######## fetch_inst_queue ########
fetch_inst_queue/m1.png
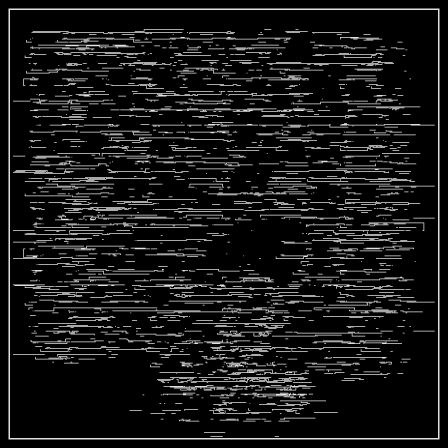
**src/rtl/fetch_pkg.sv**
```systemverilog
// fetch_pkg: definitions shared by the fetch-to-decode instruction queue.
//  DATA_W        width of an instruction word and of a PC
//  INST_NOP      word presented to decode when no entry is valid
//  OPC_W/OPC_HI/OPC_LO  position of the opcode field inside an instruction
//  fetch_entry_t one queue entry: {pc, instr}
package fetch_pkg;

  localparam int DATA_W = 32;
  localparam logic [31:0] INST_NOP = 32'h0000_0000;
  localparam int OPC_W  = 6;
  localparam int OPC_HI = 31;
  localparam int OPC_LO = 26;

  typedef struct packed {
    logic [DATA_W-1:0] pc;
    logic [DATA_W-1:0] instr;
  } fetch_entry_t;

  // Opcode field of an instruction word (000000 marks a word past program end).
  function automatic logic [OPC_W-1:0] opcode_of(input logic [DATA_W-1:0] instr);
    return instr[OPC_HI:OPC_LO];
  endfunction

  // Pack a fetched {pc, instruction} pair into one entry.
  function automatic fetch_entry_t make_entry(input logic [DATA_W-1:0] pc,
                                              input logic [DATA_W-1:0] instr);
    fetch_entry_t e;
    e.pc    = pc;
    e.instr = instr;
    return e;
  endfunction

endpackage

```
**src/rtl/fetch_inst_queue_mem.sv**
```systemverilog
// fetch_inst_queue_mem: DEPTH x WIDTH register file holding queue entries.
//  One synchronous write port, one asynchronous read port, no reset: the
//  queue's validity is tracked purely by pointers and count in the parent.
// Ports:
//  clk    in   clock
//  we     in   write enable
//  waddr  in   write address
//  wdata  in   write data
//  raddr  in   read address
//  rdata  out  read data (combinational from raddr)
module fetch_inst_queue_mem
  import fetch_pkg::*;
#(
  parameter int DEPTH = 4,
  parameter int PTR_W = 2,
  parameter int WIDTH = 2 * fetch_pkg::DATA_W
) (
  input  logic             clk,
  input  logic             we,
  input  logic [PTR_W-1:0] waddr,
  input  logic [WIDTH-1:0] wdata,
  input  logic [PTR_W-1:0] raddr,
  output logic [WIDTH-1:0] rdata
);

  logic [WIDTH-1:0] mem [DEPTH];

  // Write port: storage is intentionally not reset.
  always_ff @(posedge clk) begin
    if (we) begin
      mem[waddr] <= wdata;
    end
  end

  assign rdata = mem[raddr];

endmodule

```
**src/rtl/fetch_inst_queue.sv**
```systemverilog
// fetch_inst_queue: small FIFO between instruction fetch and decode.
//  Captures the {PC, instruction} pair fetch presents every cycle, stalls
//  fetch while full, presents the oldest entry to decode first-word-fall-
//  through with a valid/ready handshake, and empties on a taken branch.
// Ports:
//  clk, rst         clock; synchronous active-high reset
//  if_instruction   instruction from fetch for if_pc
//  if_pc            PC of if_instruction
//  fetch_stall      holds the fetch PC while the queue is full
//  branch_taken     flush: drops queue contents and this cycle's fetch word
//  id_ready         decode can accept the head this cycle
//  id_valid         head entry valid
//  id_instruction   head instruction, NOP when !id_valid
//  id_pc            head PC, 0 when !id_valid
//  occupancy        entry count 0..DEPTH
//  stall_cycles     saturating count of cycles with fetch_stall=1
module fetch_inst_queue
  import fetch_pkg::*;
#(
  parameter int DEPTH  = 4,
  parameter int PTR_W  = 2,
  parameter int DATA_W = fetch_pkg::DATA_W,
  parameter int CNT_W  = 16
) (
  input  logic              clk,
  input  logic              rst,
  input  logic [DATA_W-1:0] if_instruction,
  input  logic [DATA_W-1:0] if_pc,
  output logic              fetch_stall,
  input  logic              branch_taken,
  input  logic              id_ready,
  output logic              id_valid,
  output logic [DATA_W-1:0] id_instruction,
  output logic [DATA_W-1:0] id_pc,
  output logic [PTR_W:0]    occupancy,
  output logic [CNT_W-1:0]  stall_cycles
);

  localparam logic [PTR_W:0] FULL_COUNT = (PTR_W+1)'(DEPTH);

  logic [PTR_W-1:0]    rd_ptr;
  logic [PTR_W-1:0]    wr_ptr;
  logic [PTR_W:0]      count;
  logic                full;
  logic                enq;
  logic                deq;
  logic [PTR_W:0]      count_next;
  logic [2*DATA_W-1:0] wr_entry;
  logic [2*DATA_W-1:0] rd_entry;

  // Full blocks enq even when a deq happens in the same cycle, so fetch only
  // resumes the cycle after the count has actually dropped.
  assign full        = (count == FULL_COUNT);
  assign fetch_stall = full;
  assign id_valid    = (count != {(PTR_W+1){1'b0}});
  assign enq         = !rst && !branch_taken && !full;
  assign deq         = !rst && !branch_taken && id_valid && id_ready;
  assign occupancy   = count;

  assign wr_entry = {if_pc, if_instruction};

  fetch_inst_queue_mem #(
    .DEPTH (DEPTH),
    .PTR_W (PTR_W),
    .WIDTH (2 * DATA_W)
  ) u_mem (
    .clk   (clk),
    .we    (enq),
    .waddr (wr_ptr),
    .wdata (wr_entry),
    .raddr (rd_ptr),
    .rdata (rd_entry)
  );

  // Head outputs: first-word-fall-through, forced to NOP / 0 when empty.
  always_comb begin
    id_instruction = DATA_W'(INST_NOP);
    id_pc          = {DATA_W{1'b0}};
    if (id_valid) begin
      id_pc          = rd_entry[2*DATA_W-1:DATA_W];
      id_instruction = rd_entry[DATA_W-1:0];
    end else begin
      id_pc          = {DATA_W{1'b0}};
      id_instruction = DATA_W'(INST_NOP);
    end
  end

  // Next count: simultaneous enq and deq cancel out.
  always_comb begin
    count_next = count;
    case ({enq, deq})
      2'b10:   count_next = count + (PTR_W+1)'(1);
      2'b01:   count_next = count - (PTR_W+1)'(1);
      default: count_next = count;
    endcase
  end

  // Pointer and count state; reset overrides flush, flush overrides enq/deq.
  always_ff @(posedge clk) begin
    if (rst) begin
      rd_ptr <= {PTR_W{1'b0}};
      wr_ptr <= {PTR_W{1'b0}};
      count  <= {(PTR_W+1){1'b0}};
    end else if (branch_taken) begin
      rd_ptr <= {PTR_W{1'b0}};
      wr_ptr <= {PTR_W{1'b0}};
      count  <= {(PTR_W+1){1'b0}};
    end else begin
      // Power-of-two depth: pointers wrap naturally.
      if (enq) begin
        wr_ptr <= wr_ptr + PTR_W'(1);
      end
      if (deq) begin
        rd_ptr <= rd_ptr + PTR_W'(1);
      end
      count <= count_next;
    end
  end

  // Saturating stall-cycle counter; survives flush, cleared only by reset.
  always_ff @(posedge clk) begin
    if (rst) begin
      stall_cycles <= {CNT_W{1'b0}};
    end else if (fetch_stall && (stall_cycles != {CNT_W{1'b1}})) begin
      stall_cycles <= stall_cycles + CNT_W'(1);
    end
  end

endmodule

```
**config.mk**
```make
export PLATFORM = sky130hd
export DESIGN_NAME = fetch_inst_queue
export DESIGN_NICKNAME = d
export VERILOG_FILES = /design/src/rtl/fetch_pkg.sv /design/src/rtl/fetch_inst_queue_mem.sv /design/src/rtl/fetch_inst_queue.sv
export SDC_FILE = /design/constraint.sdc
export NUM_CORES = 1
export LEC_CHECK = 0
export CORE_MARGIN = 5
export CORE_UTILIZATION = 55
export CTS_CLUSTER_SIZE = 12
export DETAILED_ROUTE_END_ITERATION = 10
export PLACE_DENSITY = 0.8
export SKIP_LAST_GASP = 1
export SLEW_MARGIN = 10
export SYNTH_ARGS = -nofsm -noshare
export SYNTH_HDL_FRONTEND = slang
export SYNTH_SLANG_ARGS = --single-unit
export TNS_END_PERCENT = 1
```
**constraint.sdc**
```tcl
create_clock -name clk -period 5.97 [get_ports clk]
set_clock_uncertainty 0.2 [all_clocks]
set_input_delay 0.597 -clock clk [delete_from_list [all_inputs] [get_ports clk]]
set_output_delay 0.597 -clock clk [all_outputs]
set_load 0.01 [all_outputs]
```
==> impl_metrics.yaml <==
# generated from flow reports
grt:
  grt_pass1_vias: 5830
sta:
  rsz0062_at_grt: "no"
  setup_viol: 0
  tns_ns: 0
yosys:
  synth-simple-area-share_pct: 6.970
  yosys.cell_types.count: 39
  topCellsByArea: "edfxtp_1 (71%), mux4_2 (13%), dfxtp_1 (4.6%)"
  ys_cells: 547
  ys_warn_count: 0
clock_network:
  ctsHoldBuffers: 0
  cts_buffers: 29
placement:
  routabilityCongestion: 0.7837
  hpwlAfterDp_um: 12300
critical_path:
  crit_required_ns: 5.17
finish:
  fin_cells: 995
  sh_comb_area_pct: 18.93
  seq_area_share_pct: 60.50
  clk_share_pct: 6.632
run_status:
  status: "finished, final reports clean"
floorplanning:
  die_h_um: 150.5
## Picture notes: fetch_inst_queue/m1.png
wire length on this layer: 8250 µm
main direction: horizontal
longest straight run: 50.1 µm
nets with wire on the layer: 708
share of all routed wire: 39%
grt met1 use: 24.50%
total number of vias: 5551
final wirelength: 21160 µm


######## ps2_move_decoder ########
[src/rtl/ps2_move_decoder.sv]
// Debounces the PS/2 scan-code level, maps held keys to 2048 moves and
// issues one command per physical keypress over a valid/ack handshake.
module ps2_move_decoder #(
  parameter int STABLE_CYCLES  = 250000,
  parameter int RELEASE_CYCLES = 250000,
  parameter int CNT_W          = 18
) (
  input  logic       i_clk25,
  input  logic       i_rst_n,
  input  logic [7:0] i_scan_code,
  input  logic       i_cmd_ack,
  output logic       o_cmd_valid,
  output logic [2:0] o_cmd,
  output logic       o_key_held,
  output logic [7:0] o_last_code
);

  // state   | meaning
  // IDLE    | no key, waiting for a nonzero code
  // QUALIFY | candidate code must stay unchanged for STABLE_CYCLES
  // FIRE    | one cycle: latch debug code, issue command if mapped
  // HOLD    | key down; other codes ignored until release
  // RELEASE | code must read zero for RELEASE_CYCLES
  typedef enum logic [2:0] {
    S_IDLE, S_QUALIFY, S_FIRE, S_HOLD, S_RELEASE
  } state_t;

  localparam logic [CNT_W-1:0] STABLE_TC  = CNT_W'(STABLE_CYCLES - 1);
  localparam logic [CNT_W-1:0] RELEASE_TC = CNT_W'(RELEASE_CYCLES - 1);
  localparam logic [CNT_W-1:0] CNT_MAX    = '1;

  logic             r_rst_meta, r_rst_sync;
  state_t           r_state, w_state_nxt;
  logic [CNT_W-1:0] r_cnt, w_cnt_nxt, w_cnt_inc;
  logic [7:0]       r_code_q, r_cand, w_cand_nxt;
  logic [7:0]       r_last, w_last_nxt;
  logic [2:0]       r_cmd, w_cmd_nxt, w_map_cmd;
  logic             r_valid, w_valid_nxt;
  logic             r_held, w_held_nxt;
  logic             w_mapped;

  // Assert immediately, release two edges after rst_n rises
  always_ff @(posedge i_clk25 or negedge i_rst_n) begin
    if (!i_rst_n) begin
      r_rst_meta <= 1'b0;
      r_rst_sync <= 1'b0;
    end else begin
      r_rst_meta <= 1'b1;
      r_rst_sync <= r_rst_meta;
    end
  end

  always_comb begin
    w_mapped  = 1'b1;
    w_map_cmd = 3'd0;
    case (r_cand)
      8'h1D, 8'h75: w_map_cmd = 3'd0;
      8'h1B, 8'h72: w_map_cmd = 3'd1;
      8'h1C, 8'h6B: w_map_cmd = 3'd2;
      8'h23, 8'h74: w_map_cmd = 3'd3;
      8'h2D:        w_map_cmd = 3'd4;
      default:      w_mapped  = 1'b0;
    endcase
  end

  assign w_cnt_inc = (r_cnt == CNT_MAX) ? r_cnt : r_cnt + CNT_W'(1);

  always_comb begin
    w_state_nxt = r_state;
    w_cnt_nxt   = r_cnt;
    w_cand_nxt  = r_cand;
    w_last_nxt  = r_last;
    w_cmd_nxt   = r_cmd;
    w_valid_nxt = r_valid;
    w_held_nxt  = r_held;
    if (r_valid && i_cmd_ack) w_valid_nxt = 1'b0;
    case (r_state)
      S_IDLE: begin
        if (r_code_q != 8'h00) begin
          w_cand_nxt  = r_code_q;
          w_cnt_nxt   = '0;
          w_state_nxt = S_QUALIFY;
        end
      end
      S_QUALIFY: begin
        if (r_code_q == 8'h00) begin
          w_state_nxt = S_IDLE;
        end else if (r_code_q != r_cand) begin
          w_cand_nxt = r_code_q;
          w_cnt_nxt  = '0;
        end else begin
          w_cnt_nxt = w_cnt_inc;
          if (w_cnt_inc == STABLE_TC) w_state_nxt = S_FIRE;
        end
      end
      S_FIRE: begin
        w_last_nxt  = r_cand;
        w_held_nxt  = 1'b1;
        // A pending unacked command wins; the new press is dropped
        if (w_mapped && (!r_valid || i_cmd_ack)) begin
          w_cmd_nxt   = w_map_cmd;
          w_valid_nxt = 1'b1;
        end
        w_state_nxt = S_HOLD;
      end
      S_HOLD: begin
        if (r_code_q == 8'h00) begin
          w_cnt_nxt   = '0;
          w_state_nxt = S_RELEASE;
        end
      end
      S_RELEASE: begin
        if (r_code_q != 8'h00) begin
          w_state_nxt = S_HOLD;
        end else begin
          w_cnt_nxt = w_cnt_inc;
          if (w_cnt_inc == RELEASE_TC) begin
            w_held_nxt  = 1'b0;
            w_state_nxt = S_IDLE;
          end
        end
      end
      default: w_state_nxt = S_IDLE;
    endcase
  end

  always_ff @(posedge i_clk25 or negedge r_rst_sync) begin
    if (!r_rst_sync) begin
      r_state  <= S_IDLE;
      r_cnt    <= '0;
      r_code_q <= 8'h00;
      r_cand   <= 8'h00;
      r_last   <= 8'h00;
      r_cmd    <= 3'd0;
      r_valid  <= 1'b0;
      r_held   <= 1'b0;
    end else begin
      r_state  <= w_state_nxt;
      r_cnt    <= w_cnt_nxt;
      r_code_q <= i_scan_code;
      r_cand   <= w_cand_nxt;
      r_last   <= w_last_nxt;
      r_cmd    <= w_cmd_nxt;
      r_valid  <= w_valid_nxt;
      r_held   <= w_held_nxt;
    end
  end

  assign o_cmd_valid = r_valid;
  assign o_cmd       = r_cmd;
  assign o_key_held  = r_held;
  assign o_last_code = r_last;

endmodule

[config.mk]
export PLATFORM = sky130hd
export DESIGN_NAME = ps2_move_decoder
export DESIGN_NICKNAME = d
export VERILOG_FILES = /design/src/rtl/ps2_move_decoder.sv
export SDC_FILE = /design/constraint.sdc
export NUM_CORES = 1
export LEC_CHECK = 0
export CAP_MARGIN = 20
export CORE_ASPECT_RATIO = 0.9
export CORE_UTILIZATION = 55
export DETAILED_ROUTE_END_ITERATION = 16
export GPL_TIMING_DRIVEN = 0
export PLACE_DENSITY = 0.76
export SLEW_MARGIN = 0
export SYNTH_ARGS = -nofsm -noshare
export SYNTH_HDL_FRONTEND = slang
export SYNTH_SLANG_ARGS = --single-unit
[constraint.sdc]
create_clock -name i_clk25 -period 2 [get_ports i_clk25]
set_input_delay 0.4 -clock i_clk25 [delete_from_list [all_inputs] [get_ports i_clk25]]
set_output_delay 0.4 -clock i_clk25 [all_outputs]
set_load 0.02 [all_outputs]
ps2_move_decoder/m1.png
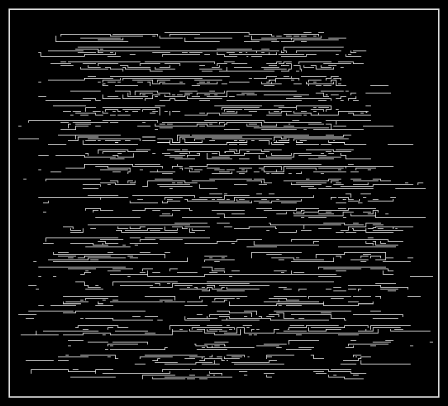
nets with wire on the layer: 350
longest straight run: 33.6 µm
wire length on this layer: 3670 µm
main direction: horizontal
final wirelength: 9163 µm
grt met1 use: 40.74%
total number of vias: 2742

ps2_move_decoder/congestion_map.png
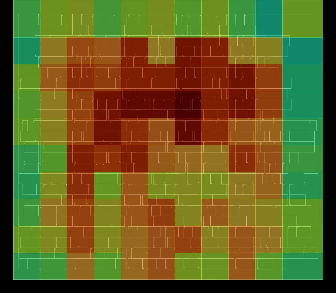
DR WL/cell: 21.71 µm
GR Layer Usage met3: 5.223%
Post-Route Utilization: 82.88%
met2 usage: 41.76%
Overall Global Routing Usage: 27.63%

==> impl_metrics.yaml <==
# generated from flow reports
yosys:
  netlist_area_um2: 2967
  yosysTopAreaCell: "dfrtp_1"
  synth-main-ff-cell: "dfrtp_1"
  synthMuxAreaShare_pct: 7.170
  ys_cells: 288
floorplanning:
  die_h_um: 71.68
  floorplan.core_util_pct: 59.16
run_status:
  violations: "negative setup slack"
  status: "complete, but fails checks"
finish:
  final_layout_size_suffix_gt1_share_pct: 44.82
  nClkBuffers: 5
  seq_cells: 52
  inverters: 11
  regMostFlops: "r_cnt"
detailed_routing:
  wl_met2_um: 4396
  wl_met3_um: 747
  via_per_inst: 6.498
critical_path:
  reg2reg_slack_ns: -0.15
  start_kind: "flop"
sta:
  fin_ws_ns: -0.1510
  rsz0062_at_grt: "yes"
  setup_viol: 21
clock_network:
  cts_max_path_buffers: 2
  ctsHoldBuffers: 0
pwr:
  clkPwrFrac_pct: 22.7
  power_switching_uw: 1078
grt:
  grt_pass1_vias: 2480

######## shift_issue_buffer ########
shift_issue_buffer/m1.png
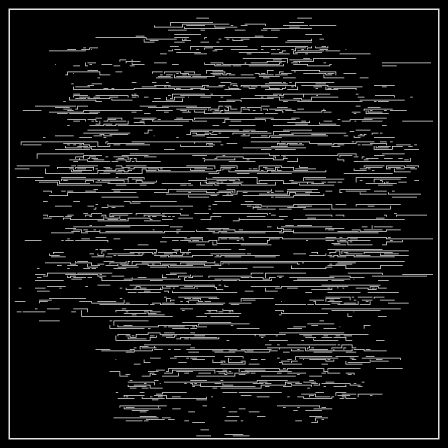
shift_issue_buffer/m2.png
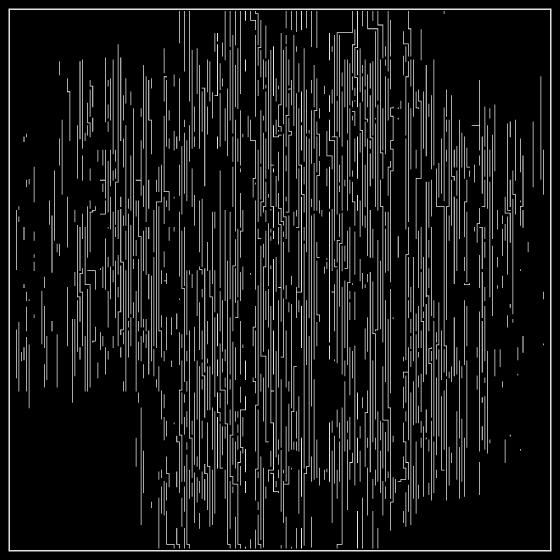
**src/rtl/shift_issue_buffer_pkg.sv**
```systemverilog
// Shared definitions for the shift issue buffer.
// Holds the shifter operation codes, the MIPS R-type shift funct codes,
// the skid buffer state encoding and the log2 helper that sizes the amount field.
package shift_issue_buffer_pkg;

    // Shifter operation codes, as expected on the shifter's i_operation input
    localparam logic [1:0] OP_SLL = 2'b00;
    localparam logic [1:0] OP_ROR = 2'b01;
    localparam logic [1:0] OP_SRL = 2'b10;
    localparam logic [1:0] OP_SRA = 2'b11;

    // R-type funct field values of the shift instructions
    localparam logic [5:0] FUNCT_SLL  = 6'b000000;
    localparam logic [5:0] FUNCT_SRL  = 6'b000010;
    localparam logic [5:0] FUNCT_SRA  = 6'b000011;
    localparam logic [5:0] FUNCT_SLLV = 6'b000100;
    localparam logic [5:0] FUNCT_SRLV = 6'b000110;
    localparam logic [5:0] FUNCT_SRAV = 6'b000111;

    // Skid buffer occupancy: nothing, main register only, main plus skid
    typedef enum logic [1:0] {
        ST_EMPTY = 2'b00,
        ST_MAIN  = 2'b01,
        ST_FULL  = 2'b10
    } skid_state_e;

    // Ceiling log2, used to size the shift amount from the data width
    function automatic int log2_ceil(input int value);
        int width;
        width = 0;
        for (int i = 0; i < 31; i++) begin
            if ((32'sd1 <<< i) < value) begin
                width = i + 1;
            end
        end
        return width;
    endfunction

endpackage

```
**src/rtl/shift_issue_buffer_decode.sv**
```systemverilog
// Combinational decode of a MIPS R-type shift instruction.
// Ports:
//   i_funct      - instruction funct field
//   i_rbit       - rotate select (already muxed by the decode stage)
//   i_shamt      - instruction shamt field, used by the fixed forms
//   i_rs_amount  - low bits of rs, used by the variable forms
//   o_operation  - shifter operation code
//   o_amount     - shift amount
//   o_illegal    - funct is not a shift
module shift_issue_buffer_decode
    import shift_issue_buffer_pkg::*;
#(
    parameter int ADDR_WIDTH = 5
) (
    input  logic [5:0]            i_funct,
    input  logic                  i_rbit,
    input  logic [4:0]            i_shamt,
    input  logic [ADDR_WIDTH-1:0] i_rs_amount,
    output logic [1:0]            o_operation,
    output logic [ADDR_WIDTH-1:0] o_amount,
    output logic                  o_illegal
);

    logic [ADDR_WIDTH-1:0] shamt_s;

    // Size cast truncates shamt for narrow datapaths and zero-extends for wide ones
    assign shamt_s = ADDR_WIDTH'(i_shamt);

    // Map funct/rbit to operation and amount source; non-shifts become a flagged SLL by 0
    always_comb begin
        o_operation = OP_SLL;
        o_amount    = '0;
        o_illegal   = 1'b0;
        case (i_funct)
            FUNCT_SLL: begin
                o_amount = shamt_s;
            end
            FUNCT_SRL: begin
                o_operation = i_rbit ? OP_ROR : OP_SRL;
                o_amount    = shamt_s;
            end
            FUNCT_SRA: begin
                o_operation = OP_SRA;
                o_amount    = shamt_s;
            end
            FUNCT_SLLV: begin
                o_amount = i_rs_amount;
            end
            FUNCT_SRLV: begin
                o_operation = i_rbit ? OP_ROR : OP_SRL;
                o_amount    = i_rs_amount;
            end
            FUNCT_SRAV: begin
                o_operation = OP_SRA;
                o_amount    = i_rs_amount;
            end
            default: begin
                o_illegal = 1'b1;
            end
        endcase
    end

endmodule

```
**src/rtl/shift_issue_buffer.sv**
```systemverilog
// Execute-stage front end of the shift unit: decodes shift instructions and
// holds the decoded operands in a 2-entry skid buffer (main + skid).
// Ports:
//   i_clk, i_rst     - clock, synchronous active-high reset
//   i_flush          - discard all buffered entries and the offered input
//   i_valid/o_ready  - upstream handshake (o_ready is registered)
//   i_funct, i_rbit, i_shamt, i_rs_data, i_rt_data - instruction fields/operands
//   o_valid/i_ready  - downstream handshake
//   o_operation, o_amount, o_din, o_illegal - decoded entry for the shifter
module shift_issue_buffer
    import shift_issue_buffer_pkg::*;
#(
    parameter  int DATA_WIDTH = 32,
    localparam int ADDR_WIDTH = log2_ceil(DATA_WIDTH)
) (
    input  logic                  i_clk,
    input  logic                  i_rst,
    input  logic                  i_flush,
    input  logic                  i_valid,
    output logic                  o_ready,
    input  logic [5:0]            i_funct,
    input  logic                  i_rbit,
    input  logic [4:0]            i_shamt,
    input  logic [DATA_WIDTH-1:0] i_rs_data,
    input  logic [DATA_WIDTH-1:0] i_rt_data,
    output logic                  o_valid,
    input  logic                  i_ready,
    output logic [1:0]            o_operation,
    output logic [ADDR_WIDTH-1:0] o_amount,
    output logic [DATA_WIDTH-1:0] o_din,
    output logic                  o_illegal
);

    skid_state_e           state_q;
    logic                  valid_q;
    logic                  ready_q;
    logic [1:0]            main_op_q;
    logic [ADDR_WIDTH-1:0] main_amt_q;
    logic [DATA_WIDTH-1:0] main_din_q;
    logic                  main_ill_q;
    logic [1:0]            skid_op_q;
    logic [ADDR_WIDTH-1:0] skid_amt_q;
    logic [DATA_WIDTH-1:0] skid_din_q;
    logic                  skid_ill_q;

    logic [1:0]            dec_op_s;
    logic [ADDR_WIDTH-1:0] dec_amt_s;
    logic                  dec_ill_s;
    logic                  in_fire_s;
    logic                  out_fire_s;
    logic                  unused_rs_s;

    // Only the low rs bits can ever form a shift amount
    assign unused_rs_s = ^i_rs_data[DATA_WIDTH-1:ADDR_WIDTH];

    shift_issue_buffer_decode #(
        .ADDR_WIDTH (ADDR_WIDTH)
    ) u_decode (
        .i_funct     (i_funct),
        .i_rbit      (i_rbit),
        .i_shamt     (i_shamt),
        .i_rs_amount (i_rs_data[ADDR_WIDTH-1:0]),
        .o_operation (dec_op_s),
        .o_amount    (dec_amt_s),
        .o_illegal   (dec_ill_s)
    );

    assign in_fire_s  = i_valid & ready_q;
    assign out_fire_s = valid_q & i_ready;

    // Skid buffer FSM; handshake flags are registered alongside the state so
    // o_ready never sees i_ready combinationally. Data registers load only on transfer.
    always_ff @(posedge i_clk) begin
        if (i_rst) begin
            state_q    <= ST_EMPTY;
            valid_q    <= 1'b0;
            ready_q    <= 1'b1;
            main_op_q  <= OP_SLL;
            main_amt_q <= '0;
            main_din_q <= '0;
            main_ill_q <= 1'b0;
            skid_op_q  <= OP_SLL;
            skid_amt_q <= '0;
            skid_din_q <= '0;
            skid_ill_q <= 1'b0;
        end else if (i_flush) begin
            // Offered input is dropped; a concurrent output transfer simply completes
            state_q <= ST_EMPTY;
            valid_q <= 1'b0;
            ready_q <= 1'b1;
        end else begin
            case (state_q)
                ST_EMPTY: begin
                    if (in_fire_s) begin
                        main_op_q  <= dec_op_s;
                        main_amt_q <= dec_amt_s;
                        main_din_q <= i_rt_data;
                        main_ill_q <= dec_ill_s;
                        state_q    <= ST_MAIN;
                        valid_q    <= 1'b1;
                    end
                end
                ST_MAIN: begin
                    if (in_fire_s && out_fire_s) begin
                        main_op_q  <= dec_op_s;
                        main_amt_q <= dec_amt_s;
                        main_din_q <= i_rt_data;
                        main_ill_q <= dec_ill_s;
                    end else if (in_fire_s) begin
                        skid_op_q  <= dec_op_s;
                        skid_amt_q <= dec_amt_s;
                        skid_din_q <= i_rt_data;
                        skid_ill_q <= dec_ill_s;
                        state_q    <= ST_FULL;
                        ready_q    <= 1'b0;
                    end else if (out_fire_s) begin
                        state_q <= ST_EMPTY;
                        valid_q <= 1'b0;
                    end
                end
                ST_FULL: begin
                    if (out_fire_s) begin
                        main_op_q  <= skid_op_q;
                        main_amt_q <= skid_amt_q;
                        main_din_q <= skid_din_q;
                        main_ill_q <= skid_ill_q;
                        state_q    <= ST_MAIN;
                        ready_q    <= 1'b1;
                    end
                end
                default: begin
                    state_q <= ST_EMPTY;
                    valid_q <= 1'b0;
                    ready_q <= 1'b1;
                end
            endcase
        end
    end

    assign o_valid     = valid_q;
    assign o_ready     = ready_q;
    assign o_operation = main_op_q;
    assign o_amount    = main_amt_q;
    assign o_din       = main_din_q;
    assign o_illegal   = main_ill_q;

endmodule

```
**config.mk**
```make
export PLATFORM = sky130hd
export DESIGN_NAME = shift_issue_buffer
export DESIGN_NICKNAME = d
export VERILOG_FILES = /design/src/rtl/shift_issue_buffer_pkg.sv /design/src/rtl/shift_issue_buffer_decode.sv /design/src/rtl/shift_issue_buffer.sv
export SDC_FILE = /design/constraint.sdc
export NUM_CORES = 1
export LEC_CHECK = 0
export CORE_MARGIN = 2
export CORE_UTILIZATION = 41
export CTS_CLUSTER_SIZE = 25
export DETAILED_ROUTE_END_ITERATION = 16
export HOLD_SLACK_MARGIN = 0.03
export PLACE_DENSITY = 0.83
export SETUP_SLACK_MARGIN = 0.3
export SYNTH_ARGS = -nofsm -noshare
export SYNTH_HDL_FRONTEND = slang
export SYNTH_HIERARCHICAL = 1
export SYNTH_SLANG_ARGS = --single-unit
```
**constraint.sdc**
```tcl
create_clock -name i_clk -period 1.6 [get_ports i_clk]
set_clock_uncertainty 0.2 [all_clocks]
set_input_delay 0.16 -clock i_clk [delete_from_list [all_inputs] [get_ports i_clk]]
set_output_delay 0.16 -clock i_clk [all_outputs]
set_load 0.01 [all_outputs]
```
==> impl_metrics.yaml <==
# generated from flow reports
sta:
  tns_ns: -15.73
  fin_ws_ns: -0.2811
  setup_viol: 81
yosys:
  topCellsByArea: "dfxtp_1 (47%), mux2i_1 (13%), a21oi_1 (12%)"
  ys_sh_aoi_pct: 21.75
floorplanning:
  pin_count: 123
pwr:
  leakagePower_uw: 0.002496
run_status:
  status: "complete, but fails checks"
  violations: "negative setup slack"
grt:
  busiest_layer: "met2"
  grt_usage_pct: 22.56
finish:
  final_layout_size_suffix_gt1_share_pct: 50.64
  fill_cells: 569
  antenna_cells: 0
  nonClkBufAreaFrac_pct: 28.75
critical_path:
  path_class: "reg -> reg"
  cp_max_fo: 11
clock_network:
  cts-resized-gates: 194
## Picture notes: shift_issue_buffer/m1.png
nets with wire on the layer: 550
main direction: horizontal
wire length on this layer: 5360 µm
share of all routed wire: 40%
longest straight run: 41.9 µm
final wirelength: 13360 µm
grt met1 use: 25.96%
total number of vias: 3823

## Picture notes: shift_issue_buffer/m2.png
main direction: vertical
wire length on this layer: 6910 µm
longest straight run: 40.5 µm
nets with wire on the layer: 548
share of all routed wire: 52%
met2 usage: 40.16%


######## gray_code_counter ########
gray_code_counter/m2.png
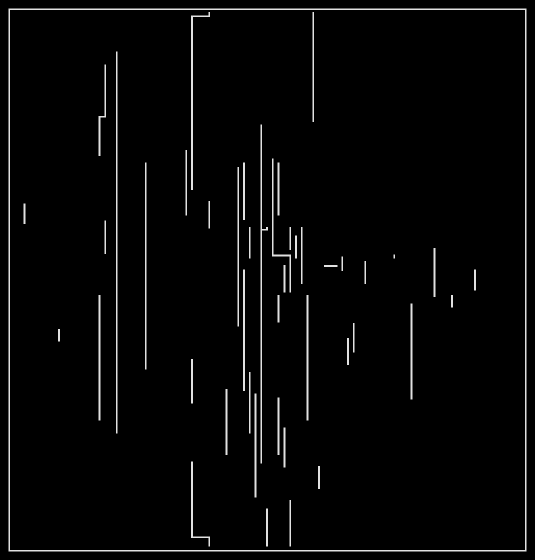
gray_code_counter/m1.png
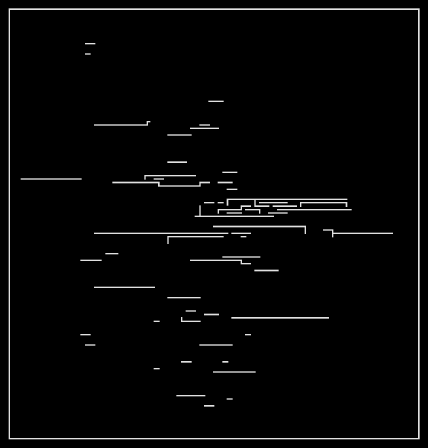
==> src/rtl/gray_code_counter.sv <==
// Parametrised up/down Gray-code counter with parallel load, wrap/saturate and terminal count.
// Define GRAY_BIN_OUT_EN to add the registered binary-index output Bin.
module gray_code_counter #(
    parameter int WIDTH    = 3,
    parameter int SATURATE = 0,
    parameter int RST_VAL  = 0
) (
    input  logic             Clk,
    input  logic             Rst,
    input  logic             En,
    input  logic             Up,
    input  logic             Load,
    input  logic [WIDTH-1:0] LoadVal,
`ifdef GRAY_BIN_OUT_EN
    output logic [WIDTH-1:0] Bin,
`endif
    output logic [WIDTH-1:0] Q,
    output logic             Tc
);
    localparam logic [WIDTH-1:0] RST_BIN  = WIDTH'(RST_VAL);
    localparam logic [WIDTH-1:0] RST_GRAY = RST_BIN ^ (RST_BIN >> 1);
    localparam logic [WIDTH-1:0] MAX_BIN  = '1;
    localparam logic [WIDTH-1:0] ONE      = WIDTH'(1);
    localparam logic [WIDTH-1:0] TOP_GRAY = {1'b1, {(WIDTH-1){1'b0}}};

    logic [WIDTH-1:0] r_q;
    logic [WIDTH-1:0] w_bin;
    logic [WIDTH-1:0] w_bin_step;
    logic [WIDTH-1:0] w_bin_next;
    logic [WIDTH-1:0] w_gray_next;
    logic             w_at_end;

    function automatic logic [WIDTH-1:0] gray_to_bin(input logic [WIDTH-1:0] g);
        logic [WIDTH-1:0] b;
        b[WIDTH-1] = g[WIDTH-1];
        for (int i = WIDTH - 2; i >= 0; i--) begin
            b[i] = b[i+1] ^ g[i];
        end
        return b;
    endfunction

    // Stepping is done on the recovered binary index, then re-encoded.
    always_comb begin
        w_bin       = gray_to_bin(r_q);
        w_at_end    = Up ? (w_bin == MAX_BIN) : (w_bin == '0);
        w_bin_step  = Up ? (w_bin + ONE) : (w_bin - ONE);
        w_bin_next  = ((SATURATE != 0) && w_at_end) ? w_bin : w_bin_step;
        w_gray_next = w_bin_next ^ (w_bin_next >> 1);
    end

    always_ff @(posedge Clk or posedge Rst) begin
        if (Rst) begin
            r_q <= RST_GRAY;
        end else if (Load) begin
            r_q <= LoadVal;
        end else if (En) begin
            r_q <= w_gray_next;
        end
    end

`ifdef GRAY_BIN_OUT_EN
    logic [WIDTH-1:0] r_bin;
    logic [WIDTH-1:0] w_load_bin;

    always_comb begin
        w_load_bin = gray_to_bin(LoadVal);
    end

    always_ff @(posedge Clk or posedge Rst) begin
        if (Rst) begin
            r_bin <= RST_BIN;
        end else if (Load) begin
            r_bin <= w_load_bin;
        end else if (En) begin
            r_bin <= w_bin_next;
        end
    end

    assign Bin = r_bin;
`endif

    assign Q  = r_q;
    assign Tc = Up ? (r_q == TOP_GRAY) : (r_q == '0);

endmodule

==> config.mk <==
export PLATFORM = sky130hd
export DESIGN_NAME = gray_code_counter
export DESIGN_NICKNAME = d
export VERILOG_FILES = /design/src/rtl/gray_code_counter.sv
export SDC_FILE = /design/constraint.sdc
export NUM_CORES = 1
export LEC_CHECK = 0
export CORE_AREA = 2 2 39 41
export CTS_BUF_LIST = sky130_fd_sc_hd__clkbuf_2
export DETAILED_ROUTE_END_ITERATION = 10
export DIE_AREA = 0 0 41 43
export MAX_ROUTING_LAYER = met4
export RECOVER_POWER = 100
export SYNTH_ARGS = -nofsm -noshare
export SYNTH_HDL_FRONTEND = slang
export SYNTH_SLANG_ARGS = --single-unit
==> constraint.sdc <==
create_clock -name Clk -period 1.73 [get_ports Clk]
set_clock_uncertainty 0.15 [all_clocks]
set_input_delay 0.346 -clock Clk [delete_from_list [all_inputs] [get_ports Clk]]
set_output_delay 0.346 -clock Clk [all_outputs]
set_load 0.02 [all_outputs]
==> impl_metrics.yaml <==
# generated from flow reports
clock_network:
  cts_root_buffer: "clkbuf_2"
  cts-resized-gates: 9
  clk_latency_ns: 0.20
finish:
  final_cell_mix: "clkbuf_2 (5), clkdlybuf4s50_1 (4), dlygate4sd2_1 (4), dfrtp_1 (3), buf_4 (3)"
  final_layout_size_suffix_gt1_share_pct: 25.00
grt:
  grt_usage_pct: 7.216
placement:
  routabilityCongestion: 0.6313
detailed_routing:
  ant_nets: 0
  drtPass1Iterations: 4
pwr:
  powerDensity_nw_per_um2: 819.6
  p_total_uw: 298.4
run_status:
  status: "finished, final reports clean"
floorplanning:
  dieArea_um2: 1763
  floorplan.core_util_pct: 14.01
yosys:
  yosys_area_um2: 193.9
  ys_cells: 20
About gray_code_counter/m2.png:
wire length on this layer: 261 µm
main direction: vertical
nets with wire on the layer: 39
longest straight run: 30.3 µm
total number of vias: 205
met2 usage: 10.00%
final wirelength: 492 µm

About gray_code_counter/m1.png:
nets with wire on the layer: 39
wire length on this layer: 188 µm
longest straight run: 13.3 µm
grt met1 use: 7.120%


######## acc_burst_arbiter ########
$ cat src/rtl/acc_burst_arbiter.sv
// Round-robin burst arbiter sequencing a shared unsigned up-accumulator.
// Optional build macro ACC_BURST_SAT_EN: saturating adds with sticky res_ovf.
module acc_burst_arbiter #(
  parameter int NREQ = 4,
  parameter int DW   = 4,
  parameter int AW   = 8,
  parameter int LENW = 4,
  localparam int IW  = (NREQ > 1) ? $clog2(NREQ) : 1
) (
  input  logic                 clk,
  input  logic                 clear,
  input  logic [NREQ-1:0]      req,
  input  logic [NREQ*LENW-1:0] req_len,
  input  logic [NREQ-1:0]      op_valid,
  input  logic [NREQ*DW-1:0]   op_data,
  output logic [NREQ-1:0]      op_ready,
  output logic [NREQ-1:0]      gnt,
  output logic                 busy,
  output logic                 res_valid,
  output logic [AW-1:0]        res_data,
  output logic [IW-1:0]        res_id,
  output logic                 res_ovf,
  input  logic                 res_ready
);

  typedef enum logic [1:0] {IDLE, RUN, DONE} state_t;

  state_t          state;
  logic [AW-1:0]   acc;
  logic [LENW-1:0] cnt;
  logic [IW-1:0]   last;

  logic            sel_found;
  logic [IW-1:0]   sel_idx;
  logic [IW-1:0]   scan_idx;
  logic [LENW-1:0] sel_len;
  logic [DW-1:0]   beat_data;
  logic            beat_valid;
  logic            beat;
  logic [AW-1:0]   acc_next;
  logic            ovf_next;

  // Round-robin pick: first set request after the last served index, with wrap.
  // NOTE: combinational blocks use blocking assignments and give every output a
  // default first, so scratch variables like scan_idx never infer latches.
  always_comb begin
    sel_found = 1'b0;
    sel_idx   = '0;
    scan_idx  = last;
    for (int i = 0; i < NREQ; i++) begin
      scan_idx = (scan_idx == IW'(NREQ - 1)) ? '0 : scan_idx + 1'b1;
      if (!sel_found && req[scan_idx]) begin
        sel_found = 1'b1;
        sel_idx   = scan_idx;
      end
    end
  end

  always_comb begin
    sel_len = '0;
    for (int i = 0; i < NREQ; i++) begin
      if (sel_idx == IW'(i)) sel_len = req_len[i*LENW +: LENW];
    end
  end

  // The one-hot grant doubles as the operand mux select.
  always_comb begin
    beat_data  = '0;
    beat_valid = 1'b0;
    for (int i = 0; i < NREQ; i++) begin
      if (gnt[i]) begin
        beat_data  = op_data[i*DW +: DW];
        beat_valid = op_valid[i];
      end
    end
  end

  assign beat = beat_valid && (state == RUN);

`ifdef ACC_BURST_SAT_EN
  logic [AW:0] sum;
  assign sum      = {1'b0, acc} + {{(AW + 1 - DW){1'b0}}, beat_data};
  assign acc_next = sum[AW] ? {AW{1'b1}} : sum[AW-1:0];
  assign ovf_next = res_ovf | sum[AW];
`else
  assign acc_next = acc + {{(AW - DW){1'b0}}, beat_data};
  assign ovf_next = 1'b0;
`endif

  // NOTE: all state updates use non-blocking assignments so every register
  // samples values from before the edge, independent of statement order.
  always_ff @(posedge clk) begin
    if (clear) begin
      state     <= IDLE;
      gnt       <= '0;
      res_valid <= 1'b0;
      res_id    <= '0;
      res_ovf   <= 1'b0;
      acc       <= '0;
      cnt       <= '0;
      last      <= IW'(NREQ - 1);
    end else begin
      unique case (state)
        IDLE: begin
          if (sel_found) begin
            gnt     <= NREQ'(1) << sel_idx;
            res_id  <= sel_idx;
            acc     <= '0;
            res_ovf <= 1'b0;
            cnt     <= sel_len;
            if (sel_len == '0) begin
              state     <= DONE;
              res_valid <= 1'b1;
            end else begin
              state <= RUN;
            end
          end
        end
        RUN: begin
          if (beat) begin
            acc     <= acc_next;
            res_ovf <= ovf_next;
            cnt     <= cnt - 1'b1;
            if (cnt == LENW'(1)) begin
              state     <= DONE;
              res_valid <= 1'b1;
            end
          end
        end
        DONE: begin
          if (res_ready) begin
            res_valid <= 1'b0;
            gnt       <= '0;
            last      <= res_id;
            state     <= IDLE;
          end
        end
        default: state <= IDLE;
      endcase
    end
  end

  assign op_ready = (state == RUN) ? gnt : '0;
  assign busy     = (state != IDLE);
  assign res_data = acc;

endmodule

$ cat config.mk
export PLATFORM = sky130hd
export DESIGN_NAME = acc_burst_arbiter
export DESIGN_NICKNAME = d
export VERILOG_FILES = /design/src/rtl/acc_burst_arbiter.sv
export SDC_FILE = /design/constraint.sdc
export NUM_CORES = 1
export LEC_CHECK = 0
export CAP_MARGIN = 0
export CORE_MARGIN = 3
export CORE_UTILIZATION = 24
export CTS_BUF_LIST = sky130_fd_sc_hd__clkbuf_4
export CTS_CLUSTER_DIAMETER = 100
export CTS_CLUSTER_SIZE = 30
export DETAILED_ROUTE_END_ITERATION = 12
export SLEW_MARGIN = 5
export SYNTH_ARGS = -nofsm -noshare
export SYNTH_HDL_FRONTEND = slang
export SYNTH_SLANG_ARGS = --single-unit
$ cat constraint.sdc
create_clock -name clk -period 3.3 [get_ports clk]
set_input_delay 0.66 -clock clk [delete_from_list [all_inputs] [get_ports clk]]
set_output_delay 0.66 -clock clk [all_outputs]
set_load 0.03 [all_outputs]
acc_burst_arbiter/m2.png
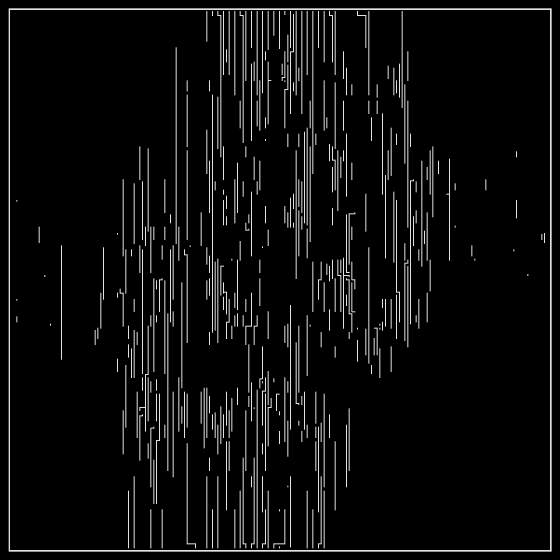
nets with wire on the layer: 263
longest straight run: 39.1 µm
final wirelength: 4829 µm
met2 usage: 20.04%

==> impl_metrics.yaml <==
# generated from flow reports
finish:
  logic_area_um2: 1091
  fill_cells: 662
  final_cell_mix: "clkdlybuf4s50_1 (62), dfxtp_1 (23), nor2_1 (22), nand2_1 (17), inv_1 (14)"
pwr:
  powerClk_uw: 135
  intPower_uw: 783.2
placement:
  place_area_um2: 2344
  hpwlAfterDp_um: 3830
critical_path:
  crit_path_end: "op_ready[0]"
  worstSetupStartpoint: "state[0]$_SDFFE_PP0P_"
yosys:
  ys_async_sr_fraction_pct: 0
  ys_seq_share_pct: 27.86
sta:
  holdWs_ns: 0.4917
  fin_skew_ns: 0.002198
run_status:
  status: "finished, final reports clean"
floorplanning:
  dieArea_um2: 7918
acc_burst_arbiter/ff_map.png
Scale bar: 20 µm. Other sequential cells in the stronger gray, the rest of the logic in the fainter gray.
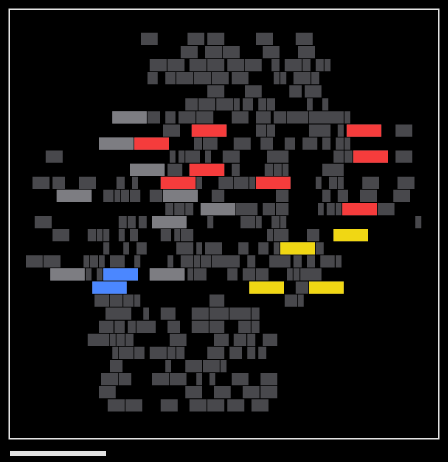
| name in the netlist | color | placed flops |
|---|---|---|
| cnt | yellow | 4 |
| last | blue | 2 |
| res_data | red | 8 |
Reg area: 460.4 µm²
Seq/total area: 19.40%
Post-Route Utilization: 36.54%
Sequential Power: 414 µW


######## pipeline_hazard_ctrl_flat ########
pipeline_hazard_ctrl_flat/m1.png
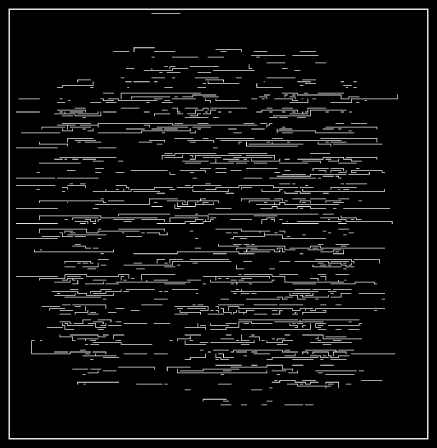
pipeline_hazard_ctrl_flat/m2.png
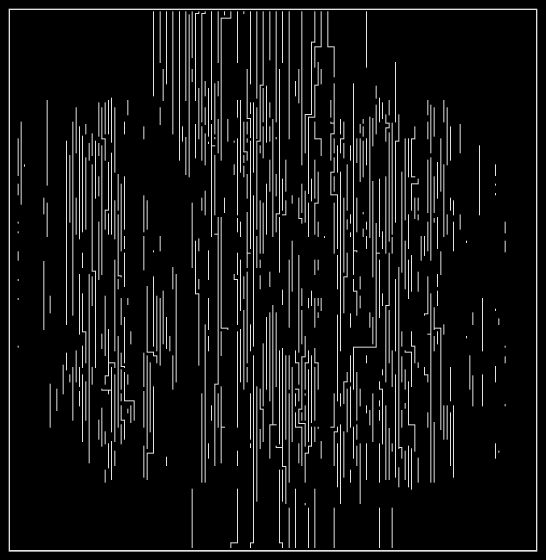
**src/rtl/pipeline_hazard_ctrl_if.sv**
```systemverilog
// Hazard-control bus between the rv32imc pipeline stages and the stall/flush sequencer.
// The master side reports stage status; the slave side (sequencer) returns stall/bubble controls.
interface pipeline_hazard_ctrl_if #(
  parameter int CNT_W = 32
);
  logic [4:0]       id_rs1_addr;
  logic [4:0]       id_rs2_addr;
  logic             id_rs1_used;
  logic             id_rs2_used;
  logic [4:0]       ex_rd_addr;
  logic             ex_mem_read;
  logic             ex_muldiv_valid;
  logic             ex_redirect;
  logic             muldiv_done;
  logic             mem_dmem_req;
  logic             dmem_resp;

  logic             stall_if;
  logic             stall_id;
  logic             stall_ex;
  logic             stall_mem;
  logic             flush_id;
  logic             bubble_ex;
  logic             bubble_mem;
  logic             bubble_wb;
  logic             muldiv_start;
  logic             muldiv_timeout;
  logic [CNT_W-1:0] stall_cycles;

  modport master (
    output id_rs1_addr, id_rs2_addr, id_rs1_used, id_rs2_used, ex_rd_addr,
           ex_mem_read, ex_muldiv_valid, ex_redirect, muldiv_done,
           mem_dmem_req, dmem_resp,
    input  stall_if, stall_id, stall_ex, stall_mem, flush_id, bubble_ex,
           bubble_mem, bubble_wb, muldiv_start, muldiv_timeout, stall_cycles
  );

  modport slave (
    input  id_rs1_addr, id_rs2_addr, id_rs1_used, id_rs2_used, ex_rd_addr,
           ex_mem_read, ex_muldiv_valid, ex_redirect, muldiv_done,
           mem_dmem_req, dmem_resp,
    output stall_if, stall_id, stall_ex, stall_mem, flush_id, bubble_ex,
           bubble_mem, bubble_wb, muldiv_start, muldiv_timeout, stall_cycles
  );
endinterface

```
**src/rtl/pipeline_hazard_ctrl.sv**
```systemverilog
// Stall/flush sequencer for the 5-stage rv32imc pipeline: prioritised hazard resolution,
// mul/div start/done handshake with timeout watchdog, and a saturating stall-cycle counter.
module pipeline_hazard_ctrl #(
  parameter int MD_MAX_CYC = 34,
  parameter int CNT_W      = 32
) (
  input logic                  clk,
  input logic                  rst_n,
  pipeline_hazard_ctrl_if.slave hz
);
  localparam int MD_W = $clog2(MD_MAX_CYC + 1);

  typedef enum logic [0:0] {RUN, MD_BUSY} state_t;

  state_t           state, state_d;
  logic             done_pend;
  logic [MD_W-1:0]  md_cnt;
  logic             timeout_q;
  logic [CNT_W-1:0] stall_cycles_q;

  logic dmem_hz, md_ready, md_hz, lu_hz;

  function automatic logic [CNT_W-1:0] sat_inc_cnt(input logic [CNT_W-1:0] v);
    return (&v) ? v : v + CNT_W'(1);
  endfunction

  function automatic logic [MD_W-1:0] sat_inc_md(input logic [MD_W-1:0] v);
    return (&v) ? v : v + MD_W'(1);
  endfunction

  assign dmem_hz  = hz.mem_dmem_req & ~hz.dmem_resp;
  assign md_ready = hz.muldiv_done | done_pend;
  assign md_hz    = hz.ex_muldiv_valid & ~md_ready;
  assign lu_hz    = hz.ex_mem_read && (hz.ex_rd_addr != 5'd0) &&
                    ((hz.id_rs1_used && (hz.id_rs1_addr == hz.ex_rd_addr)) ||
                     (hz.id_rs2_used && (hz.id_rs2_addr == hz.ex_rd_addr)));

  assign hz.muldiv_timeout = timeout_q;
  assign hz.stall_cycles   = stall_cycles_q;

  always_comb begin
    hz.stall_if     = 1'b0;
    hz.stall_id     = 1'b0;
    hz.stall_ex     = 1'b0;
    hz.stall_mem    = 1'b0;
    hz.flush_id     = 1'b0;
    hz.bubble_ex    = 1'b0;
    hz.bubble_mem   = 1'b0;
    hz.bubble_wb    = 1'b0;
    hz.muldiv_start = 1'b0;
    state_d         = state;
    if (rst_n) begin
      // Only the highest-priority active hazard shapes the controls.
      if (dmem_hz) begin
        hz.stall_if  = 1'b1;
        hz.stall_id  = 1'b1;
        hz.stall_ex  = 1'b1;
        hz.stall_mem = 1'b1;
        hz.bubble_wb = 1'b1;
      end else if (md_hz) begin
        hz.stall_if   = 1'b1;
        hz.stall_id   = 1'b1;
        hz.stall_ex   = 1'b1;
        hz.bubble_mem = 1'b1;
      end else if (hz.ex_redirect) begin
        hz.flush_id  = 1'b1;
        hz.bubble_ex = 1'b1;
      end else if (lu_hz) begin
        hz.stall_if  = 1'b1;
        hz.stall_id  = 1'b1;
        hz.bubble_ex = 1'b1;
      end

      unique case (state)
        RUN: begin
          if (hz.ex_muldiv_valid) begin
            hz.muldiv_start = 1'b1;
            state_d         = MD_BUSY;
          end
        end
        MD_BUSY: begin
          // A done that lands under a DMEM stall is held in done_pend until MEM frees up.
          if (!hz.ex_muldiv_valid || (md_ready && !dmem_hz)) state_d = RUN;
        end
        default: state_d = RUN;
      endcase
    end
  end

  always_ff @(posedge clk) begin
    if (!rst_n) begin
      state          <= RUN;
      done_pend      <= 1'b0;
      md_cnt         <= '0;
      timeout_q      <= 1'b0;
      stall_cycles_q <= '0;
    end else begin
      state <= state_d;
      if (hz.stall_if) stall_cycles_q <= sat_inc_cnt(stall_cycles_q);
      if (state == RUN) begin
        done_pend <= 1'b0;
        md_cnt    <= '0;
      end else if (state_d == RUN) begin
        done_pend <= 1'b0;
      end else begin
        md_cnt <= sat_inc_md(md_cnt);
        if (hz.muldiv_done && dmem_hz) done_pend <= 1'b1;
        // Watchdog only flags; the MULDIV stall keeps holding the pipeline.
        if (!md_ready && (sat_inc_md(md_cnt) == MD_W'(MD_MAX_CYC))) timeout_q <= 1'b1;
      end
    end
  end
endmodule
```
**src/flat_wrapper.sv**
```systemverilog
// flat-port wrapper written by rule: the top's interface ports become plain ports
module pipeline_hazard_ctrl_flat 
#(
  parameter int MD_MAX_CYC = 34,
  parameter int CNT_W      = 32
)
  (clk, rst_n, hz_id_rs1_addr, hz_id_rs2_addr, hz_id_rs1_used, hz_id_rs2_used, hz_ex_rd_addr, hz_ex_mem_read, hz_ex_muldiv_valid, hz_ex_redirect, hz_muldiv_done, hz_mem_dmem_req, hz_dmem_resp, hz_stall_if, hz_stall_id, hz_stall_ex, hz_stall_mem, hz_flush_id, hz_bubble_ex, hz_bubble_mem, hz_bubble_wb, hz_muldiv_start, hz_muldiv_timeout, hz_stall_cycles);
  pipeline_hazard_ctrl_if #(.CNT_W(CNT_W)) hz_i ();
  input logic clk;
  input logic rst_n;
  input wire logic [$bits(hz_i.id_rs1_addr)-1:0] hz_id_rs1_addr;
  input wire logic [$bits(hz_i.id_rs2_addr)-1:0] hz_id_rs2_addr;
  input wire logic [$bits(hz_i.id_rs1_used)-1:0] hz_id_rs1_used;
  input wire logic [$bits(hz_i.id_rs2_used)-1:0] hz_id_rs2_used;
  input wire logic [$bits(hz_i.ex_rd_addr)-1:0] hz_ex_rd_addr;
  input wire logic [$bits(hz_i.ex_mem_read)-1:0] hz_ex_mem_read;
  input wire logic [$bits(hz_i.ex_muldiv_valid)-1:0] hz_ex_muldiv_valid;
  input wire logic [$bits(hz_i.ex_redirect)-1:0] hz_ex_redirect;
  input wire logic [$bits(hz_i.muldiv_done)-1:0] hz_muldiv_done;
  input wire logic [$bits(hz_i.mem_dmem_req)-1:0] hz_mem_dmem_req;
  input wire logic [$bits(hz_i.dmem_resp)-1:0] hz_dmem_resp;
  output wire logic [$bits(hz_i.stall_if)-1:0] hz_stall_if;
  output wire logic [$bits(hz_i.stall_id)-1:0] hz_stall_id;
  output wire logic [$bits(hz_i.stall_ex)-1:0] hz_stall_ex;
  output wire logic [$bits(hz_i.stall_mem)-1:0] hz_stall_mem;
  output wire logic [$bits(hz_i.flush_id)-1:0] hz_flush_id;
  output wire logic [$bits(hz_i.bubble_ex)-1:0] hz_bubble_ex;
  output wire logic [$bits(hz_i.bubble_mem)-1:0] hz_bubble_mem;
  output wire logic [$bits(hz_i.bubble_wb)-1:0] hz_bubble_wb;
  output wire logic [$bits(hz_i.muldiv_start)-1:0] hz_muldiv_start;
  output wire logic [$bits(hz_i.muldiv_timeout)-1:0] hz_muldiv_timeout;
  output wire logic [$bits(hz_i.stall_cycles)-1:0] hz_stall_cycles;
  assign hz_i.id_rs1_addr = hz_id_rs1_addr;
  assign hz_i.id_rs2_addr = hz_id_rs2_addr;
  assign hz_i.id_rs1_used = hz_id_rs1_used;
  assign hz_i.id_rs2_used = hz_id_rs2_used;
  assign hz_i.ex_rd_addr = hz_ex_rd_addr;
  assign hz_i.ex_mem_read = hz_ex_mem_read;
  assign hz_i.ex_muldiv_valid = hz_ex_muldiv_valid;
  assign hz_i.ex_redirect = hz_ex_redirect;
  assign hz_i.muldiv_done = hz_muldiv_done;
  assign hz_i.mem_dmem_req = hz_mem_dmem_req;
  assign hz_i.dmem_resp = hz_dmem_resp;
  assign hz_stall_if = hz_i.stall_if;
  assign hz_stall_id = hz_i.stall_id;
  assign hz_stall_ex = hz_i.stall_ex;
  assign hz_stall_mem = hz_i.stall_mem;
  assign hz_flush_id = hz_i.flush_id;
  assign hz_bubble_ex = hz_i.bubble_ex;
  assign hz_bubble_mem = hz_i.bubble_mem;
  assign hz_bubble_wb = hz_i.bubble_wb;
  assign hz_muldiv_start = hz_i.muldiv_start;
  assign hz_muldiv_timeout = hz_i.muldiv_timeout;
  assign hz_stall_cycles = hz_i.stall_cycles;
  pipeline_hazard_ctrl #(.MD_MAX_CYC(MD_MAX_CYC), .CNT_W(CNT_W)) u_core (.clk(clk), .rst_n(rst_n), .hz(hz_i));
endmodule
```
**config.mk**
```make
export PLATFORM = sky130hd
export DESIGN_NAME = pipeline_hazard_ctrl_flat
export DESIGN_NICKNAME = d
export VERILOG_FILES = /design/src/rtl/pipeline_hazard_ctrl_if.sv /design/src/rtl/pipeline_hazard_ctrl.sv /design/src/flat_wrapper.sv
export SDC_FILE = /design/constraint.sdc
export NUM_CORES = 1
export LEC_CHECK = 0
export ABC_CLOCK_PERIOD_IN_PS = 3900
export CAP_MARGIN = 20
export CORE_AREA = 4 4 71 73
export CTS_BUF_LIST = sky130_fd_sc_hd__clkbuf_4 sky130_fd_sc_hd__clkbuf_8
export DETAILED_ROUTE_END_ITERATION = 10
export DIE_AREA = 0 0 75 77
export PLACE_DENSITY = 0.87
export SLEW_MARGIN = 20
export SYNTH_ARGS = -nofsm -noshare
export SYNTH_HDL_FRONTEND = slang
export SYNTH_SLANG_ARGS = --single-unit
export TNS_END_PERCENT = 1
```
**constraint.sdc**
```tcl
create_clock -name clk -period 3.9 [get_ports clk]
set_input_delay 0.39 -clock clk [delete_from_list [all_inputs] [get_ports clk]]
set_output_delay 0.39 -clock clk [all_outputs]
set_load 0.02 [all_outputs]
```
==> impl_metrics.yaml <==
# generated from flow reports
min_path:
  hold_path.class: "reg -> reg"
pwr:
  power-top-group: "registers"
  clkPwrFrac_pct: 40.8
  p_comb_share_pct: 11.0
  seqPwrFrac_pct: 48.2
clock_network:
  cts-resized-gates: 0
  cts_root_buffer: "clkbuf_8"
placement:
  pre_cts_ws_ns: 0.9262
finish:
  final_cell_mix: "clkdlybuf4s50_1 (66), dfxtp_1 (41), nand2_1 (26), nor2_1 (24), a21oi_1 (21)"
  layout.cells.most_common: "clkdlybuf4s50_1"
  final_util_pct: 71.09
  seq_cells: 41
detailed_routing:
  drc: 0
  wl_met2_um: 3147
run_status:
  status: "finished, final reports clean"
grt:
  antenna_found_initial: 0
yosys:
  netlist_area_um2: 2305
  ys_sh_aoi_pct: 16.45
sta:
  fin_ws_ns: 0.9186
  max_slew_margin_pct: 65.66
critical_path:
  critPathTopFamily: "buffers and inverters"
  slowest_delay_ns: 0.57
  cp.arrival_ns: 2.59
Notes on pipeline_hazard_ctrl_flat/m1.png above:
wire length on this layer: 2500 µm
share of all routed wire: 41%
nets with wire on the layer: 339
main direction: horizontal
total number of vias: 2377
final wirelength: 6079 µm
grt met1 use: 26.27%

Notes on pipeline_hazard_ctrl_flat/m2.png above:
longest straight run: 27.5 µm
nets with wire on the layer: 322
main direction: vertical
wire length on this layer: 3150 µm
met2 usage: 36.06%


######## uart_rx_fifo ########
<file path="src/rtl/uart_rx_fifo.sv">
// UART receiver with sticky error flags
// and a first-word fall-through receive FIFO.
module uart_rx_fifo #(
  parameter int CLKS_PER_BIT = 43,
  parameter int DATA_BITS    = 8,
  parameter int PARITY_EN    = 0,
  parameter int PARITY_ODD   = 0,
  parameter int FIFO_DEPTH   = 4
) (
  input  logic                        clk,
  input  logic                        rst_n,
  input  logic                        RX,
  input  logic                        rd_en,
  input  logic                        clr_err,
  output logic [DATA_BITS-1:0]        rx_data,
  output logic                        rdy,
  output logic [$clog2(FIFO_DEPTH):0] count,
  output logic                        frame_err,
  output logic                        parity_err,
  output logic                        overrun
);

  localparam int CW = $clog2(CLKS_PER_BIT);
  localparam int BW = $clog2(DATA_BITS);
  localparam int AW = $clog2(FIFO_DEPTH);

  localparam logic [CW-1:0] C_LAST =
    CW'(CLKS_PER_BIT - 1);
  localparam logic [CW-1:0] C_HALF =
    CW'(CLKS_PER_BIT / 2 - 1);
  localparam logic [BW-1:0] B_LAST =
    BW'(DATA_BITS - 1);
  localparam logic [AW:0] DEPTH =
    (AW+1)'(FIFO_DEPTH);

  typedef enum logic [2:0] {
    IDLE, START, DATA, PARITY, STOP, BREAK
  } state_t;

  state_t               state_q, state_d;
  logic [1:0]           sync_q;
  logic                 rx;
  logic [CW-1:0]        cnt_q, cnt_d;
  logic [BW-1:0]        bit_q, bit_d;
  logic [DATA_BITS-1:0] sh_q, sh_d;
  logic                 par_q, par_d;
  logic                 tick;
  logic                 push, set_fe, set_pe;
  logic                 pop, full, wr, ovf;

  logic [DATA_BITS-1:0] mem [FIFO_DEPTH];
  logic [AW-1:0]        wr_ptr, rd_ptr;

  assign rx   = sync_q[1];
  assign tick = (cnt_q == C_LAST);

  // Two-flop synchronizer, idles high.
  always_ff @(posedge clk or negedge rst_n) begin
    if (!rst_n) sync_q <= 2'b11;
    else        sync_q <= {sync_q[0], RX};
  end

  // Receiver state and datapath registers.
  always_ff @(posedge clk or negedge rst_n) begin
    if (!rst_n) begin
      state_q <= IDLE;
      cnt_q   <= '0;
      bit_q   <= '0;
      sh_q    <= '0;
      par_q   <= 1'b0;
    end else begin
      state_q <= state_d;
      cnt_q   <= cnt_d;
      bit_q   <= bit_d;
      sh_q    <= sh_d;
      par_q   <= par_d;
    end
  end

  // Next state, bit sampling and frame verdict.
  always_comb begin
    state_d = state_q;
    cnt_d   = cnt_q + CW'(1);
    bit_d   = bit_q;
    sh_d    = sh_q;
    par_d   = par_q;
    push    = 1'b0;
    set_fe  = 1'b0;
    set_pe  = 1'b0;
    unique case (state_q)
      IDLE: begin
        cnt_d = '0;
        par_d = 1'b0;
        if (!rx) state_d = START;
      end
      START: begin
        if (cnt_q == C_HALF) begin
          cnt_d   = '0;
          bit_d   = '0;
          state_d = rx ? IDLE : DATA;
        end
      end
      DATA: begin
        if (tick) begin
          cnt_d = '0;
          sh_d  = {rx, sh_q[DATA_BITS-1:1]};
          bit_d = bit_q + BW'(1);
          if (bit_q == B_LAST)
            state_d = (PARITY_EN != 0) ?
                      PARITY : STOP;
        end
      end
      PARITY: begin
        if (tick) begin
          cnt_d   = '0;
          par_d   = rx ^ (^sh_q) ^
                    (PARITY_ODD != 0);
          state_d = STOP;
        end
      end
      STOP: begin
        if (tick) begin
          cnt_d = '0;
          if (!rx) begin
            set_fe  = 1'b1;
            state_d = BREAK;
          end else if (par_q) begin
            set_pe  = 1'b1;
            state_d = IDLE;
          end else begin
            push    = 1'b1;
            state_d = IDLE;
          end
        end
      end
      BREAK: begin
        cnt_d = '0;
        if (rx) state_d = IDLE;
      end
      default: state_d = IDLE;
    endcase
  end

  assign pop  = rd_en & rdy;
  assign full = (count == DEPTH);
  assign wr   = push & (~full | pop);
  assign ovf  = push & full & ~pop;

  // FIFO pointers and occupancy.
  always_ff @(posedge clk or negedge rst_n) begin
    if (!rst_n) begin
      wr_ptr <= '0;
      rd_ptr <= '0;
      count  <= '0;
    end else begin
      if (wr)  wr_ptr <= wr_ptr + AW'(1);
      if (pop) rd_ptr <= rd_ptr + AW'(1);
      if (wr & ~pop)
        count <= count + (AW+1)'(1);
      else if (pop & ~wr)
        count <= count - (AW+1)'(1);
    end
  end

  // FIFO storage needs no reset.
  always_ff @(posedge clk) begin
    if (wr) mem[wr_ptr] <= sh_q;
  end

  assign rdy     = (count != '0);
  assign rx_data = mem[rd_ptr];

  // Sticky flags; a set beats a clear.
  always_ff @(posedge clk or negedge rst_n) begin
    if (!rst_n) begin
      frame_err  <= 1'b0;
      parity_err <= 1'b0;
      overrun    <= 1'b0;
    end else begin
      if (set_fe)       frame_err <= 1'b1;
      else if (clr_err) frame_err <= 1'b0;
      if (set_pe)       parity_err <= 1'b1;
      else if (clr_err) parity_err <= 1'b0;
      if (ovf)          overrun <= 1'b1;
      else if (clr_err) overrun <= 1'b0;
    end
  end

endmodule
</file>
<file path="config.mk">
export PLATFORM = sky130hd
export DESIGN_NAME = uart_rx_fifo
export DESIGN_NICKNAME = d
export VERILOG_FILES = /design/src/rtl/uart_rx_fifo.sv
export SDC_FILE = /design/constraint.sdc
export NUM_CORES = 1
export LEC_CHECK = 0
export CAP_MARGIN = 25
export CORE_MARGIN = 10
export CORE_UTILIZATION = 25
export CTS_CLUSTER_SIZE = 8
export DETAILED_ROUTE_END_ITERATION = 12
export SYNTH_ARGS = -nofsm -noshare
export SYNTH_HDL_FRONTEND = slang
export SYNTH_SLANG_ARGS = --single-unit
export TNS_END_PERCENT = 50
</file>
<file path="constraint.sdc">
create_clock -name clk -period 3.28 [get_ports clk]
set_clock_uncertainty 0.05 [all_clocks]
set_input_delay 0.656 -clock clk [delete_from_list [all_inputs] [get_ports clk]]
set_output_delay 0.656 -clock clk [all_outputs]
set_load 0.005 [all_outputs]
</file>
uart_rx_fifo/m1.png
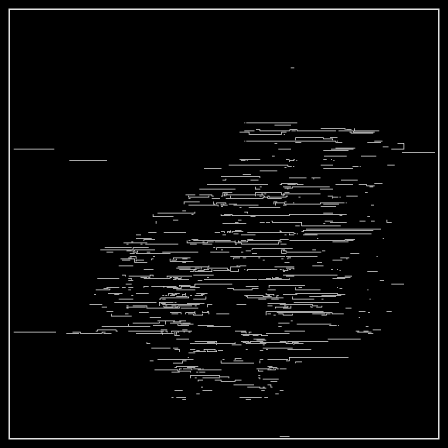
nets with wire on the layer: 224
share of all routed wire: 44%
wire length on this layer: 2240 µm
main direction: horizontal
final wirelength: 5072 µm
grt met1 use: 7.273%
total number of vias: 1578

uart_rx_fifo/m2.png
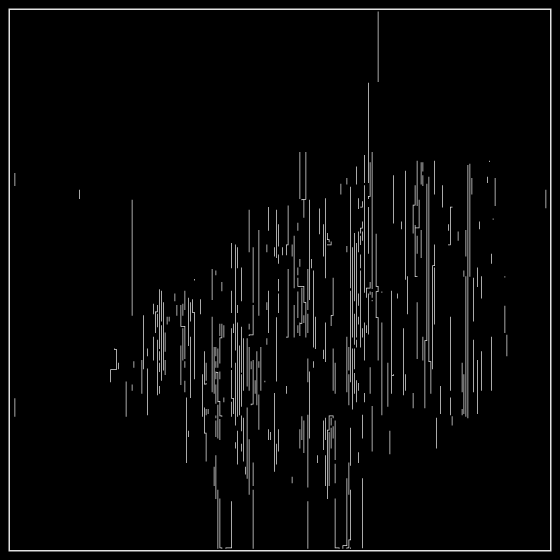
nets with wire on the layer: 196
share of all routed wire: 50%
met2 usage: 11.09%

==> impl_metrics.yaml <==
# generated from flow reports
min_path:
  hold_end: "sync_q[1]$_DFF_PN1_"
detailed_routing:
  highest_layer: "met4"
yosys:
  synthTopCellsByCount: "edfxtp_1 (32), dfrtp_1 (31), nand2_1 (28), xnor2_1 (13), ha_1 (10)"
  logic_family: "simple AND/OR/NAND/NOR gates"
  synth.avg_cell_area_um2: 14.09
  ys_sh_aoi_pct: 4.615
pwr:
  powerClk_uw: 1030
floorplanning:
  die_h_um: 127.2
  chipWidth_um: 127.2
  floorplan.core_util_pct: 25.39
finish:
  largestClassByArea: "registers"
  top_regs: "mem x32, sh_q x8, cnt_q x6"
  antenna_cells: 0
  final_cell_mix: "edfxtp_1 (32), dfrtp_1 (31), nand2_1 (28), clkdlybuf4s50_1 (19), xnor2_1 (13)"
  nClkBuffers: 9
  stdcell_area_um2: 3560
sta:
  setup_viol: 0
  fin_ws_ns: 0.3705
placement:
  dp_cells: 361
  routabilityCongestion: 0.6918
critical_path:
  slowest_delay_ns: 0.42
  reg2reg_slack_ns: 0.37
run_status:
  status: "finished, final reports clean"
clock_network:
  clk_latency_ns: 0.32

######## ls_issue_queue_flat ########
ls_issue_queue_flat/m1.png
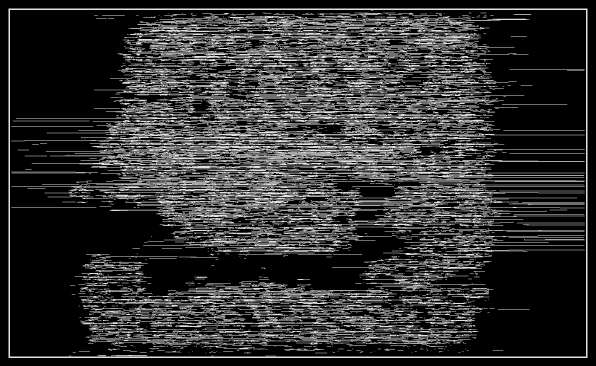
File: src/rtl/ls_pkg.sv
// Shared types for the load/store issue queue: widths, op encodings, the
// per-entry record and the operand wakeup helper.
package ls_pkg;

    localparam int LS_TAG_W  = 6;
    localparam int LS_CW_W   = 4;
    localparam int LS_OP_W   = 6;
    localparam int LS_DATA_W = 32;

    typedef enum logic [LS_OP_W-1:0] {
        LS_LB  = 6'h00,
        LS_LH  = 6'h01,
        LS_LW  = 6'h02,
        LS_LBU = 6'h04,
        LS_LHU = 6'h05,
        LS_SB  = 6'h08,
        LS_SH  = 6'h09,
        LS_SW  = 6'h0A
    } ls_op_e;

    typedef struct packed {
        logic                 valid;
        logic [LS_OP_W-1:0]   op;
        logic [LS_DATA_W-1:0] imm;
        logic [LS_TAG_W-1:0]  s1_tag;
        logic                 s1_rdy;
        logic [LS_DATA_W-1:0] s1_val;
        logic [LS_TAG_W-1:0]  s2_tag;
        logic                 s2_rdy;
        logic [LS_DATA_W-1:0] s2_val;
        logic [LS_TAG_W-1:0]  rdst;
        logic [LS_CW_W-1:0]   cw;
    } ls_entry_t;

    // A source already marked ready keeps its value; only waiting sources capture.
    function automatic ls_entry_t ls_wakeup(input ls_entry_t            e,
                                            input logic                 hit,
                                            input logic [LS_TAG_W-1:0]  tag,
                                            input logic [LS_DATA_W-1:0] data);
        ls_entry_t r;
        r = e;
        if (hit && !e.s1_rdy && (e.s1_tag == tag)) begin
            r.s1_rdy = 1'b1;
            r.s1_val = data;
        end else begin
            r.s1_rdy = e.s1_rdy;
        end
        if (hit && !e.s2_rdy && (e.s2_tag == tag)) begin
            r.s2_rdy = 1'b1;
            r.s2_val = data;
        end else begin
            r.s2_rdy = e.s2_rdy;
        end
        return r;
    endfunction

endpackage

File: src/rtl/ls_issue_queue_if.sv
// Bus bundle between the dispatch/writeback side and the load/store issue
// queue, including the EX_DU issue port.
interface ls_issue_queue_if #(
    parameter int DEPTH = 8,
    parameter int TAG_W = 6,
    parameter int CW_W  = 4
);
    logic                   flush;

    logic                   disp_valid;
    logic                   disp_ready;
    logic [5:0]             disp_op;
    logic [31:0]            disp_imm;
    logic [TAG_W-1:0]       disp_s1_tag;
    logic                   disp_s1_rdy;
    logic [31:0]            disp_s1_val;
    logic [TAG_W-1:0]       disp_s2_tag;
    logic                   disp_s2_rdy;
    logic [31:0]            disp_s2_val;
    logic [TAG_W-1:0]       disp_rdst;
    logic [CW_W-1:0]        disp_cw;

    logic                   wb_valid;
    logic                   wb_write_phy;
    logic [TAG_W-1:0]       wb_tag;
    logic [31:0]            wb_data;

    logic                   ex_en;
    logic [5:0]             ex_operation;
    logic [31:0]            ex_imm;
    logic [31:0]            ex_src1;
    logic [31:0]            ex_src2;
    logic [TAG_W-1:0]       ex_phy_rdst;
    logic [CW_W-1:0]        ex_commit_window;

    logic [$clog2(DEPTH):0] count;

    modport master (
        output flush,
        output disp_valid, disp_op, disp_imm, disp_s1_tag, disp_s1_rdy, disp_s1_val,
        output disp_s2_tag, disp_s2_rdy, disp_s2_val, disp_rdst, disp_cw,
        output wb_valid, wb_write_phy, wb_tag, wb_data,
        input  disp_ready,
        input  ex_en, ex_operation, ex_imm, ex_src1, ex_src2, ex_phy_rdst, ex_commit_window,
        input  count
    );

    modport slave (
        input  flush,
        input  disp_valid, disp_op, disp_imm, disp_s1_tag, disp_s1_rdy, disp_s1_val,
        input  disp_s2_tag, disp_s2_rdy, disp_s2_val, disp_rdst, disp_cw,
        input  wb_valid, wb_write_phy, wb_tag, wb_data,
        output disp_ready,
        output ex_en, ex_operation, ex_imm, ex_src1, ex_src2, ex_phy_rdst, ex_commit_window,
        output count
    );

endinterface

File: src/rtl/ls_iq_entry.sv
// One issue-queue slot: holds a dispatched memory op and captures waiting
// source operands from the writeback broadcast.
module ls_iq_entry
    import ls_pkg::*;
(
    input  logic                 clk,
    input  logic                 rst,
    input  logic                 clr,
    input  logic                 wr_en,
    input  ls_entry_t            wr_data,
    input  logic                 pop,
    input  logic                 wb_hit,
    input  logic [LS_TAG_W-1:0]  wb_tag,
    input  logic [LS_DATA_W-1:0] wb_data,
    output ls_entry_t            entry
);

    ls_entry_t entry_d;
    ls_entry_t entry_q;

    // Write and pop never target the same slot in one cycle: that needs
    // head==tail, i.e. an empty queue (nothing to pop) or a full one (no write).
    always_comb begin
        entry_d = entry_q;
        if (wr_en) begin
            entry_d = ls_wakeup(wr_data, wb_hit, wb_tag, wb_data);
        end else if (pop) begin
            entry_d.valid  = 1'b0;
            entry_d.s1_rdy = 1'b0;
            entry_d.s2_rdy = 1'b0;
        end else if (entry_q.valid) begin
            entry_d = ls_wakeup(entry_q, wb_hit, wb_tag, wb_data);
        end else begin
            entry_d = entry_q;
        end
    end

    // Slot register; flush clears it like reset.
    always_ff @(posedge clk) begin
        if (rst || clr) begin
            entry_q <= '0;
        end else begin
            entry_q <= entry_d;
        end
    end

    assign entry = entry_q;

endmodule

File: src/rtl/ls_issue_queue.sv
// In-order load/store issue queue: circular buffer of ls_iq_entry slots that
// issues only from the head once both operands are ready.
module ls_issue_queue
    import ls_pkg::*;
#(
    parameter int DEPTH = 8,
    parameter int TAG_W = LS_TAG_W,
    parameter int CW_W  = LS_CW_W
) (
    input  logic             clk,
    input  logic             rst,
    ls_issue_queue_if.slave  bus
);

    localparam int PTR_W = $clog2(DEPTH);
    localparam int CNT_W = PTR_W + 1;

    logic [PTR_W-1:0] head_q, head_d;
    logic [PTR_W-1:0] tail_q, tail_d;
    logic [CNT_W-1:0] count_q, count_d;
    logic             disp_ready_q, disp_ready_d;

    logic             ex_en_q, ex_en_d;
    logic [5:0]       ex_op_q, ex_op_d;
    logic [31:0]      ex_imm_q, ex_imm_d;
    logic [31:0]      ex_src1_q, ex_src1_d;
    logic [31:0]      ex_src2_q, ex_src2_d;
    logic [TAG_W-1:0] ex_rdst_q, ex_rdst_d;
    logic [CW_W-1:0]  ex_cw_q, ex_cw_d;

    ls_entry_t        ent_s [DEPTH];
    ls_entry_t        head_ent_s;
    ls_entry_t        wr_entry_s;
    logic [DEPTH-1:0] wr_en_s;
    logic [DEPTH-1:0] pop_s;
    logic             accept_s;
    logic             issue_s;
    logic             wb_hit_s;

    // Fullness comes from the registered ready flag, so a same-cycle issue
    // never frees room for a dispatch.
    assign accept_s   = bus.disp_valid & disp_ready_q & ~bus.flush;
    assign head_ent_s = ent_s[head_q];
    assign issue_s    = head_ent_s.valid & head_ent_s.s1_rdy & head_ent_s.s2_rdy & ~bus.flush;
    assign wb_hit_s   = bus.wb_valid & bus.wb_write_phy;

    // Assemble the record written at the tail.
    always_comb begin
        wr_entry_s        = '0;
        wr_entry_s.valid  = 1'b1;
        wr_entry_s.op     = bus.disp_op;
        wr_entry_s.imm    = bus.disp_imm;
        wr_entry_s.s1_tag = bus.disp_s1_tag;
        wr_entry_s.s1_rdy = bus.disp_s1_rdy;
        wr_entry_s.s1_val = bus.disp_s1_val;
        wr_entry_s.s2_tag = bus.disp_s2_tag;
        wr_entry_s.s2_rdy = bus.disp_s2_rdy;
        wr_entry_s.s2_val = bus.disp_s2_val;
        wr_entry_s.rdst   = bus.disp_rdst;
        wr_entry_s.cw     = bus.disp_cw;
    end

    // One-hot slot selects for the tail write and the head pop.
    always_comb begin
        wr_en_s = '0;
        pop_s   = '0;
        for (int i = 0; i < DEPTH; i++) begin
            wr_en_s[i] = accept_s & (tail_q == PTR_W'(i));
            pop_s[i]   = issue_s & (head_q == PTR_W'(i));
        end
    end

    for (genvar g = 0; g < DEPTH; g++) begin : g_slot
        ls_iq_entry u_entry (
            .clk     (clk),
            .rst     (rst),
            .clr     (bus.flush),
            .wr_en   (wr_en_s[g]),
            .wr_data (wr_entry_s),
            .pop     (pop_s[g]),
            .wb_hit  (wb_hit_s),
            .wb_tag  (bus.wb_tag),
            .wb_data (bus.wb_data),
            .entry   (ent_s[g])
        );
    end

    // Pointer, occupancy and ready-flag next state.
    always_comb begin
        head_d = head_q;
        tail_d = tail_q;
        if (issue_s) begin
            head_d = head_q + PTR_W'(1);
        end else begin
            head_d = head_q;
        end
        if (accept_s) begin
            tail_d = tail_q + PTR_W'(1);
        end else begin
            tail_d = tail_q;
        end
        case ({accept_s, issue_s})
            2'b10:   count_d = count_q + CNT_W'(1);
            2'b01:   count_d = count_q - CNT_W'(1);
            default: count_d = count_q;
        endcase
        disp_ready_d = (count_d != CNT_W'(DEPTH));
    end

    // Issue register: loads the head on issue, otherwise holds with ex_en low.
    always_comb begin
        ex_en_d   = issue_s;
        ex_op_d   = ex_op_q;
        ex_imm_d  = ex_imm_q;
        ex_src1_d = ex_src1_q;
        ex_src2_d = ex_src2_q;
        ex_rdst_d = ex_rdst_q;
        ex_cw_d   = ex_cw_q;
        if (issue_s) begin
            ex_op_d   = head_ent_s.op;
            ex_imm_d  = head_ent_s.imm;
            ex_src1_d = head_ent_s.s1_val;
            ex_src2_d = head_ent_s.s2_val;
            ex_rdst_d = head_ent_s.rdst;
            ex_cw_d   = head_ent_s.cw;
        end else begin
            ex_op_d   = ex_op_q;
        end
    end

    // Control and issue-port registers; flush behaves exactly like reset.
    always_ff @(posedge clk) begin
        if (rst || bus.flush) begin
            head_q       <= '0;
            tail_q       <= '0;
            count_q      <= '0;
            disp_ready_q <= 1'b1;
            ex_en_q      <= 1'b0;
            ex_op_q      <= '0;
            ex_imm_q     <= '0;
            ex_src1_q    <= '0;
            ex_src2_q    <= '0;
            ex_rdst_q    <= '0;
            ex_cw_q      <= '0;
        end else begin
            head_q       <= head_d;
            tail_q       <= tail_d;
            count_q      <= count_d;
            disp_ready_q <= disp_ready_d;
            ex_en_q      <= ex_en_d;
            ex_op_q      <= ex_op_d;
            ex_imm_q     <= ex_imm_d;
            ex_src1_q    <= ex_src1_d;
            ex_src2_q    <= ex_src2_d;
            ex_rdst_q    <= ex_rdst_d;
            ex_cw_q      <= ex_cw_d;
        end
    end

    assign bus.disp_ready       = disp_ready_q;
    assign bus.count            = count_q;
    assign bus.ex_en            = ex_en_q;
    assign bus.ex_operation     = ex_op_q;
    assign bus.ex_imm           = ex_imm_q;
    assign bus.ex_src1          = ex_src1_q;
    assign bus.ex_src2          = ex_src2_q;
    assign bus.ex_phy_rdst      = ex_rdst_q;
    assign bus.ex_commit_window = ex_cw_q;

endmodule

File: src/flat_wrapper.sv
// flat-port wrapper written by rule: the top's interface ports become plain ports
module ls_issue_queue_flat import ls_pkg::*;
#(
    parameter int DEPTH = 8,
    parameter int TAG_W = LS_TAG_W,
    parameter int CW_W  = LS_CW_W
)
  (clk, rst, bus_flush, bus_disp_valid, bus_disp_op, bus_disp_imm, bus_disp_s1_tag, bus_disp_s1_rdy, bus_disp_s1_val, bus_disp_s2_tag, bus_disp_s2_rdy, bus_disp_s2_val, bus_disp_rdst, bus_disp_cw, bus_wb_valid, bus_wb_write_phy, bus_wb_tag, bus_wb_data, bus_disp_ready, bus_ex_en, bus_ex_operation, bus_ex_imm, bus_ex_src1, bus_ex_src2, bus_ex_phy_rdst, bus_ex_commit_window, bus_count);
  ls_issue_queue_if #(.DEPTH(DEPTH), .TAG_W(TAG_W), .CW_W(CW_W)) bus_i ();
  input  logic clk;
  input  logic rst;
  input wire logic [$bits(bus_i.flush)-1:0] bus_flush;
  input wire logic [$bits(bus_i.disp_valid)-1:0] bus_disp_valid;
  input wire logic [$bits(bus_i.disp_op)-1:0] bus_disp_op;
  input wire logic [$bits(bus_i.disp_imm)-1:0] bus_disp_imm;
  input wire logic [$bits(bus_i.disp_s1_tag)-1:0] bus_disp_s1_tag;
  input wire logic [$bits(bus_i.disp_s1_rdy)-1:0] bus_disp_s1_rdy;
  input wire logic [$bits(bus_i.disp_s1_val)-1:0] bus_disp_s1_val;
  input wire logic [$bits(bus_i.disp_s2_tag)-1:0] bus_disp_s2_tag;
  input wire logic [$bits(bus_i.disp_s2_rdy)-1:0] bus_disp_s2_rdy;
  input wire logic [$bits(bus_i.disp_s2_val)-1:0] bus_disp_s2_val;
  input wire logic [$bits(bus_i.disp_rdst)-1:0] bus_disp_rdst;
  input wire logic [$bits(bus_i.disp_cw)-1:0] bus_disp_cw;
  input wire logic [$bits(bus_i.wb_valid)-1:0] bus_wb_valid;
  input wire logic [$bits(bus_i.wb_write_phy)-1:0] bus_wb_write_phy;
  input wire logic [$bits(bus_i.wb_tag)-1:0] bus_wb_tag;
  input wire logic [$bits(bus_i.wb_data)-1:0] bus_wb_data;
  output wire logic [$bits(bus_i.disp_ready)-1:0] bus_disp_ready;
  output wire logic [$bits(bus_i.ex_en)-1:0] bus_ex_en;
  output wire logic [$bits(bus_i.ex_operation)-1:0] bus_ex_operation;
  output wire logic [$bits(bus_i.ex_imm)-1:0] bus_ex_imm;
  output wire logic [$bits(bus_i.ex_src1)-1:0] bus_ex_src1;
  output wire logic [$bits(bus_i.ex_src2)-1:0] bus_ex_src2;
  output wire logic [$bits(bus_i.ex_phy_rdst)-1:0] bus_ex_phy_rdst;
  output wire logic [$bits(bus_i.ex_commit_window)-1:0] bus_ex_commit_window;
  output wire logic [$bits(bus_i.count)-1:0] bus_count;
  assign bus_i.flush = bus_flush;
  assign bus_i.disp_valid = bus_disp_valid;
  assign bus_i.disp_op = bus_disp_op;
  assign bus_i.disp_imm = bus_disp_imm;
  assign bus_i.disp_s1_tag = bus_disp_s1_tag;
  assign bus_i.disp_s1_rdy = bus_disp_s1_rdy;
  assign bus_i.disp_s1_val = bus_disp_s1_val;
  assign bus_i.disp_s2_tag = bus_disp_s2_tag;
  assign bus_i.disp_s2_rdy = bus_disp_s2_rdy;
  assign bus_i.disp_s2_val = bus_disp_s2_val;
  assign bus_i.disp_rdst = bus_disp_rdst;
  assign bus_i.disp_cw = bus_disp_cw;
  assign bus_i.wb_valid = bus_wb_valid;
  assign bus_i.wb_write_phy = bus_wb_write_phy;
  assign bus_i.wb_tag = bus_wb_tag;
  assign bus_i.wb_data = bus_wb_data;
  assign bus_disp_ready = bus_i.disp_ready;
  assign bus_ex_en = bus_i.ex_en;
  assign bus_ex_operation = bus_i.ex_operation;
  assign bus_ex_imm = bus_i.ex_imm;
  assign bus_ex_src1 = bus_i.ex_src1;
  assign bus_ex_src2 = bus_i.ex_src2;
  assign bus_ex_phy_rdst = bus_i.ex_phy_rdst;
  assign bus_ex_commit_window = bus_i.ex_commit_window;
  assign bus_count = bus_i.count;
  ls_issue_queue #(.DEPTH(DEPTH), .TAG_W(TAG_W), .CW_W(CW_W)) u_core (.clk(clk), .rst(rst), .bus(bus_i));
endmodule
File: config.mk
export PLATFORM = sky130hd
export DESIGN_NAME = ls_issue_queue_flat
export DESIGN_NICKNAME = d
export VERILOG_FILES = /design/src/rtl/ls_pkg.sv /design/src/rtl/ls_issue_queue_if.sv /design/src/rtl/ls_iq_entry.sv /design/src/rtl/ls_issue_queue.sv /design/src/flat_wrapper.sv
export SDC_FILE = /design/constraint.sdc
export NUM_CORES = 2
export LEC_CHECK = 0
export CAP_MARGIN = 5
export CORE_ASPECT_RATIO = 0.6
export CORE_UTILIZATION = 30
export CTS_BUF_LIST = sky130_fd_sc_hd__clkbuf_4
export CTS_CLUSTER_DIAMETER = 80
export DETAILED_ROUTE_END_ITERATION = 8
export PLACE_DENSITY = 0.57
export REMOVE_ABC_BUFFERS = 1
export SYNTH_ARGS = -nofsm -noshare
export SYNTH_HDL_FRONTEND = slang
export SYNTH_SLANG_ARGS = --single-unit
File: constraint.sdc
create_clock -name clk -period 9.3 [get_ports clk]
set_input_delay 0.93 -clock clk [delete_from_list [all_inputs] [get_ports clk]]
set_output_delay 0.93 -clock clk [all_outputs]
set_load 0.01 [all_outputs]
==> impl_metrics.yaml <==
# generated from flow reports
sta:
  fin_ws_ns: 4.755
  tns_ns: 0
  max_slew_margin_pct: 12.97
  holdWs_ns: 0.4027
  max_freq_ghz: 0.2200
pwr:
  comb-power_uw: 511
  power_switching_uw: 2537
  leakagePower_uw: 0.01979
  ir_drop_v: 0.0001152
detailed_routing:
  via_per_inst: 5.689
  drtPass1Iterations: 8
  highest_layer: "met5"
  wl_met1_um: 91940
critical_path:
  path_buffers: 4
yosys:
  ys_seq_share_pct: 43.50
finish:
  fin_cells: 8539
  stdcell_area_um2: 60180
  fill_cells: 17720
  seq_cells: 1140
clock_network:
  clk_latency_ns: 1.31
  clk_pin_slew_ns: 0.06
  cts_max_path_buffers: 4
job:
  tool_warnings: 43
run_status:
  status: "finished, final reports clean"
placement:
  port_buffers: 287
  dp_cells: 8012
min_path:
  min-delay-start: "bus_disp_imm[28]"
About ls_issue_queue_flat/m1.png:
nets with wire on the layer: 5883
longest straight run: 133 µm
grt met1 use: 31.99%
final wirelength: 209400 µm
total number of vias: 48580


######## uart_cmd_frame_parser ########
[config.mk]
export PLATFORM = sky130hd
export DESIGN_NAME = uart_cmd_frame_parser
export DESIGN_NICKNAME = d
export VERILOG_FILES = /design/src/rtl/uart_cmd_frame_parser.sv
export SDC_FILE = /design/constraint.sdc
export NUM_CORES = 1
export LEC_CHECK = 0
export ABC_AREA = 1
export CAP_MARGIN = 10
export CORE_MARGIN = 2
export CORE_UTILIZATION = 40
export CTS_BUF_LIST = sky130_fd_sc_hd__clkbuf_8
export DETAILED_ROUTE_END_ITERATION = 7
export DONT_BUFFER_PORTS = 1
export HOLD_SLACK_MARGIN = 0.08
export PLACE_DENSITY = 0.56
export SLEW_MARGIN = 30
export SYNTH_ARGS = -nofsm -noshare
export SYNTH_HDL_FRONTEND = slang
export SYNTH_SLANG_ARGS = --single-unit
[constraint.sdc]
create_clock -name clk -period 1.5 [get_ports clk]
set_input_delay 0.225 -clock clk [delete_from_list [all_inputs] [get_ports clk]]
set_output_delay 0.225 -clock clk [all_outputs]
set_load 0.02 [all_outputs]
[src/rtl/uart_cmd_frame_parser.sv]
// Purpose: assembles HDR/OPC/ARG../CHK byte frames from the UART RX core, XOR-checks them and decodes the opcode into a sticky command.
// Latency: cmd_vld / err_chk pulse one cycle after the CHK byte strobe; err_tout one cycle after the last idle cycle of the timeout window.
// Backpressure: none; one byte is accepted per uart_vld strobe, back-to-back strobes included.
module uart_cmd_frame_parser #(
  parameter int                         UART_NUM_DATA = 8,
  parameter int                         CMDLENGTH     = 4,
  parameter int                         ARG_BYTES     = 2,
  parameter logic [UART_NUM_DATA-1:0]   HDR_BYTE      = 8'hA5,
  parameter int                         TIMEOUT_CYC   = 1000
) (
  input  logic                                 clk,
  input  logic                                 rst,
  input  logic                                 sys_locked,
  input  logic [UART_NUM_DATA-1:0]             uart_rdata,
  input  logic                                 uart_vld,
  output logic [CMDLENGTH-1:0]                 cmdout,
  output logic [ARG_BYTES*UART_NUM_DATA-1:0]   cmd_arg,
  output logic                                 cmd_vld,
  output logic                                 err_chk,
  output logic                                 err_tout,
  output logic                                 busy
);

  localparam int ARGW = ARG_BYTES * UART_NUM_DATA;
  localparam int TW   = $clog2(TIMEOUT_CYC + 1);
  localparam int IW   = (ARG_BYTES > 1) ? $clog2(ARG_BYTES) : 1;

  typedef enum logic [1:0] {IDLE, OPC, ARGS, CHK} state_t;

  state_t                   state, state_n;
  logic [UART_NUM_DATA-1:0] opc, acc;
  logic [ARGW-1:0]          args;
  logic [IW-1:0]            idx;
  logic [TW-1:0]            tcnt;
  logic                     clr, chk_ok, chk_bad, tout_hit;

  // Lost PLL lock is treated exactly like reset.
  assign clr = rst | ~sys_locked;

  // Unknown opcodes still produce a command, coded as all-ones nibble.
  function automatic logic [CMDLENGTH-1:0] decode(input logic [UART_NUM_DATA-1:0] op);
    logic [7:0] code;
    code = 8'h0F;
    if (op == UART_NUM_DATA'(8'hCB))      code = 8'h01;
    else if (op == UART_NUM_DATA'(8'hAD)) code = 8'h02;
    else if (op == UART_NUM_DATA'(8'h5E)) code = 8'h03;
    return CMDLENGTH'(code);
  endfunction

  // State register; clear forces IDLE and drops any partial frame silently.
  always_ff @(posedge clk) begin
    if (clr) state <= IDLE;
    else     state <= state_n;
  end

  // Next state and per-cycle event flags; a byte always wins over an expiring timeout.
  always_comb begin
    state_n  = state;
    chk_ok   = 1'b0;
    chk_bad  = 1'b0;
    tout_hit = 1'b0;
    if (uart_vld) begin
      case (state)
        IDLE:    if (uart_rdata == HDR_BYTE) state_n = OPC;
        OPC:     state_n = ARGS;
        ARGS:    if (idx == IW'(ARG_BYTES - 1)) state_n = CHK;
        CHK: begin
          state_n = IDLE;
          if (uart_rdata == acc) chk_ok  = 1'b1;
          else                   chk_bad = 1'b1;
        end
        default: state_n = IDLE;
      endcase
    end else if (state != IDLE && tcnt == TW'(TIMEOUT_CYC - 1)) begin
      tout_hit = 1'b1;
      state_n  = IDLE;
    end
  end

  // Datapath: frame capture, checksum, timeout counter and registered outputs.
  always_ff @(posedge clk) begin
    if (clr) begin
      opc      <= '0;
      acc      <= '0;
      args     <= '0;
      idx      <= '0;
      tcnt     <= '0;
      cmdout   <= '0;
      cmd_arg  <= '0;
      cmd_vld  <= 1'b0;
      err_chk  <= 1'b0;
      err_tout <= 1'b0;
      busy     <= 1'b0;
    end else begin
      cmd_vld  <= chk_ok;
      err_chk  <= chk_bad;
      err_tout <= tout_hit;
      busy     <= (state_n != IDLE);

      if (uart_vld || state == IDLE || tout_hit) tcnt <= '0;
      else if (tcnt < TW'(TIMEOUT_CYC))         tcnt <= tcnt + TW'(1);

      if (uart_vld) begin
        case (state)
          OPC: begin
            opc <= uart_rdata;
            acc <= uart_rdata;
            idx <= '0;
          end
          ARGS: begin
            // Shift in MSB first; written as shift/or so ARG_BYTES=1 needs no special slice.
            args <= (args << UART_NUM_DATA) | ARGW'(uart_rdata);
            acc  <= acc ^ uart_rdata;
            idx  <= idx + IW'(1);
          end
          CHK: begin
            if (chk_ok) begin
              cmdout  <= decode(opc);
              cmd_arg <= args;
            end
          end
          default: ;
        endcase
      end
    end
  end

endmodule
uart_cmd_frame_parser/m1.png
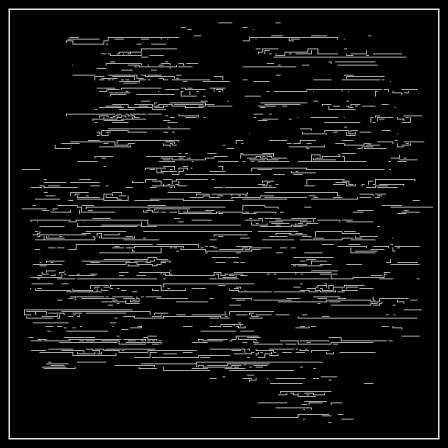
wire length on this layer: 3220 µm
share of all routed wire: 47%
main direction: horizontal
longest straight run: 29.0 µm
nets with wire on the layer: 426
total number of vias: 2627
final wirelength: 6922 µm
grt met1 use: 24.04%

uart_cmd_frame_parser/m2.png
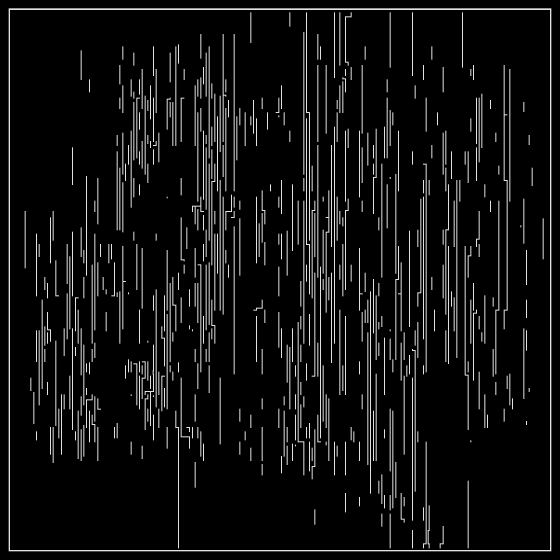
longest straight run: 35.7 µm
wire length on this layer: 3300 µm
share of all routed wire: 48%
main direction: vertical
nets with wire on the layer: 337
met2 usage: 27.61%

uart_cmd_frame_parser/m3.png
Scale bar: 20 µm. Cells faint in the background.
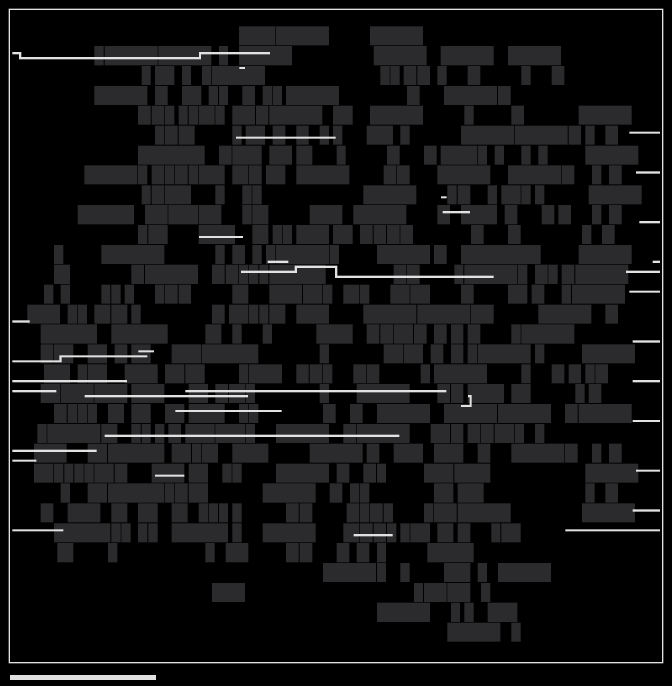
nets with wire on the layer: 28
share of all routed wire: 4.8%
longest straight run: 40.0 µm
GR Layer Usage met3: 4.155%

==> impl_metrics.yaml <==
# generated from flow reports
placement:
  routabilityCongestion: 0.7882
  pre_cts_ws_ns: -0.01610
yosys:
  synth_top_area_share_pct: 46.88
  synthMuxAreaShare_pct: 0
  topCellsByArea: "dfxtp_1 (47%), a21oi_1 (7.2%), nor2_1 (6.7%)"
  yosysTopAreaCell: "dfxtp_1"
  yosys.cell_types.count: 32
  synth-simple-area-share_pct: 23.27
finish:
  sh_comb_area_pct: 37.86
  top_regs: "args x16, cmd_arg x16, tcnt x10"
  syn_to_final_growth_pct: 25.08
run_status:
  status: "finished, final reports clean"
critical_path:
  worstPathCellList: "nand2_1 > nor2_1 > inv_1 > nor2_4 > inv_1 > a21oi_1 > nor3_2"
sta:
  rsz0062_at_grt: "yes"
  worstMarginPinSlew_ns: 0.4704
clock_network:
  clk_latency_ns: 0.35
  ctsHoldBuffers: 10
floorplanning:
  pin_count: 36

######## seq_det_scheduler ########
seq_det_scheduler/m1.png
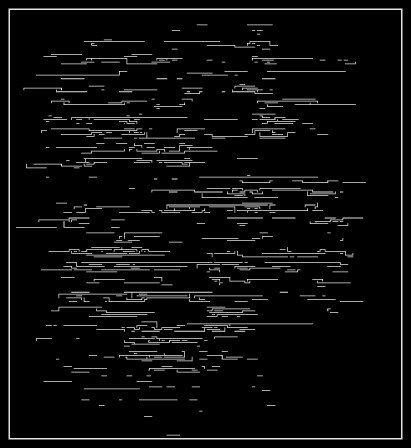
seq_det_scheduler/m2.png
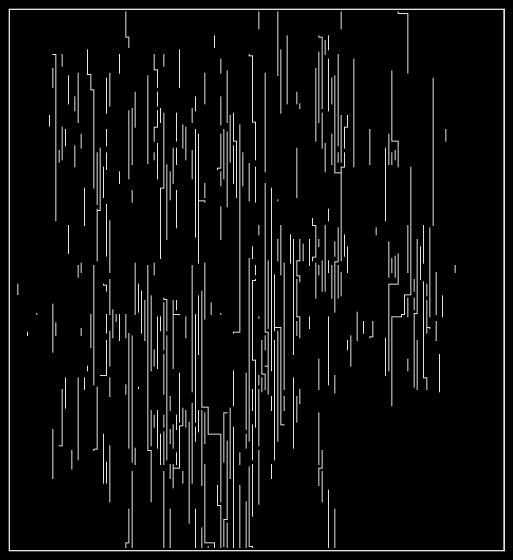
## src/rtl/seq_det_pkg.sv

```systemverilog
`default_nettype none
// ============================================================================
// Module      : seq_det_pkg
// Description : Shared types and helpers for the serial pattern-detector
//               scheduler: FSM state encoding, default pattern constants
//               and the round-robin winner function.
// Revision    : 1.0 - initial release
// ============================================================================
package seq_det_pkg;

  typedef enum logic [1:0] {
    ST_IDLE   = 2'd0,
    ST_BUSY   = 2'd1,
    ST_REPORT = 2'd2
  } state_t;

  localparam int         DEF_PLEN    = 5;
  localparam logic [4:0] DEF_PATTERN = 5'b10110;
  localparam int         MAX_REQ     = 8;

  // First set request strictly after last_id, wrapping modulo nreq.
  // Returns last_id unchanged when no request is set (caller gates on |req).
  function automatic logic [2:0] rr_next(input logic [MAX_REQ-1:0] req,
                                         input logic [2:0]         last_id,
                                         input int                 nreq);
    logic [2:0] win;
    logic       found;
    int         idx;
    logic [2:0] idx3;
    win   = last_id;
    found = 1'b0;
    for (int i = 1; i <= MAX_REQ; i++) begin
      if (i <= nreq) begin
        idx  = (int'(last_id) + i) % nreq;
        idx3 = 3'(idx);
        if (!found && req[idx3]) begin
          win   = idx3;
          found = 1'b1;
        end
      end
    end
    return win;
  endfunction

endpackage
`default_nettype wire

```

## src/rtl/seq_det_core.sv

```systemverilog
`default_nettype none
// ============================================================================
// Module      : seq_det_core
// Description : Overlapping shift-register pattern matcher. The first bit
//               received ends up in the MSB of the window.
// Ports       : clk, rst      - clock, async active-high reset
//               clr_i         - synchronous clear of window, fill and flag
//               en_i / din_i  - bit accept strobe and serial bit
//               hit_o         - combinational: this accepted bit completes
//                               a match
//               det_out_o     - registered match flag (cycle after hit)
// Revision    : 1.0 - initial release
// ============================================================================
module seq_det_core
  import seq_det_pkg::*;
#(
  parameter int              PLEN    = DEF_PLEN,
  parameter logic [PLEN-1:0] PATTERN = DEF_PATTERN
) (
  input  logic clk,
  input  logic rst,
  input  logic clr_i,
  input  logic en_i,
  input  logic din_i,
  output logic hit_o,
  output logic det_out_o
);

  localparam int FW = $clog2(PLEN + 1);

  logic [PLEN-1:0] shift_q, shift_d;
  logic [FW-1:0]   fill_q, fill_d;
  logic            det_q;

  // Fill count keeps a partially loaded window from matching stale zeros.
  always_comb begin
    shift_d = {shift_q[PLEN-2:0], din_i};
    fill_d  = (fill_q == FW'(PLEN)) ? fill_q : fill_q + FW'(1);
  end

  assign hit_o     = en_i & (shift_d == PATTERN) & (fill_d == FW'(PLEN));
  assign det_out_o = det_q;

  // Window is never cleared on a hit, so overlapping matches are counted.
  always_ff @(posedge clk or posedge rst) begin
    if (rst) begin
      shift_q <= '0;
      fill_q  <= '0;
      det_q   <= 1'b0;
    end else if (clr_i) begin
      shift_q <= '0;
      fill_q  <= '0;
      det_q   <= 1'b0;
    end else begin
      det_q <= hit_o;
      if (en_i) begin
        shift_q <= shift_d;
        fill_q  <= fill_d;
      end
    end
  end

endmodule
`default_nettype wire

```

## src/rtl/seq_det_scheduler.sv

```systemverilog
`default_nettype none
// ============================================================================
// Module      : seq_det_scheduler
// Description : Round-robin shares one serial pattern detector among NREQ
//               requesters. Each granted frame feeds FRAME_LEN accepted
//               bits, counts overlapping matches and reports the count with
//               a one-cycle done pulse.
// Build macro : SEQ_SCHED_TIMEOUT_EN - enables an idle-bit watchdog that
//               aborts a frame after TIMEOUT cycles without an accept.
// Ports       : clk, rst         - clock, async active-high reset
//               req_i[NREQ]      - per-requester frame request (level)
//               bit_valid_i/bit_data_i[NREQ] - per-requester serial bits
//               grant_o[NREQ]    - registered one-hot grant / bit ready
//               det_out_o        - registered match flag
//               done_o           - one-cycle frame-complete pulse
//               done_id_o        - requester of the reported frame
//               match_cnt_o      - match count, held until next done
//               aborted_o        - qualifies done: frame ended early
// Revision    : 1.0 - initial release
// ============================================================================
module seq_det_scheduler
  import seq_det_pkg::*;
#(
  parameter int              NREQ      = 4,
  parameter int              PLEN      = DEF_PLEN,
  parameter logic [PLEN-1:0] PATTERN   = DEF_PATTERN,
  parameter int              FRAME_LEN = 16,
  parameter int              CNT_W     = 5,
  parameter int              TIMEOUT   = 8
) (
  input  logic                    clk,
  input  logic                    rst,
  input  logic [NREQ-1:0]         req_i,
  input  logic [NREQ-1:0]         bit_valid_i,
  input  logic [NREQ-1:0]         bit_data_i,
  output logic [NREQ-1:0]         grant_o,
  output logic                    det_out_o,
  output logic                    done_o,
  output logic [$clog2(NREQ)-1:0] done_id_o,
  output logic [CNT_W-1:0]        match_cnt_o,
  output logic                    aborted_o
);

  localparam int ID_W = $clog2(NREQ);
  localparam int BCW  = $clog2(FRAME_LEN + 1);

  if ((NREQ < 2) || (NREQ > MAX_REQ) || (FRAME_LEN < PLEN) || (TIMEOUT < 1))
  begin : g_param_check
    $error("seq_det_scheduler: illegal parameter combination");
  end

  state_t            state_q, state_d;
  logic [NREQ-1:0]   grant_q;
  logic [ID_W-1:0]   last_q;      // last granted id; also the active frame's id
  logic [BCW-1:0]    bit_cnt_q;
  logic [CNT_W-1:0]  cnt_q;
  logic              abort_q;
  logic [ID_W-1:0]   rep_id_q;
  logic [CNT_W-1:0]  rep_cnt_q;

  logic              w_any_req, w_accept, w_din, w_hit, w_last_bit;
  logic              w_req_lost, w_timeout, w_end, w_abort, w_start;
  logic [ID_W-1:0]   w_win;
  logic [CNT_W-1:0]  w_cnt_next;

  assign w_any_req  = |req_i;
  assign w_win      = ID_W'(rr_next(8'(req_i), 3'(last_q), NREQ));
  assign w_start    = (state_q == ST_IDLE) & w_any_req;
  // grant_q is only non-zero in BUSY, so it also masks non-granted bits.
  assign w_accept   = (state_q == ST_BUSY) & |(grant_q & bit_valid_i);
  assign w_din      = |(grant_q & bit_data_i);
  assign w_last_bit = w_accept & (bit_cnt_q == BCW'(FRAME_LEN - 1));
  assign w_req_lost = ~|(grant_q & req_i);
  assign w_end      = w_last_bit | w_req_lost | w_timeout;
  // A final bit accepted as req drops still completes the frame normally.
  assign w_abort    = ~w_last_bit & (w_req_lost | w_timeout);
  assign w_cnt_next = (w_hit && (cnt_q != {CNT_W{1'b1}})) ? cnt_q + CNT_W'(1) : cnt_q;

`ifdef SEQ_SCHED_TIMEOUT_EN
  localparam int WDW = $clog2(TIMEOUT + 1);
  logic [WDW-1:0] wd_q;

  assign w_timeout = ~w_accept & (wd_q == WDW'(TIMEOUT - 1));

  always_ff @(posedge clk or posedge rst) begin
    if (rst) begin
      wd_q <= '0;
    end else if ((state_q != ST_BUSY) || w_accept) begin
      wd_q <= '0;
    end else begin
      wd_q <= wd_q + WDW'(1);
    end
  end
`else
  assign w_timeout = 1'b0;
`endif

  seq_det_core #(
    .PLEN    (PLEN),
    .PATTERN (PATTERN)
  ) u_core (
    .clk       (clk),
    .rst       (rst),
    .clr_i     (w_start),
    .en_i      (w_accept),
    .din_i     (w_din),
    .hit_o     (w_hit),
    .det_out_o (det_out_o)
  );

  // FSM state register
  always_ff @(posedge clk or posedge rst) begin
    if (rst) state_q <= ST_IDLE;
    else     state_q <= state_d;
  end

  // FSM next-state logic
  always_comb begin
    state_d = state_q;
    case (state_q)
      ST_IDLE:   if (w_any_req) state_d = ST_BUSY;
      ST_BUSY:   if (w_end)     state_d = ST_REPORT;
      ST_REPORT: state_d = ST_IDLE;
      default:   state_d = ST_IDLE;
    endcase
  end

  // FSM outputs
  always_comb begin
    done_o      = (state_q == ST_REPORT);
    aborted_o   = (state_q == ST_REPORT) & abort_q;
    done_id_o   = rep_id_q;
    match_cnt_o = rep_cnt_q;
    grant_o     = grant_q;
  end

  // Frame datapath
  always_ff @(posedge clk or posedge rst) begin
    if (rst) begin
      grant_q   <= '0;
      last_q    <= ID_W'(NREQ - 1);
      bit_cnt_q <= '0;
      cnt_q     <= '0;
      abort_q   <= 1'b0;
      rep_id_q  <= '0;
      rep_cnt_q <= '0;
    end else begin
      case (state_q)
        ST_IDLE: begin
          if (w_any_req) begin
            grant_q   <= NREQ'(1) << w_win;
            last_q    <= w_win;
            bit_cnt_q <= '0;
            cnt_q     <= '0;
          end
        end
        ST_BUSY: begin
          cnt_q <= w_cnt_next;
          if (w_accept) bit_cnt_q <= bit_cnt_q + BCW'(1);
          if (w_end) begin
            grant_q   <= '0;
            rep_id_q  <= last_q;
            rep_cnt_q <= w_cnt_next;
            abort_q   <= w_abort;
          end
        end
        default: begin
          abort_q <= 1'b0;
        end
      endcase
    end
  end

endmodule
`default_nettype wire
```

## config.mk

```make
export PLATFORM = sky130hd
export DESIGN_NAME = seq_det_scheduler
export DESIGN_NICKNAME = d
export VERILOG_FILES = /design/src/rtl/seq_det_pkg.sv /design/src/rtl/seq_det_core.sv /design/src/rtl/seq_det_scheduler.sv
export SDC_FILE = /design/constraint.sdc
export NUM_CORES = 1
export LEC_CHECK = 0
export CORE_ASPECT_RATIO = 1.1
export CORE_MARGIN = 2
export CORE_UTILIZATION = 35
export CTS_BUF_LIST = sky130_fd_sc_hd__clkbuf_16
export CTS_CLUSTER_DIAMETER = 40
export DETAILED_ROUTE_END_ITERATION = 8
export PLACE_DENSITY = 0.57
export SYNTH_ARGS = -nofsm -noshare
export SYNTH_HDL_FRONTEND = slang
export SYNTH_SLANG_ARGS = --single-unit
export TNS_END_PERCENT = 10
```

## constraint.sdc

```tcl
create_clock -name clk -period 2.5 [get_ports clk]
set_input_delay 0.5 -clock clk [delete_from_list [all_inputs] [get_ports clk]]
set_output_delay 0.5 -clock clk [all_outputs]
set_load 0.01 [all_outputs]
```

==> impl_metrics.yaml <==
# generated from flow reports
run_status:
  status: "finished, final reports clean"
critical_path:
  slowest_stage: "or3_4"
  path_class: "in -> reg"
finish:
  final_cell_mix: "dfrtp_1 (32), clkdlybuf4s50_1 (27), nand2_1 (23)"
  seq_cells: 34
sta:
  fin_ws_ns: 0.3671
  finalCritPeriodShare_pct: 85.32
yosys:
  yosys.cell_types.count: 41
  edf_count: 0
  synthCells: 173
detailed_routing:
  via_per_inst: 5.268
  ant_nets: 0
pwr:
  power_switching_uw: 852.0
  leakagePower_uw: 0.001001
  powerClk_uw: 568
grt:
  grt_pass1_wl_um: 6555
floorplanning:
  core_um2: 4932
Notes on seq_det_scheduler/m1.png above:
main direction: horizontal
nets with wire on the layer: 207
longest straight run: 23.9 µm
share of all routed wire: 43%
total number of vias: 1433
final wirelength: 3870 µm
grt met1 use: 18.92%

Notes on seq_det_scheduler/m2.png above:
wire length on this layer: 2030 µm
nets with wire on the layer: 199
share of all routed wire: 52%
met2 usage: 24.17%


######## ps2_frame_receiver_flat ########
ps2_frame_receiver_flat/m3.png
Scale bar: 20 µm. Cells faint in the background.
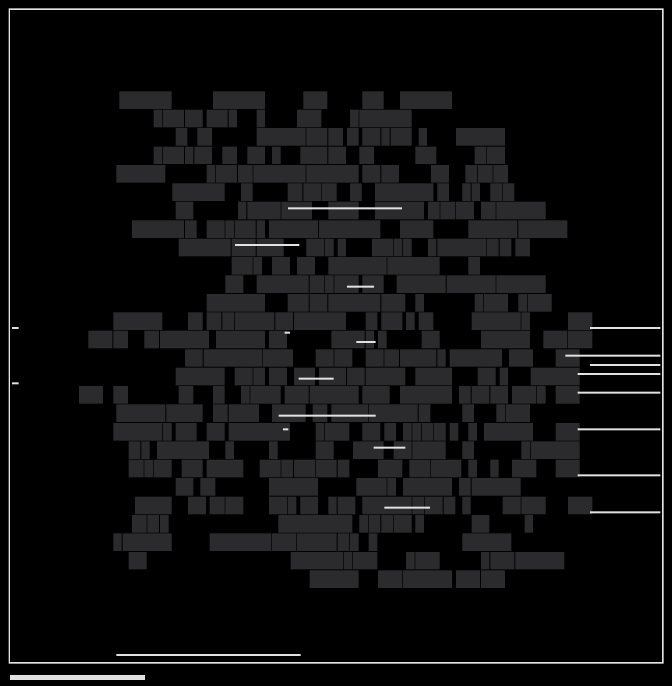
ps2_frame_receiver_flat/m1.png
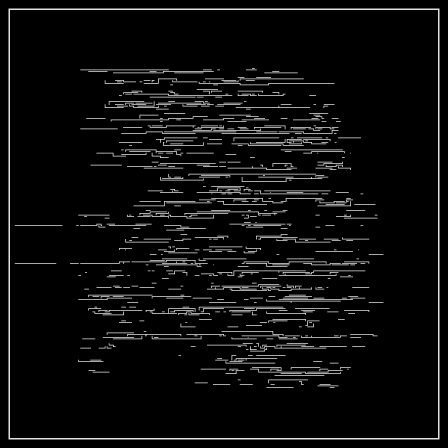
--- src/rtl/ps2_frame_receiver_if.sv ---
// Bus between the PS/2 pins, the frame receiver and the scan-code consumer.
// The receiver sits on the master side: it reads the pins and drives the scan-code outputs.
interface ps2_frame_receiver_if;
    logic       ps2_clk;
    logic       ps2_data;
    logic [7:0] scan_code;
    logic       scan_valid;
    logic       break_flag;
    logic       ext_flag;
    logic       frame_err;

    modport master (
        input  ps2_clk,
        input  ps2_data,
        output scan_code,
        output scan_valid,
        output break_flag,
        output ext_flag,
        output frame_err
    );

    modport slave (
        output ps2_clk,
        output ps2_data,
        input  scan_code,
        input  scan_valid,
        input  break_flag,
        input  ext_flag,
        input  frame_err
    );
endinterface

--- src/rtl/ps2_frame_receiver.sv ---
// PS/2 device-to-host frame receiver: synchronises the pins, deframes 11-bit frames,
// folds 0xE0/0xF0 prefixes into flags and times out frames that stall mid-way.
module ps2_frame_receiver #(
    parameter int unsigned TIMEOUT_CYCLES = 100000
) (
    input  logic                 clk,
    input  logic                 reset_n,
    ps2_frame_receiver_if.master bus
);

    localparam int unsigned CNT_W = (TIMEOUT_CYCLES < 2) ? 1 : $clog2(TIMEOUT_CYCLES + 1);
    localparam logic [CNT_W-1:0] TIMEOUT_VAL = CNT_W'(TIMEOUT_CYCLES);

    typedef enum logic [1:0] {
        IDLE,
        DATA,
        PARITY,
        STOP
    } state_t;

    state_t           state;
    logic             clk_s1, clk_s2, clk_prev;
    logic             data_s1, data_s2;
    logic [2:0]       bit_cnt;
    logic [7:0]       shift_reg;
    logic             parity_ok;
    logic [CNT_W-1:0] idle_cnt;
    logic             pending_break;
    logic             pending_ext;
    logic [7:0]       scan_code_r;
    logic             scan_valid_r;
    logic             break_flag_r;
    logic             ext_flag_r;
    logic             frame_err_r;

    logic fall;
    logic timeout;

    assign fall    = clk_prev & ~clk_s2;
    // A falling edge in the same cycle wins over a timeout.
    assign timeout = (state != IDLE) && (idle_cnt == TIMEOUT_VAL) && !fall;

    // NOTE: every register below is assigned with <= so all flops update from the same pre-edge values.
    always_ff @(posedge clk) begin
        if (!reset_n) begin
            clk_s1        <= 1'b1;
            clk_s2        <= 1'b1;
            clk_prev      <= 1'b1;
            data_s1       <= 1'b1;
            data_s2       <= 1'b1;
            state         <= IDLE;
            bit_cnt       <= 3'd0;
            shift_reg     <= 8'h00;
            parity_ok     <= 1'b0;
            idle_cnt      <= '0;
            pending_break <= 1'b0;
            pending_ext   <= 1'b0;
            scan_code_r   <= 8'h00;
            scan_valid_r  <= 1'b0;
            break_flag_r  <= 1'b0;
            ext_flag_r    <= 1'b0;
            frame_err_r   <= 1'b0;
        end else begin
            clk_s1       <= bus.ps2_clk;
            clk_s2       <= clk_s1;
            clk_prev     <= clk_s2;
            data_s1      <= bus.ps2_data;
            data_s2      <= data_s1;
            scan_valid_r <= 1'b0;
            frame_err_r  <= 1'b0;

            if (fall) begin
                idle_cnt <= '0;
            end else if (idle_cnt != TIMEOUT_VAL) begin
                idle_cnt <= idle_cnt + 1'b1;
            end

            if (fall) begin
                unique case (state)
                    IDLE: begin
                        if (!data_s2) begin
                            state   <= DATA;
                            bit_cnt <= 3'd0;
                        end
                    end
                    DATA: begin
                        shift_reg <= {data_s2, shift_reg[7:1]};
                        if (bit_cnt == 3'd7) begin
                            state <= PARITY;
                        end else begin
                            bit_cnt <= bit_cnt + 3'd1;
                        end
                    end
                    PARITY: begin
                        parity_ok <= (^shift_reg) ^ data_s2;
                        state     <= STOP;
                    end
                    STOP: begin
                        state <= IDLE;
                        if (parity_ok && data_s2) begin
                            if (shift_reg == 8'hF0) begin
                                pending_break <= 1'b1;
                            end else if (shift_reg == 8'hE0) begin
                                pending_ext <= 1'b1;
                            end else begin
                                scan_code_r   <= shift_reg;
                                break_flag_r  <= pending_break;
                                ext_flag_r    <= pending_ext;
                                scan_valid_r  <= 1'b1;
                                pending_break <= 1'b0;
                                pending_ext   <= 1'b0;
                            end
                        end else begin
                            frame_err_r   <= 1'b1;
                            pending_break <= 1'b0;
                            pending_ext   <= 1'b0;
                        end
                    end
                    default: state <= IDLE;
                endcase
            end else if (timeout) begin
                // Stalled frame: drop the partial byte and any prefix it belonged to.
                state         <= IDLE;
                frame_err_r   <= 1'b1;
                pending_break <= 1'b0;
                pending_ext   <= 1'b0;
            end
        end
    end

    assign bus.scan_code  = scan_code_r;
    assign bus.scan_valid = scan_valid_r;
    assign bus.break_flag = break_flag_r;
    assign bus.ext_flag   = ext_flag_r;
    assign bus.frame_err  = frame_err_r;

endmodule

--- src/flat_wrapper.sv ---
// flat-port wrapper written by rule: the top's interface ports become plain ports
module ps2_frame_receiver_flat 
#(
    parameter int unsigned TIMEOUT_CYCLES = 100000
)
  (clk, reset_n, bus_ps2_clk, bus_ps2_data, bus_scan_code, bus_scan_valid, bus_break_flag, bus_ext_flag, bus_frame_err);
  ps2_frame_receiver_if bus_i ();
  input  logic clk;
  input  logic reset_n;
  input wire logic [$bits(bus_i.ps2_clk)-1:0] bus_ps2_clk;
  input wire logic [$bits(bus_i.ps2_data)-1:0] bus_ps2_data;
  output wire logic [$bits(bus_i.scan_code)-1:0] bus_scan_code;
  output wire logic [$bits(bus_i.scan_valid)-1:0] bus_scan_valid;
  output wire logic [$bits(bus_i.break_flag)-1:0] bus_break_flag;
  output wire logic [$bits(bus_i.ext_flag)-1:0] bus_ext_flag;
  output wire logic [$bits(bus_i.frame_err)-1:0] bus_frame_err;
  assign bus_i.ps2_clk = bus_ps2_clk;
  assign bus_i.ps2_data = bus_ps2_data;
  assign bus_scan_code = bus_i.scan_code;
  assign bus_scan_valid = bus_i.scan_valid;
  assign bus_break_flag = bus_i.break_flag;
  assign bus_ext_flag = bus_i.ext_flag;
  assign bus_frame_err = bus_i.frame_err;
  ps2_frame_receiver #(.TIMEOUT_CYCLES(TIMEOUT_CYCLES)) u_core (.clk(clk), .reset_n(reset_n), .bus(bus_i));
endmodule
--- config.mk ---
export PLATFORM = sky130hd
export DESIGN_NAME = ps2_frame_receiver_flat
export DESIGN_NICKNAME = d
export VERILOG_FILES = /design/src/rtl/ps2_frame_receiver_if.sv /design/src/rtl/ps2_frame_receiver.sv /design/src/flat_wrapper.sv
export SDC_FILE = /design/constraint.sdc
export NUM_CORES = 1
export LEC_CHECK = 0
export CAP_MARGIN = 5
export CORE_MARGIN = 10
export CORE_UTILIZATION = 40
export CTS_CLUSTER_DIAMETER = 30
export CTS_CLUSTER_SIZE = 25
export DETAILED_ROUTE_END_ITERATION = 12
export HOLD_SLACK_MARGIN = 0.05
export SKIP_CTS_REPAIR_TIMING = 1
export SYNTH_ARGS = -nofsm -noshare
export SYNTH_HDL_FRONTEND = slang
export SYNTH_SLANG_ARGS = --single-unit
export TNS_END_PERCENT = 30
--- constraint.sdc ---
create_clock -name clk -period 1.7 [get_ports clk]
set_clock_uncertainty 0.2 [all_clocks]
set_input_delay 0.17 -clock clk [delete_from_list [all_inputs] [get_ports clk]]
set_output_delay 0.17 -clock clk [all_outputs]
set_load 0.005 [all_outputs]
==> impl_metrics.yaml <==
# generated from flow reports
placement:
  hpwlAfterDp_um: 3526
detailed_routing:
  drtPass1Iterations: 4
  highest_layer: "met4"
  via_per_inst: 5.029
pwr:
  leakagePower_uw: 0.001250
  seq_cell_power_uw: 1190
  seqPwrFrac_pct: 55.4
  p_comb_share_pct: 5.9
grt:
  antenna_found_initial: 0
  grt_pass1_wl_um: 8073
  grt_pass1_vias: 1759
run_status:
  status: "complete, but fails checks"
  violations: "negative setup slack"
sta:
  fin_ws_ns: -0.02841
  setup_viol: 1
critical_path:
  worstSetupStartpoint: "u_core.idle_cnt[1]$_SDFFE_PP0P_"
  reg2reg_slack_ns: -0.03
finish:
  fin_cells: 380
  inverters: 12
  n_all_buffers: 58
  fill_cells: 487
yosys:
  syn-num-nets: 270
  ys_async_sr_fraction_pct: 0
  synthMuxAreaShare_pct: 5.164
About ps2_frame_receiver_flat/m3.png:
wire length on this layer: 182 µm
share of all routed wire: 3.6%
nets with wire on the layer: 16
total number of vias: 1911
final wirelength: 5041 µm
GR Layer Usage met3: 2.412%

About ps2_frame_receiver_flat/m1.png:
share of all routed wire: 50%
nets with wire on the layer: 300
main direction: horizontal
wire length on this layer: 2510 µm
grt met1 use: 14.76%


######## cmp_window_stats ########
cmp_window_stats/m1.png
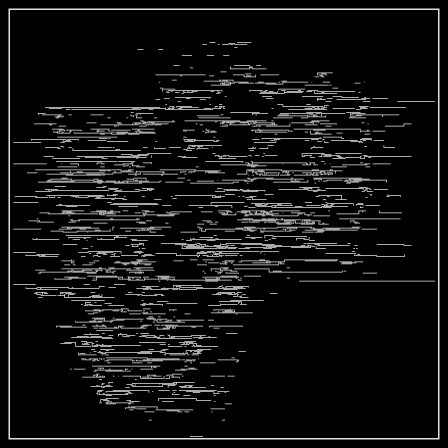
cmp_window_stats/m2.png
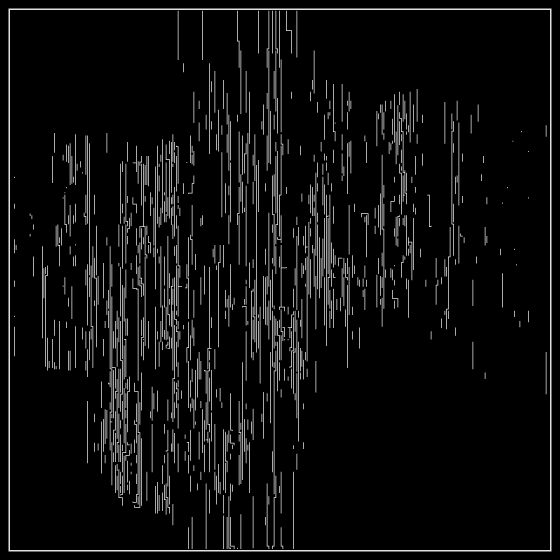
## src/rtl/cmp_window_stats.sv

```systemverilog
// rtl/cmp_window_stats.sv - windowed lt/gt/eq counts and min/max of a sample stream against a threshold
module cmp_window_stats #(
  parameter int WIDTH   = 8,
  parameter int WIN_LEN = 16,
  parameter int CNT_W   = 8
) (
  input  logic             clk,
  input  logic             rst,
  input  logic             in_valid,
  output logic             in_ready,
  input  logic [WIDTH-1:0] in_data,
  input  logic [WIDTH-1:0] thresh,
  output logic             out_valid,
  input  logic             out_ready,
  output logic [WIDTH-1:0] out_min,
  output logic [WIDTH-1:0] out_max,
  output logic [CNT_W-1:0] out_lt_cnt,
  output logic [CNT_W-1:0] out_gt_cnt,
  output logic [CNT_W-1:0] out_eq_cnt
);

  typedef enum logic {ACCUM = 1'b0, HOLD = 1'b1} state_t;

  state_t           r_state;
  state_t           w_state_nxt;
  logic [CNT_W-1:0] r_cnt;
  logic [WIDTH-1:0] r_thresh_q;
  logic [CNT_W-1:0] r_lt_acc;
  logic [CNT_W-1:0] r_gt_acc;
  logic [CNT_W-1:0] r_eq_acc;
  logic [WIDTH-1:0] r_min_acc;
  logic [WIDTH-1:0] r_max_acc;

  logic             w_take;
  logic             w_first;
  logic             w_last;
  logic [WIDTH-1:0] w_thr;
  logic             w_lt;
  logic             w_gt;
  logic             w_eq;
  logic [CNT_W-1:0] w_lt_nxt;
  logic [CNT_W-1:0] w_gt_nxt;
  logic [CNT_W-1:0] w_eq_nxt;
  logic [WIDTH-1:0] w_min_nxt;
  logic [WIDTH-1:0] w_max_nxt;

  assign w_take  = in_valid && (r_state == ACCUM);
  assign w_first = (r_cnt == '0);
  assign w_last  = (r_cnt == CNT_W'(WIN_LEN - 1));

  // First sample of a window compares against the live threshold; the rest use the captured copy.
  assign w_thr = w_first ? thresh : r_thresh_q;
  assign w_lt  = (in_data < w_thr);
  assign w_gt  = (in_data > w_thr);
  assign w_eq  = (in_data == w_thr);

  assign w_lt_nxt  = r_lt_acc + CNT_W'(w_lt);
  assign w_gt_nxt  = r_gt_acc + CNT_W'(w_gt);
  assign w_eq_nxt  = r_eq_acc + CNT_W'(w_eq);
  assign w_min_nxt = (w_first || (in_data < r_min_acc)) ? in_data : r_min_acc;
  assign w_max_nxt = (w_first || (in_data > r_max_acc)) ? in_data : r_max_acc;

  always_ff @(posedge clk) begin
    if (rst) begin
      r_state <= ACCUM;
    end else begin
      r_state <= w_state_nxt;
    end
  end

  always_comb begin
    w_state_nxt = r_state;
    in_ready    = 1'b0;
    out_valid   = 1'b0;
    case (r_state)
      ACCUM: begin
        in_ready = 1'b1;
        if (in_valid && w_last) begin
          w_state_nxt = HOLD;
        end
      end
      HOLD: begin
        out_valid = 1'b1;
        if (out_ready) begin
          w_state_nxt = ACCUM;
        end
      end
      default: w_state_nxt = ACCUM;
    endcase
  end

  always_ff @(posedge clk) begin
    if (rst) begin
      r_cnt      <= '0;
      r_thresh_q <= '0;
      r_lt_acc   <= '0;
      r_gt_acc   <= '0;
      r_eq_acc   <= '0;
      r_min_acc  <= '0;
      r_max_acc  <= '0;
      out_min    <= '0;
      out_max    <= '0;
      out_lt_cnt <= '0;
      out_gt_cnt <= '0;
      out_eq_cnt <= '0;
    end else if (w_take) begin
      if (w_first) begin
        r_thresh_q <= thresh;
      end
      if (w_last) begin
        out_min    <= w_min_nxt;
        out_max    <= w_max_nxt;
        out_lt_cnt <= w_lt_nxt;
        out_gt_cnt <= w_gt_nxt;
        out_eq_cnt <= w_eq_nxt;
        r_cnt      <= '0;
        r_lt_acc   <= '0;
        r_gt_acc   <= '0;
        r_eq_acc   <= '0;
        r_min_acc  <= '0;
        r_max_acc  <= '0;
      end else begin
        r_cnt     <= r_cnt + 1'b1;
        r_lt_acc  <= w_lt_nxt;
        r_gt_acc  <= w_gt_nxt;
        r_eq_acc  <= w_eq_nxt;
        r_min_acc <= w_min_nxt;
        r_max_acc <= w_max_nxt;
      end
    end
  end

endmodule

```

## config.mk

```make
export PLATFORM = sky130hd
export DESIGN_NAME = cmp_window_stats
export DESIGN_NICKNAME = d
export VERILOG_FILES = /design/src/rtl/cmp_window_stats.sv
export SDC_FILE = /design/constraint.sdc
export NUM_CORES = 1
export LEC_CHECK = 0
export CORE_MARGIN = 5
export CORE_UTILIZATION = 27
export DETAILED_ROUTE_END_ITERATION = 12
export PLACE_DENSITY = 0.53
export SLEW_MARGIN = 10
export SYNTH_ARGS = -nofsm -noshare
export SYNTH_HDL_FRONTEND = slang
export SYNTH_SLANG_ARGS = --single-unit
```

## constraint.sdc

```tcl
create_clock -name clk -period 3.7 [get_ports clk]
set_input_delay 0.74 -clock clk [delete_from_list [all_inputs] [get_ports clk]]
set_output_delay 0.74 -clock clk [all_outputs]
set_load 0.02 [all_outputs]
```

==> impl_metrics.yaml <==
# generated from flow reports
finish:
  fin_cells: 830
  n_all_buffers: 82
  fill_cells: 1757
pwr:
  ir_drop_v: 0.0002063
  switching_share_pct: 27.03
  comb-power_uw: 303
sta:
  tns_ns: 0
  worstMarginPinSlew_ns: 0.8549
critical_path:
  worstPathCellList: "inv_1 > ha_1 > nor3b_2 > nand2_2 > buf_6 > mux2i_2 > ha_1 > a21o_1 > a21o_1 > a21oi_1 > and2_1 > ha_1 > nand3_1 > nor3_2 > xnor2_1 > o21ai_0 > and2_1"
  r2r_end: "r_lt_acc[7]$_SDFFE_PP0P_"
  rr_worst_depth: 17
  crit_path_frequent_cell: "ha_1"
yosys:
  synth_top_area_share_pct: 40.97
placement:
  pre_cts_ws_ns: 0.08228
  port_buffers: 61
clock_network:
  cts_root_buffer: "clkbuf_16"
grt:
  grt_pass1_wl_um: 20310
min_path:
  holdPathStages: 2
run_status:
  status: "finished, final reports clean"
## Picture notes: cmp_window_stats/m1.png
nets with wire on the layer: 608
wire length on this layer: 5690 µm
share of all routed wire: 46%
longest straight run: 45.1 µm
main direction: horizontal
final wirelength: 12260 µm
total number of vias: 4058
grt met1 use: 15.22%

## Picture notes: cmp_window_stats/m2.png
share of all routed wire: 46%
wire length on this layer: 5660 µm
met2 usage: 19.73%



==> notes/layouts.md <==
Pictures saved along the way, in no particular order.

Congestion heat map.
Plate I
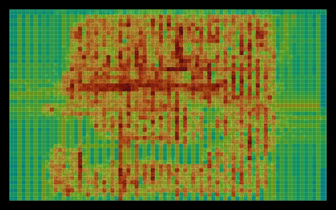
Plate II
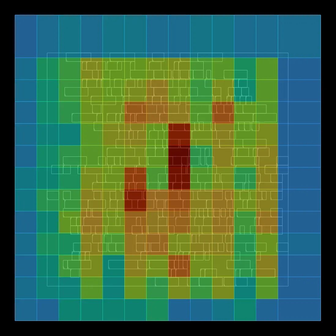
Plate III
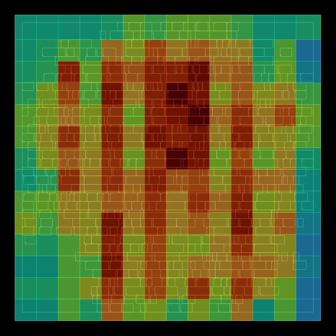
Plate IV
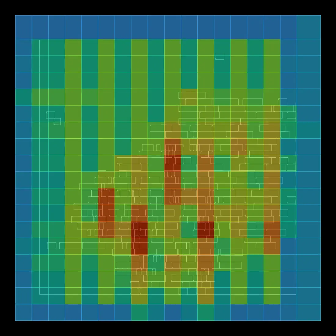
Plate V
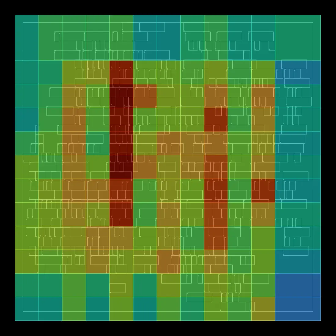
Plate VI
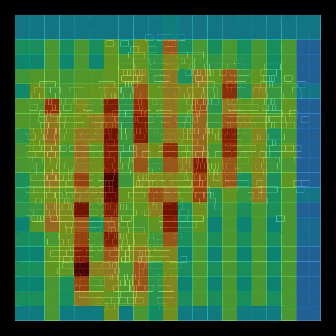
Plate VI comes from cmp_window_stats.
Plate IV comes from uart_rx_fifo.
Plate V comes from uart_cmd_frame_parser.
Plate II comes from ps2_frame_receiver_flat.
Plate I comes from ls_issue_queue_flat.
Plate III comes from shift_issue_buffer.
- most wire per cell: Plate I
- lowest track usage: Plate IV


==> notes/layouts.md <==
Pictures saved along the way, in no particular order.

The metal 3 layer.
panel A
Scale bar: 50 µm. Cells faint in the background.
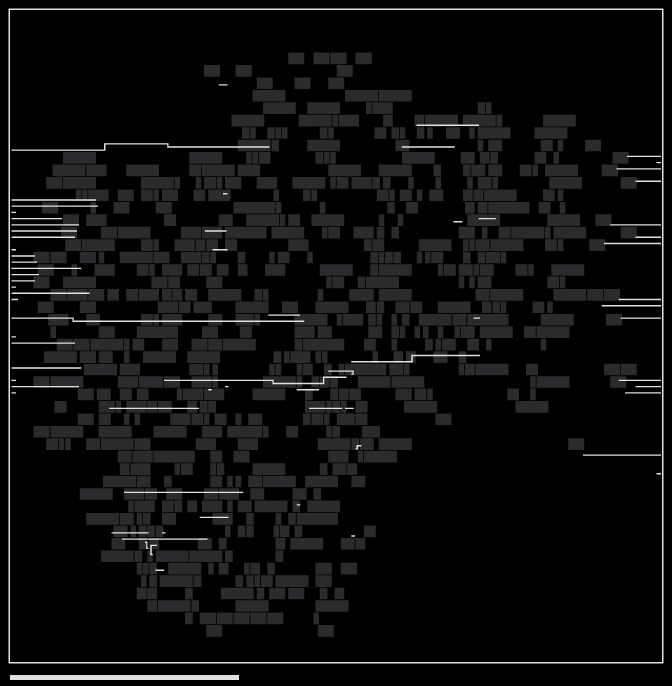
panel B
Scale bar: 20 µm. Cells faint in the background.
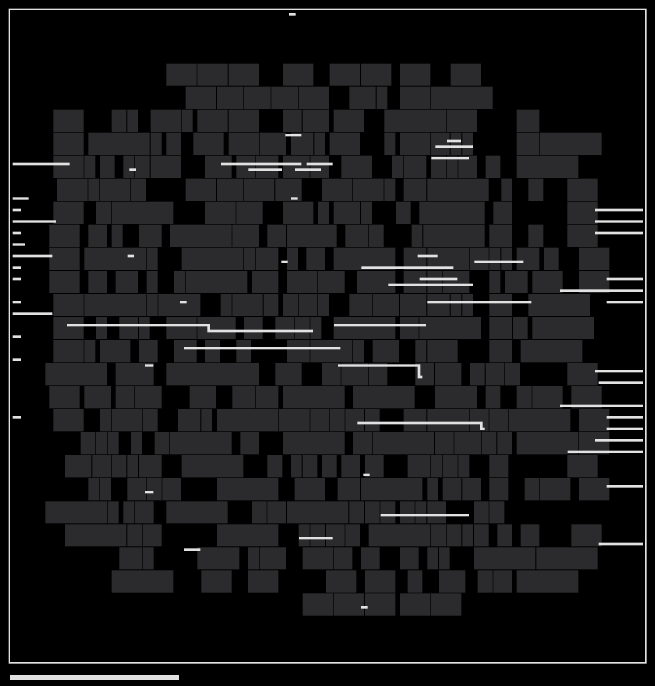
panel C
Scale bar: 20 µm. Cells faint in the background.
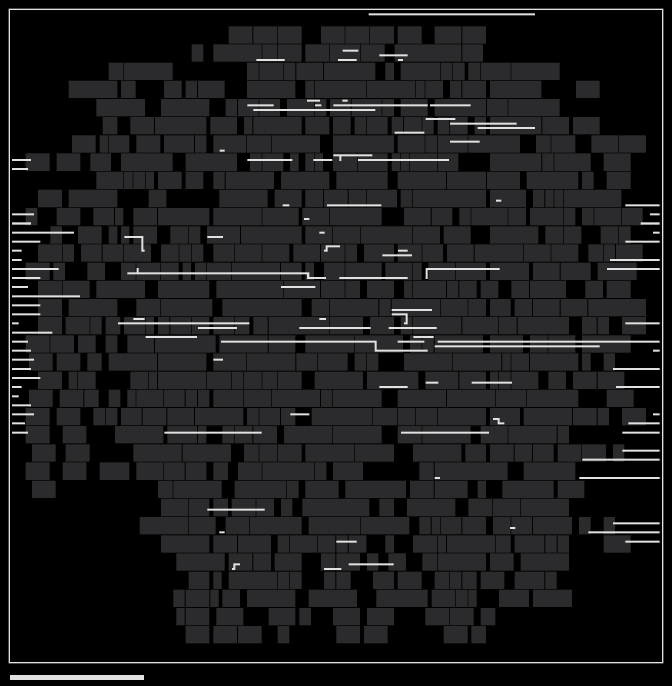
panel D
Scale bar: 20 µm. Cells faint in the background.
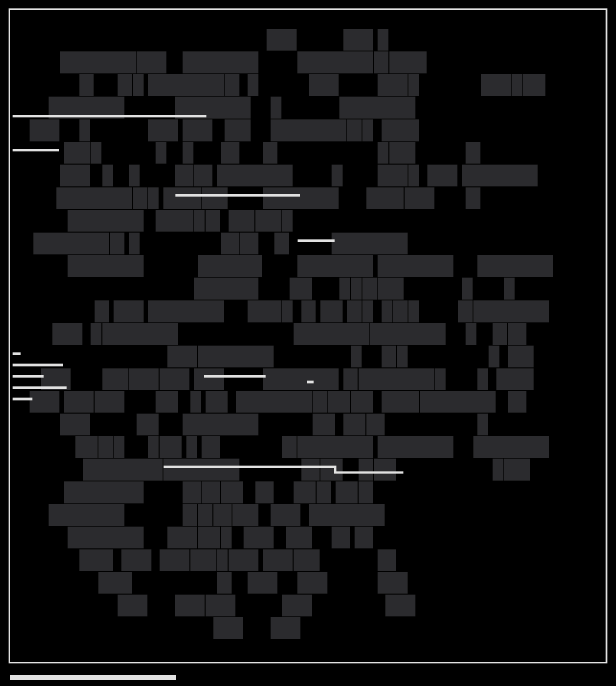
panel E
Scale bar: 50 µm. Cells faint in the background.
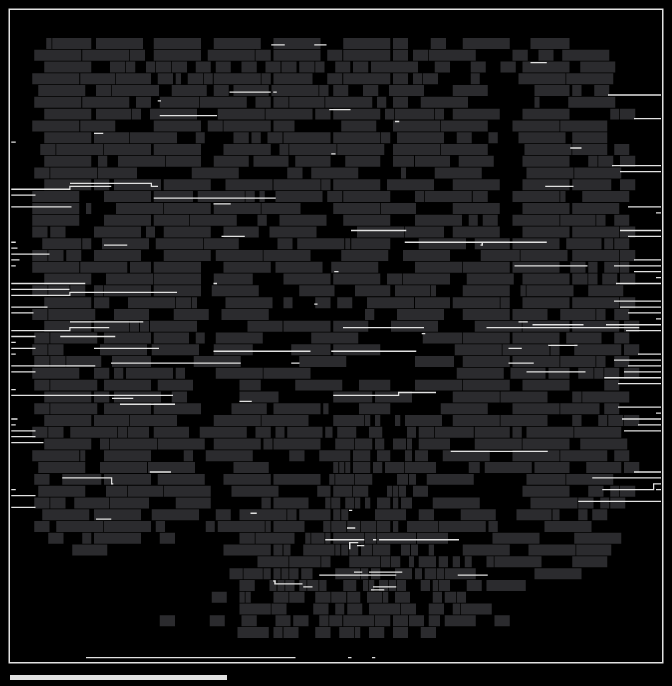
- shift_issue_buffer = panel C
- fetch_inst_queue = panel E
- cmp_window_stats = panel A
- seq_det_scheduler = panel D
- pipeline_hazard_ctrl_flat = panel B

Power is estimated from default activity; no workload was simulated.
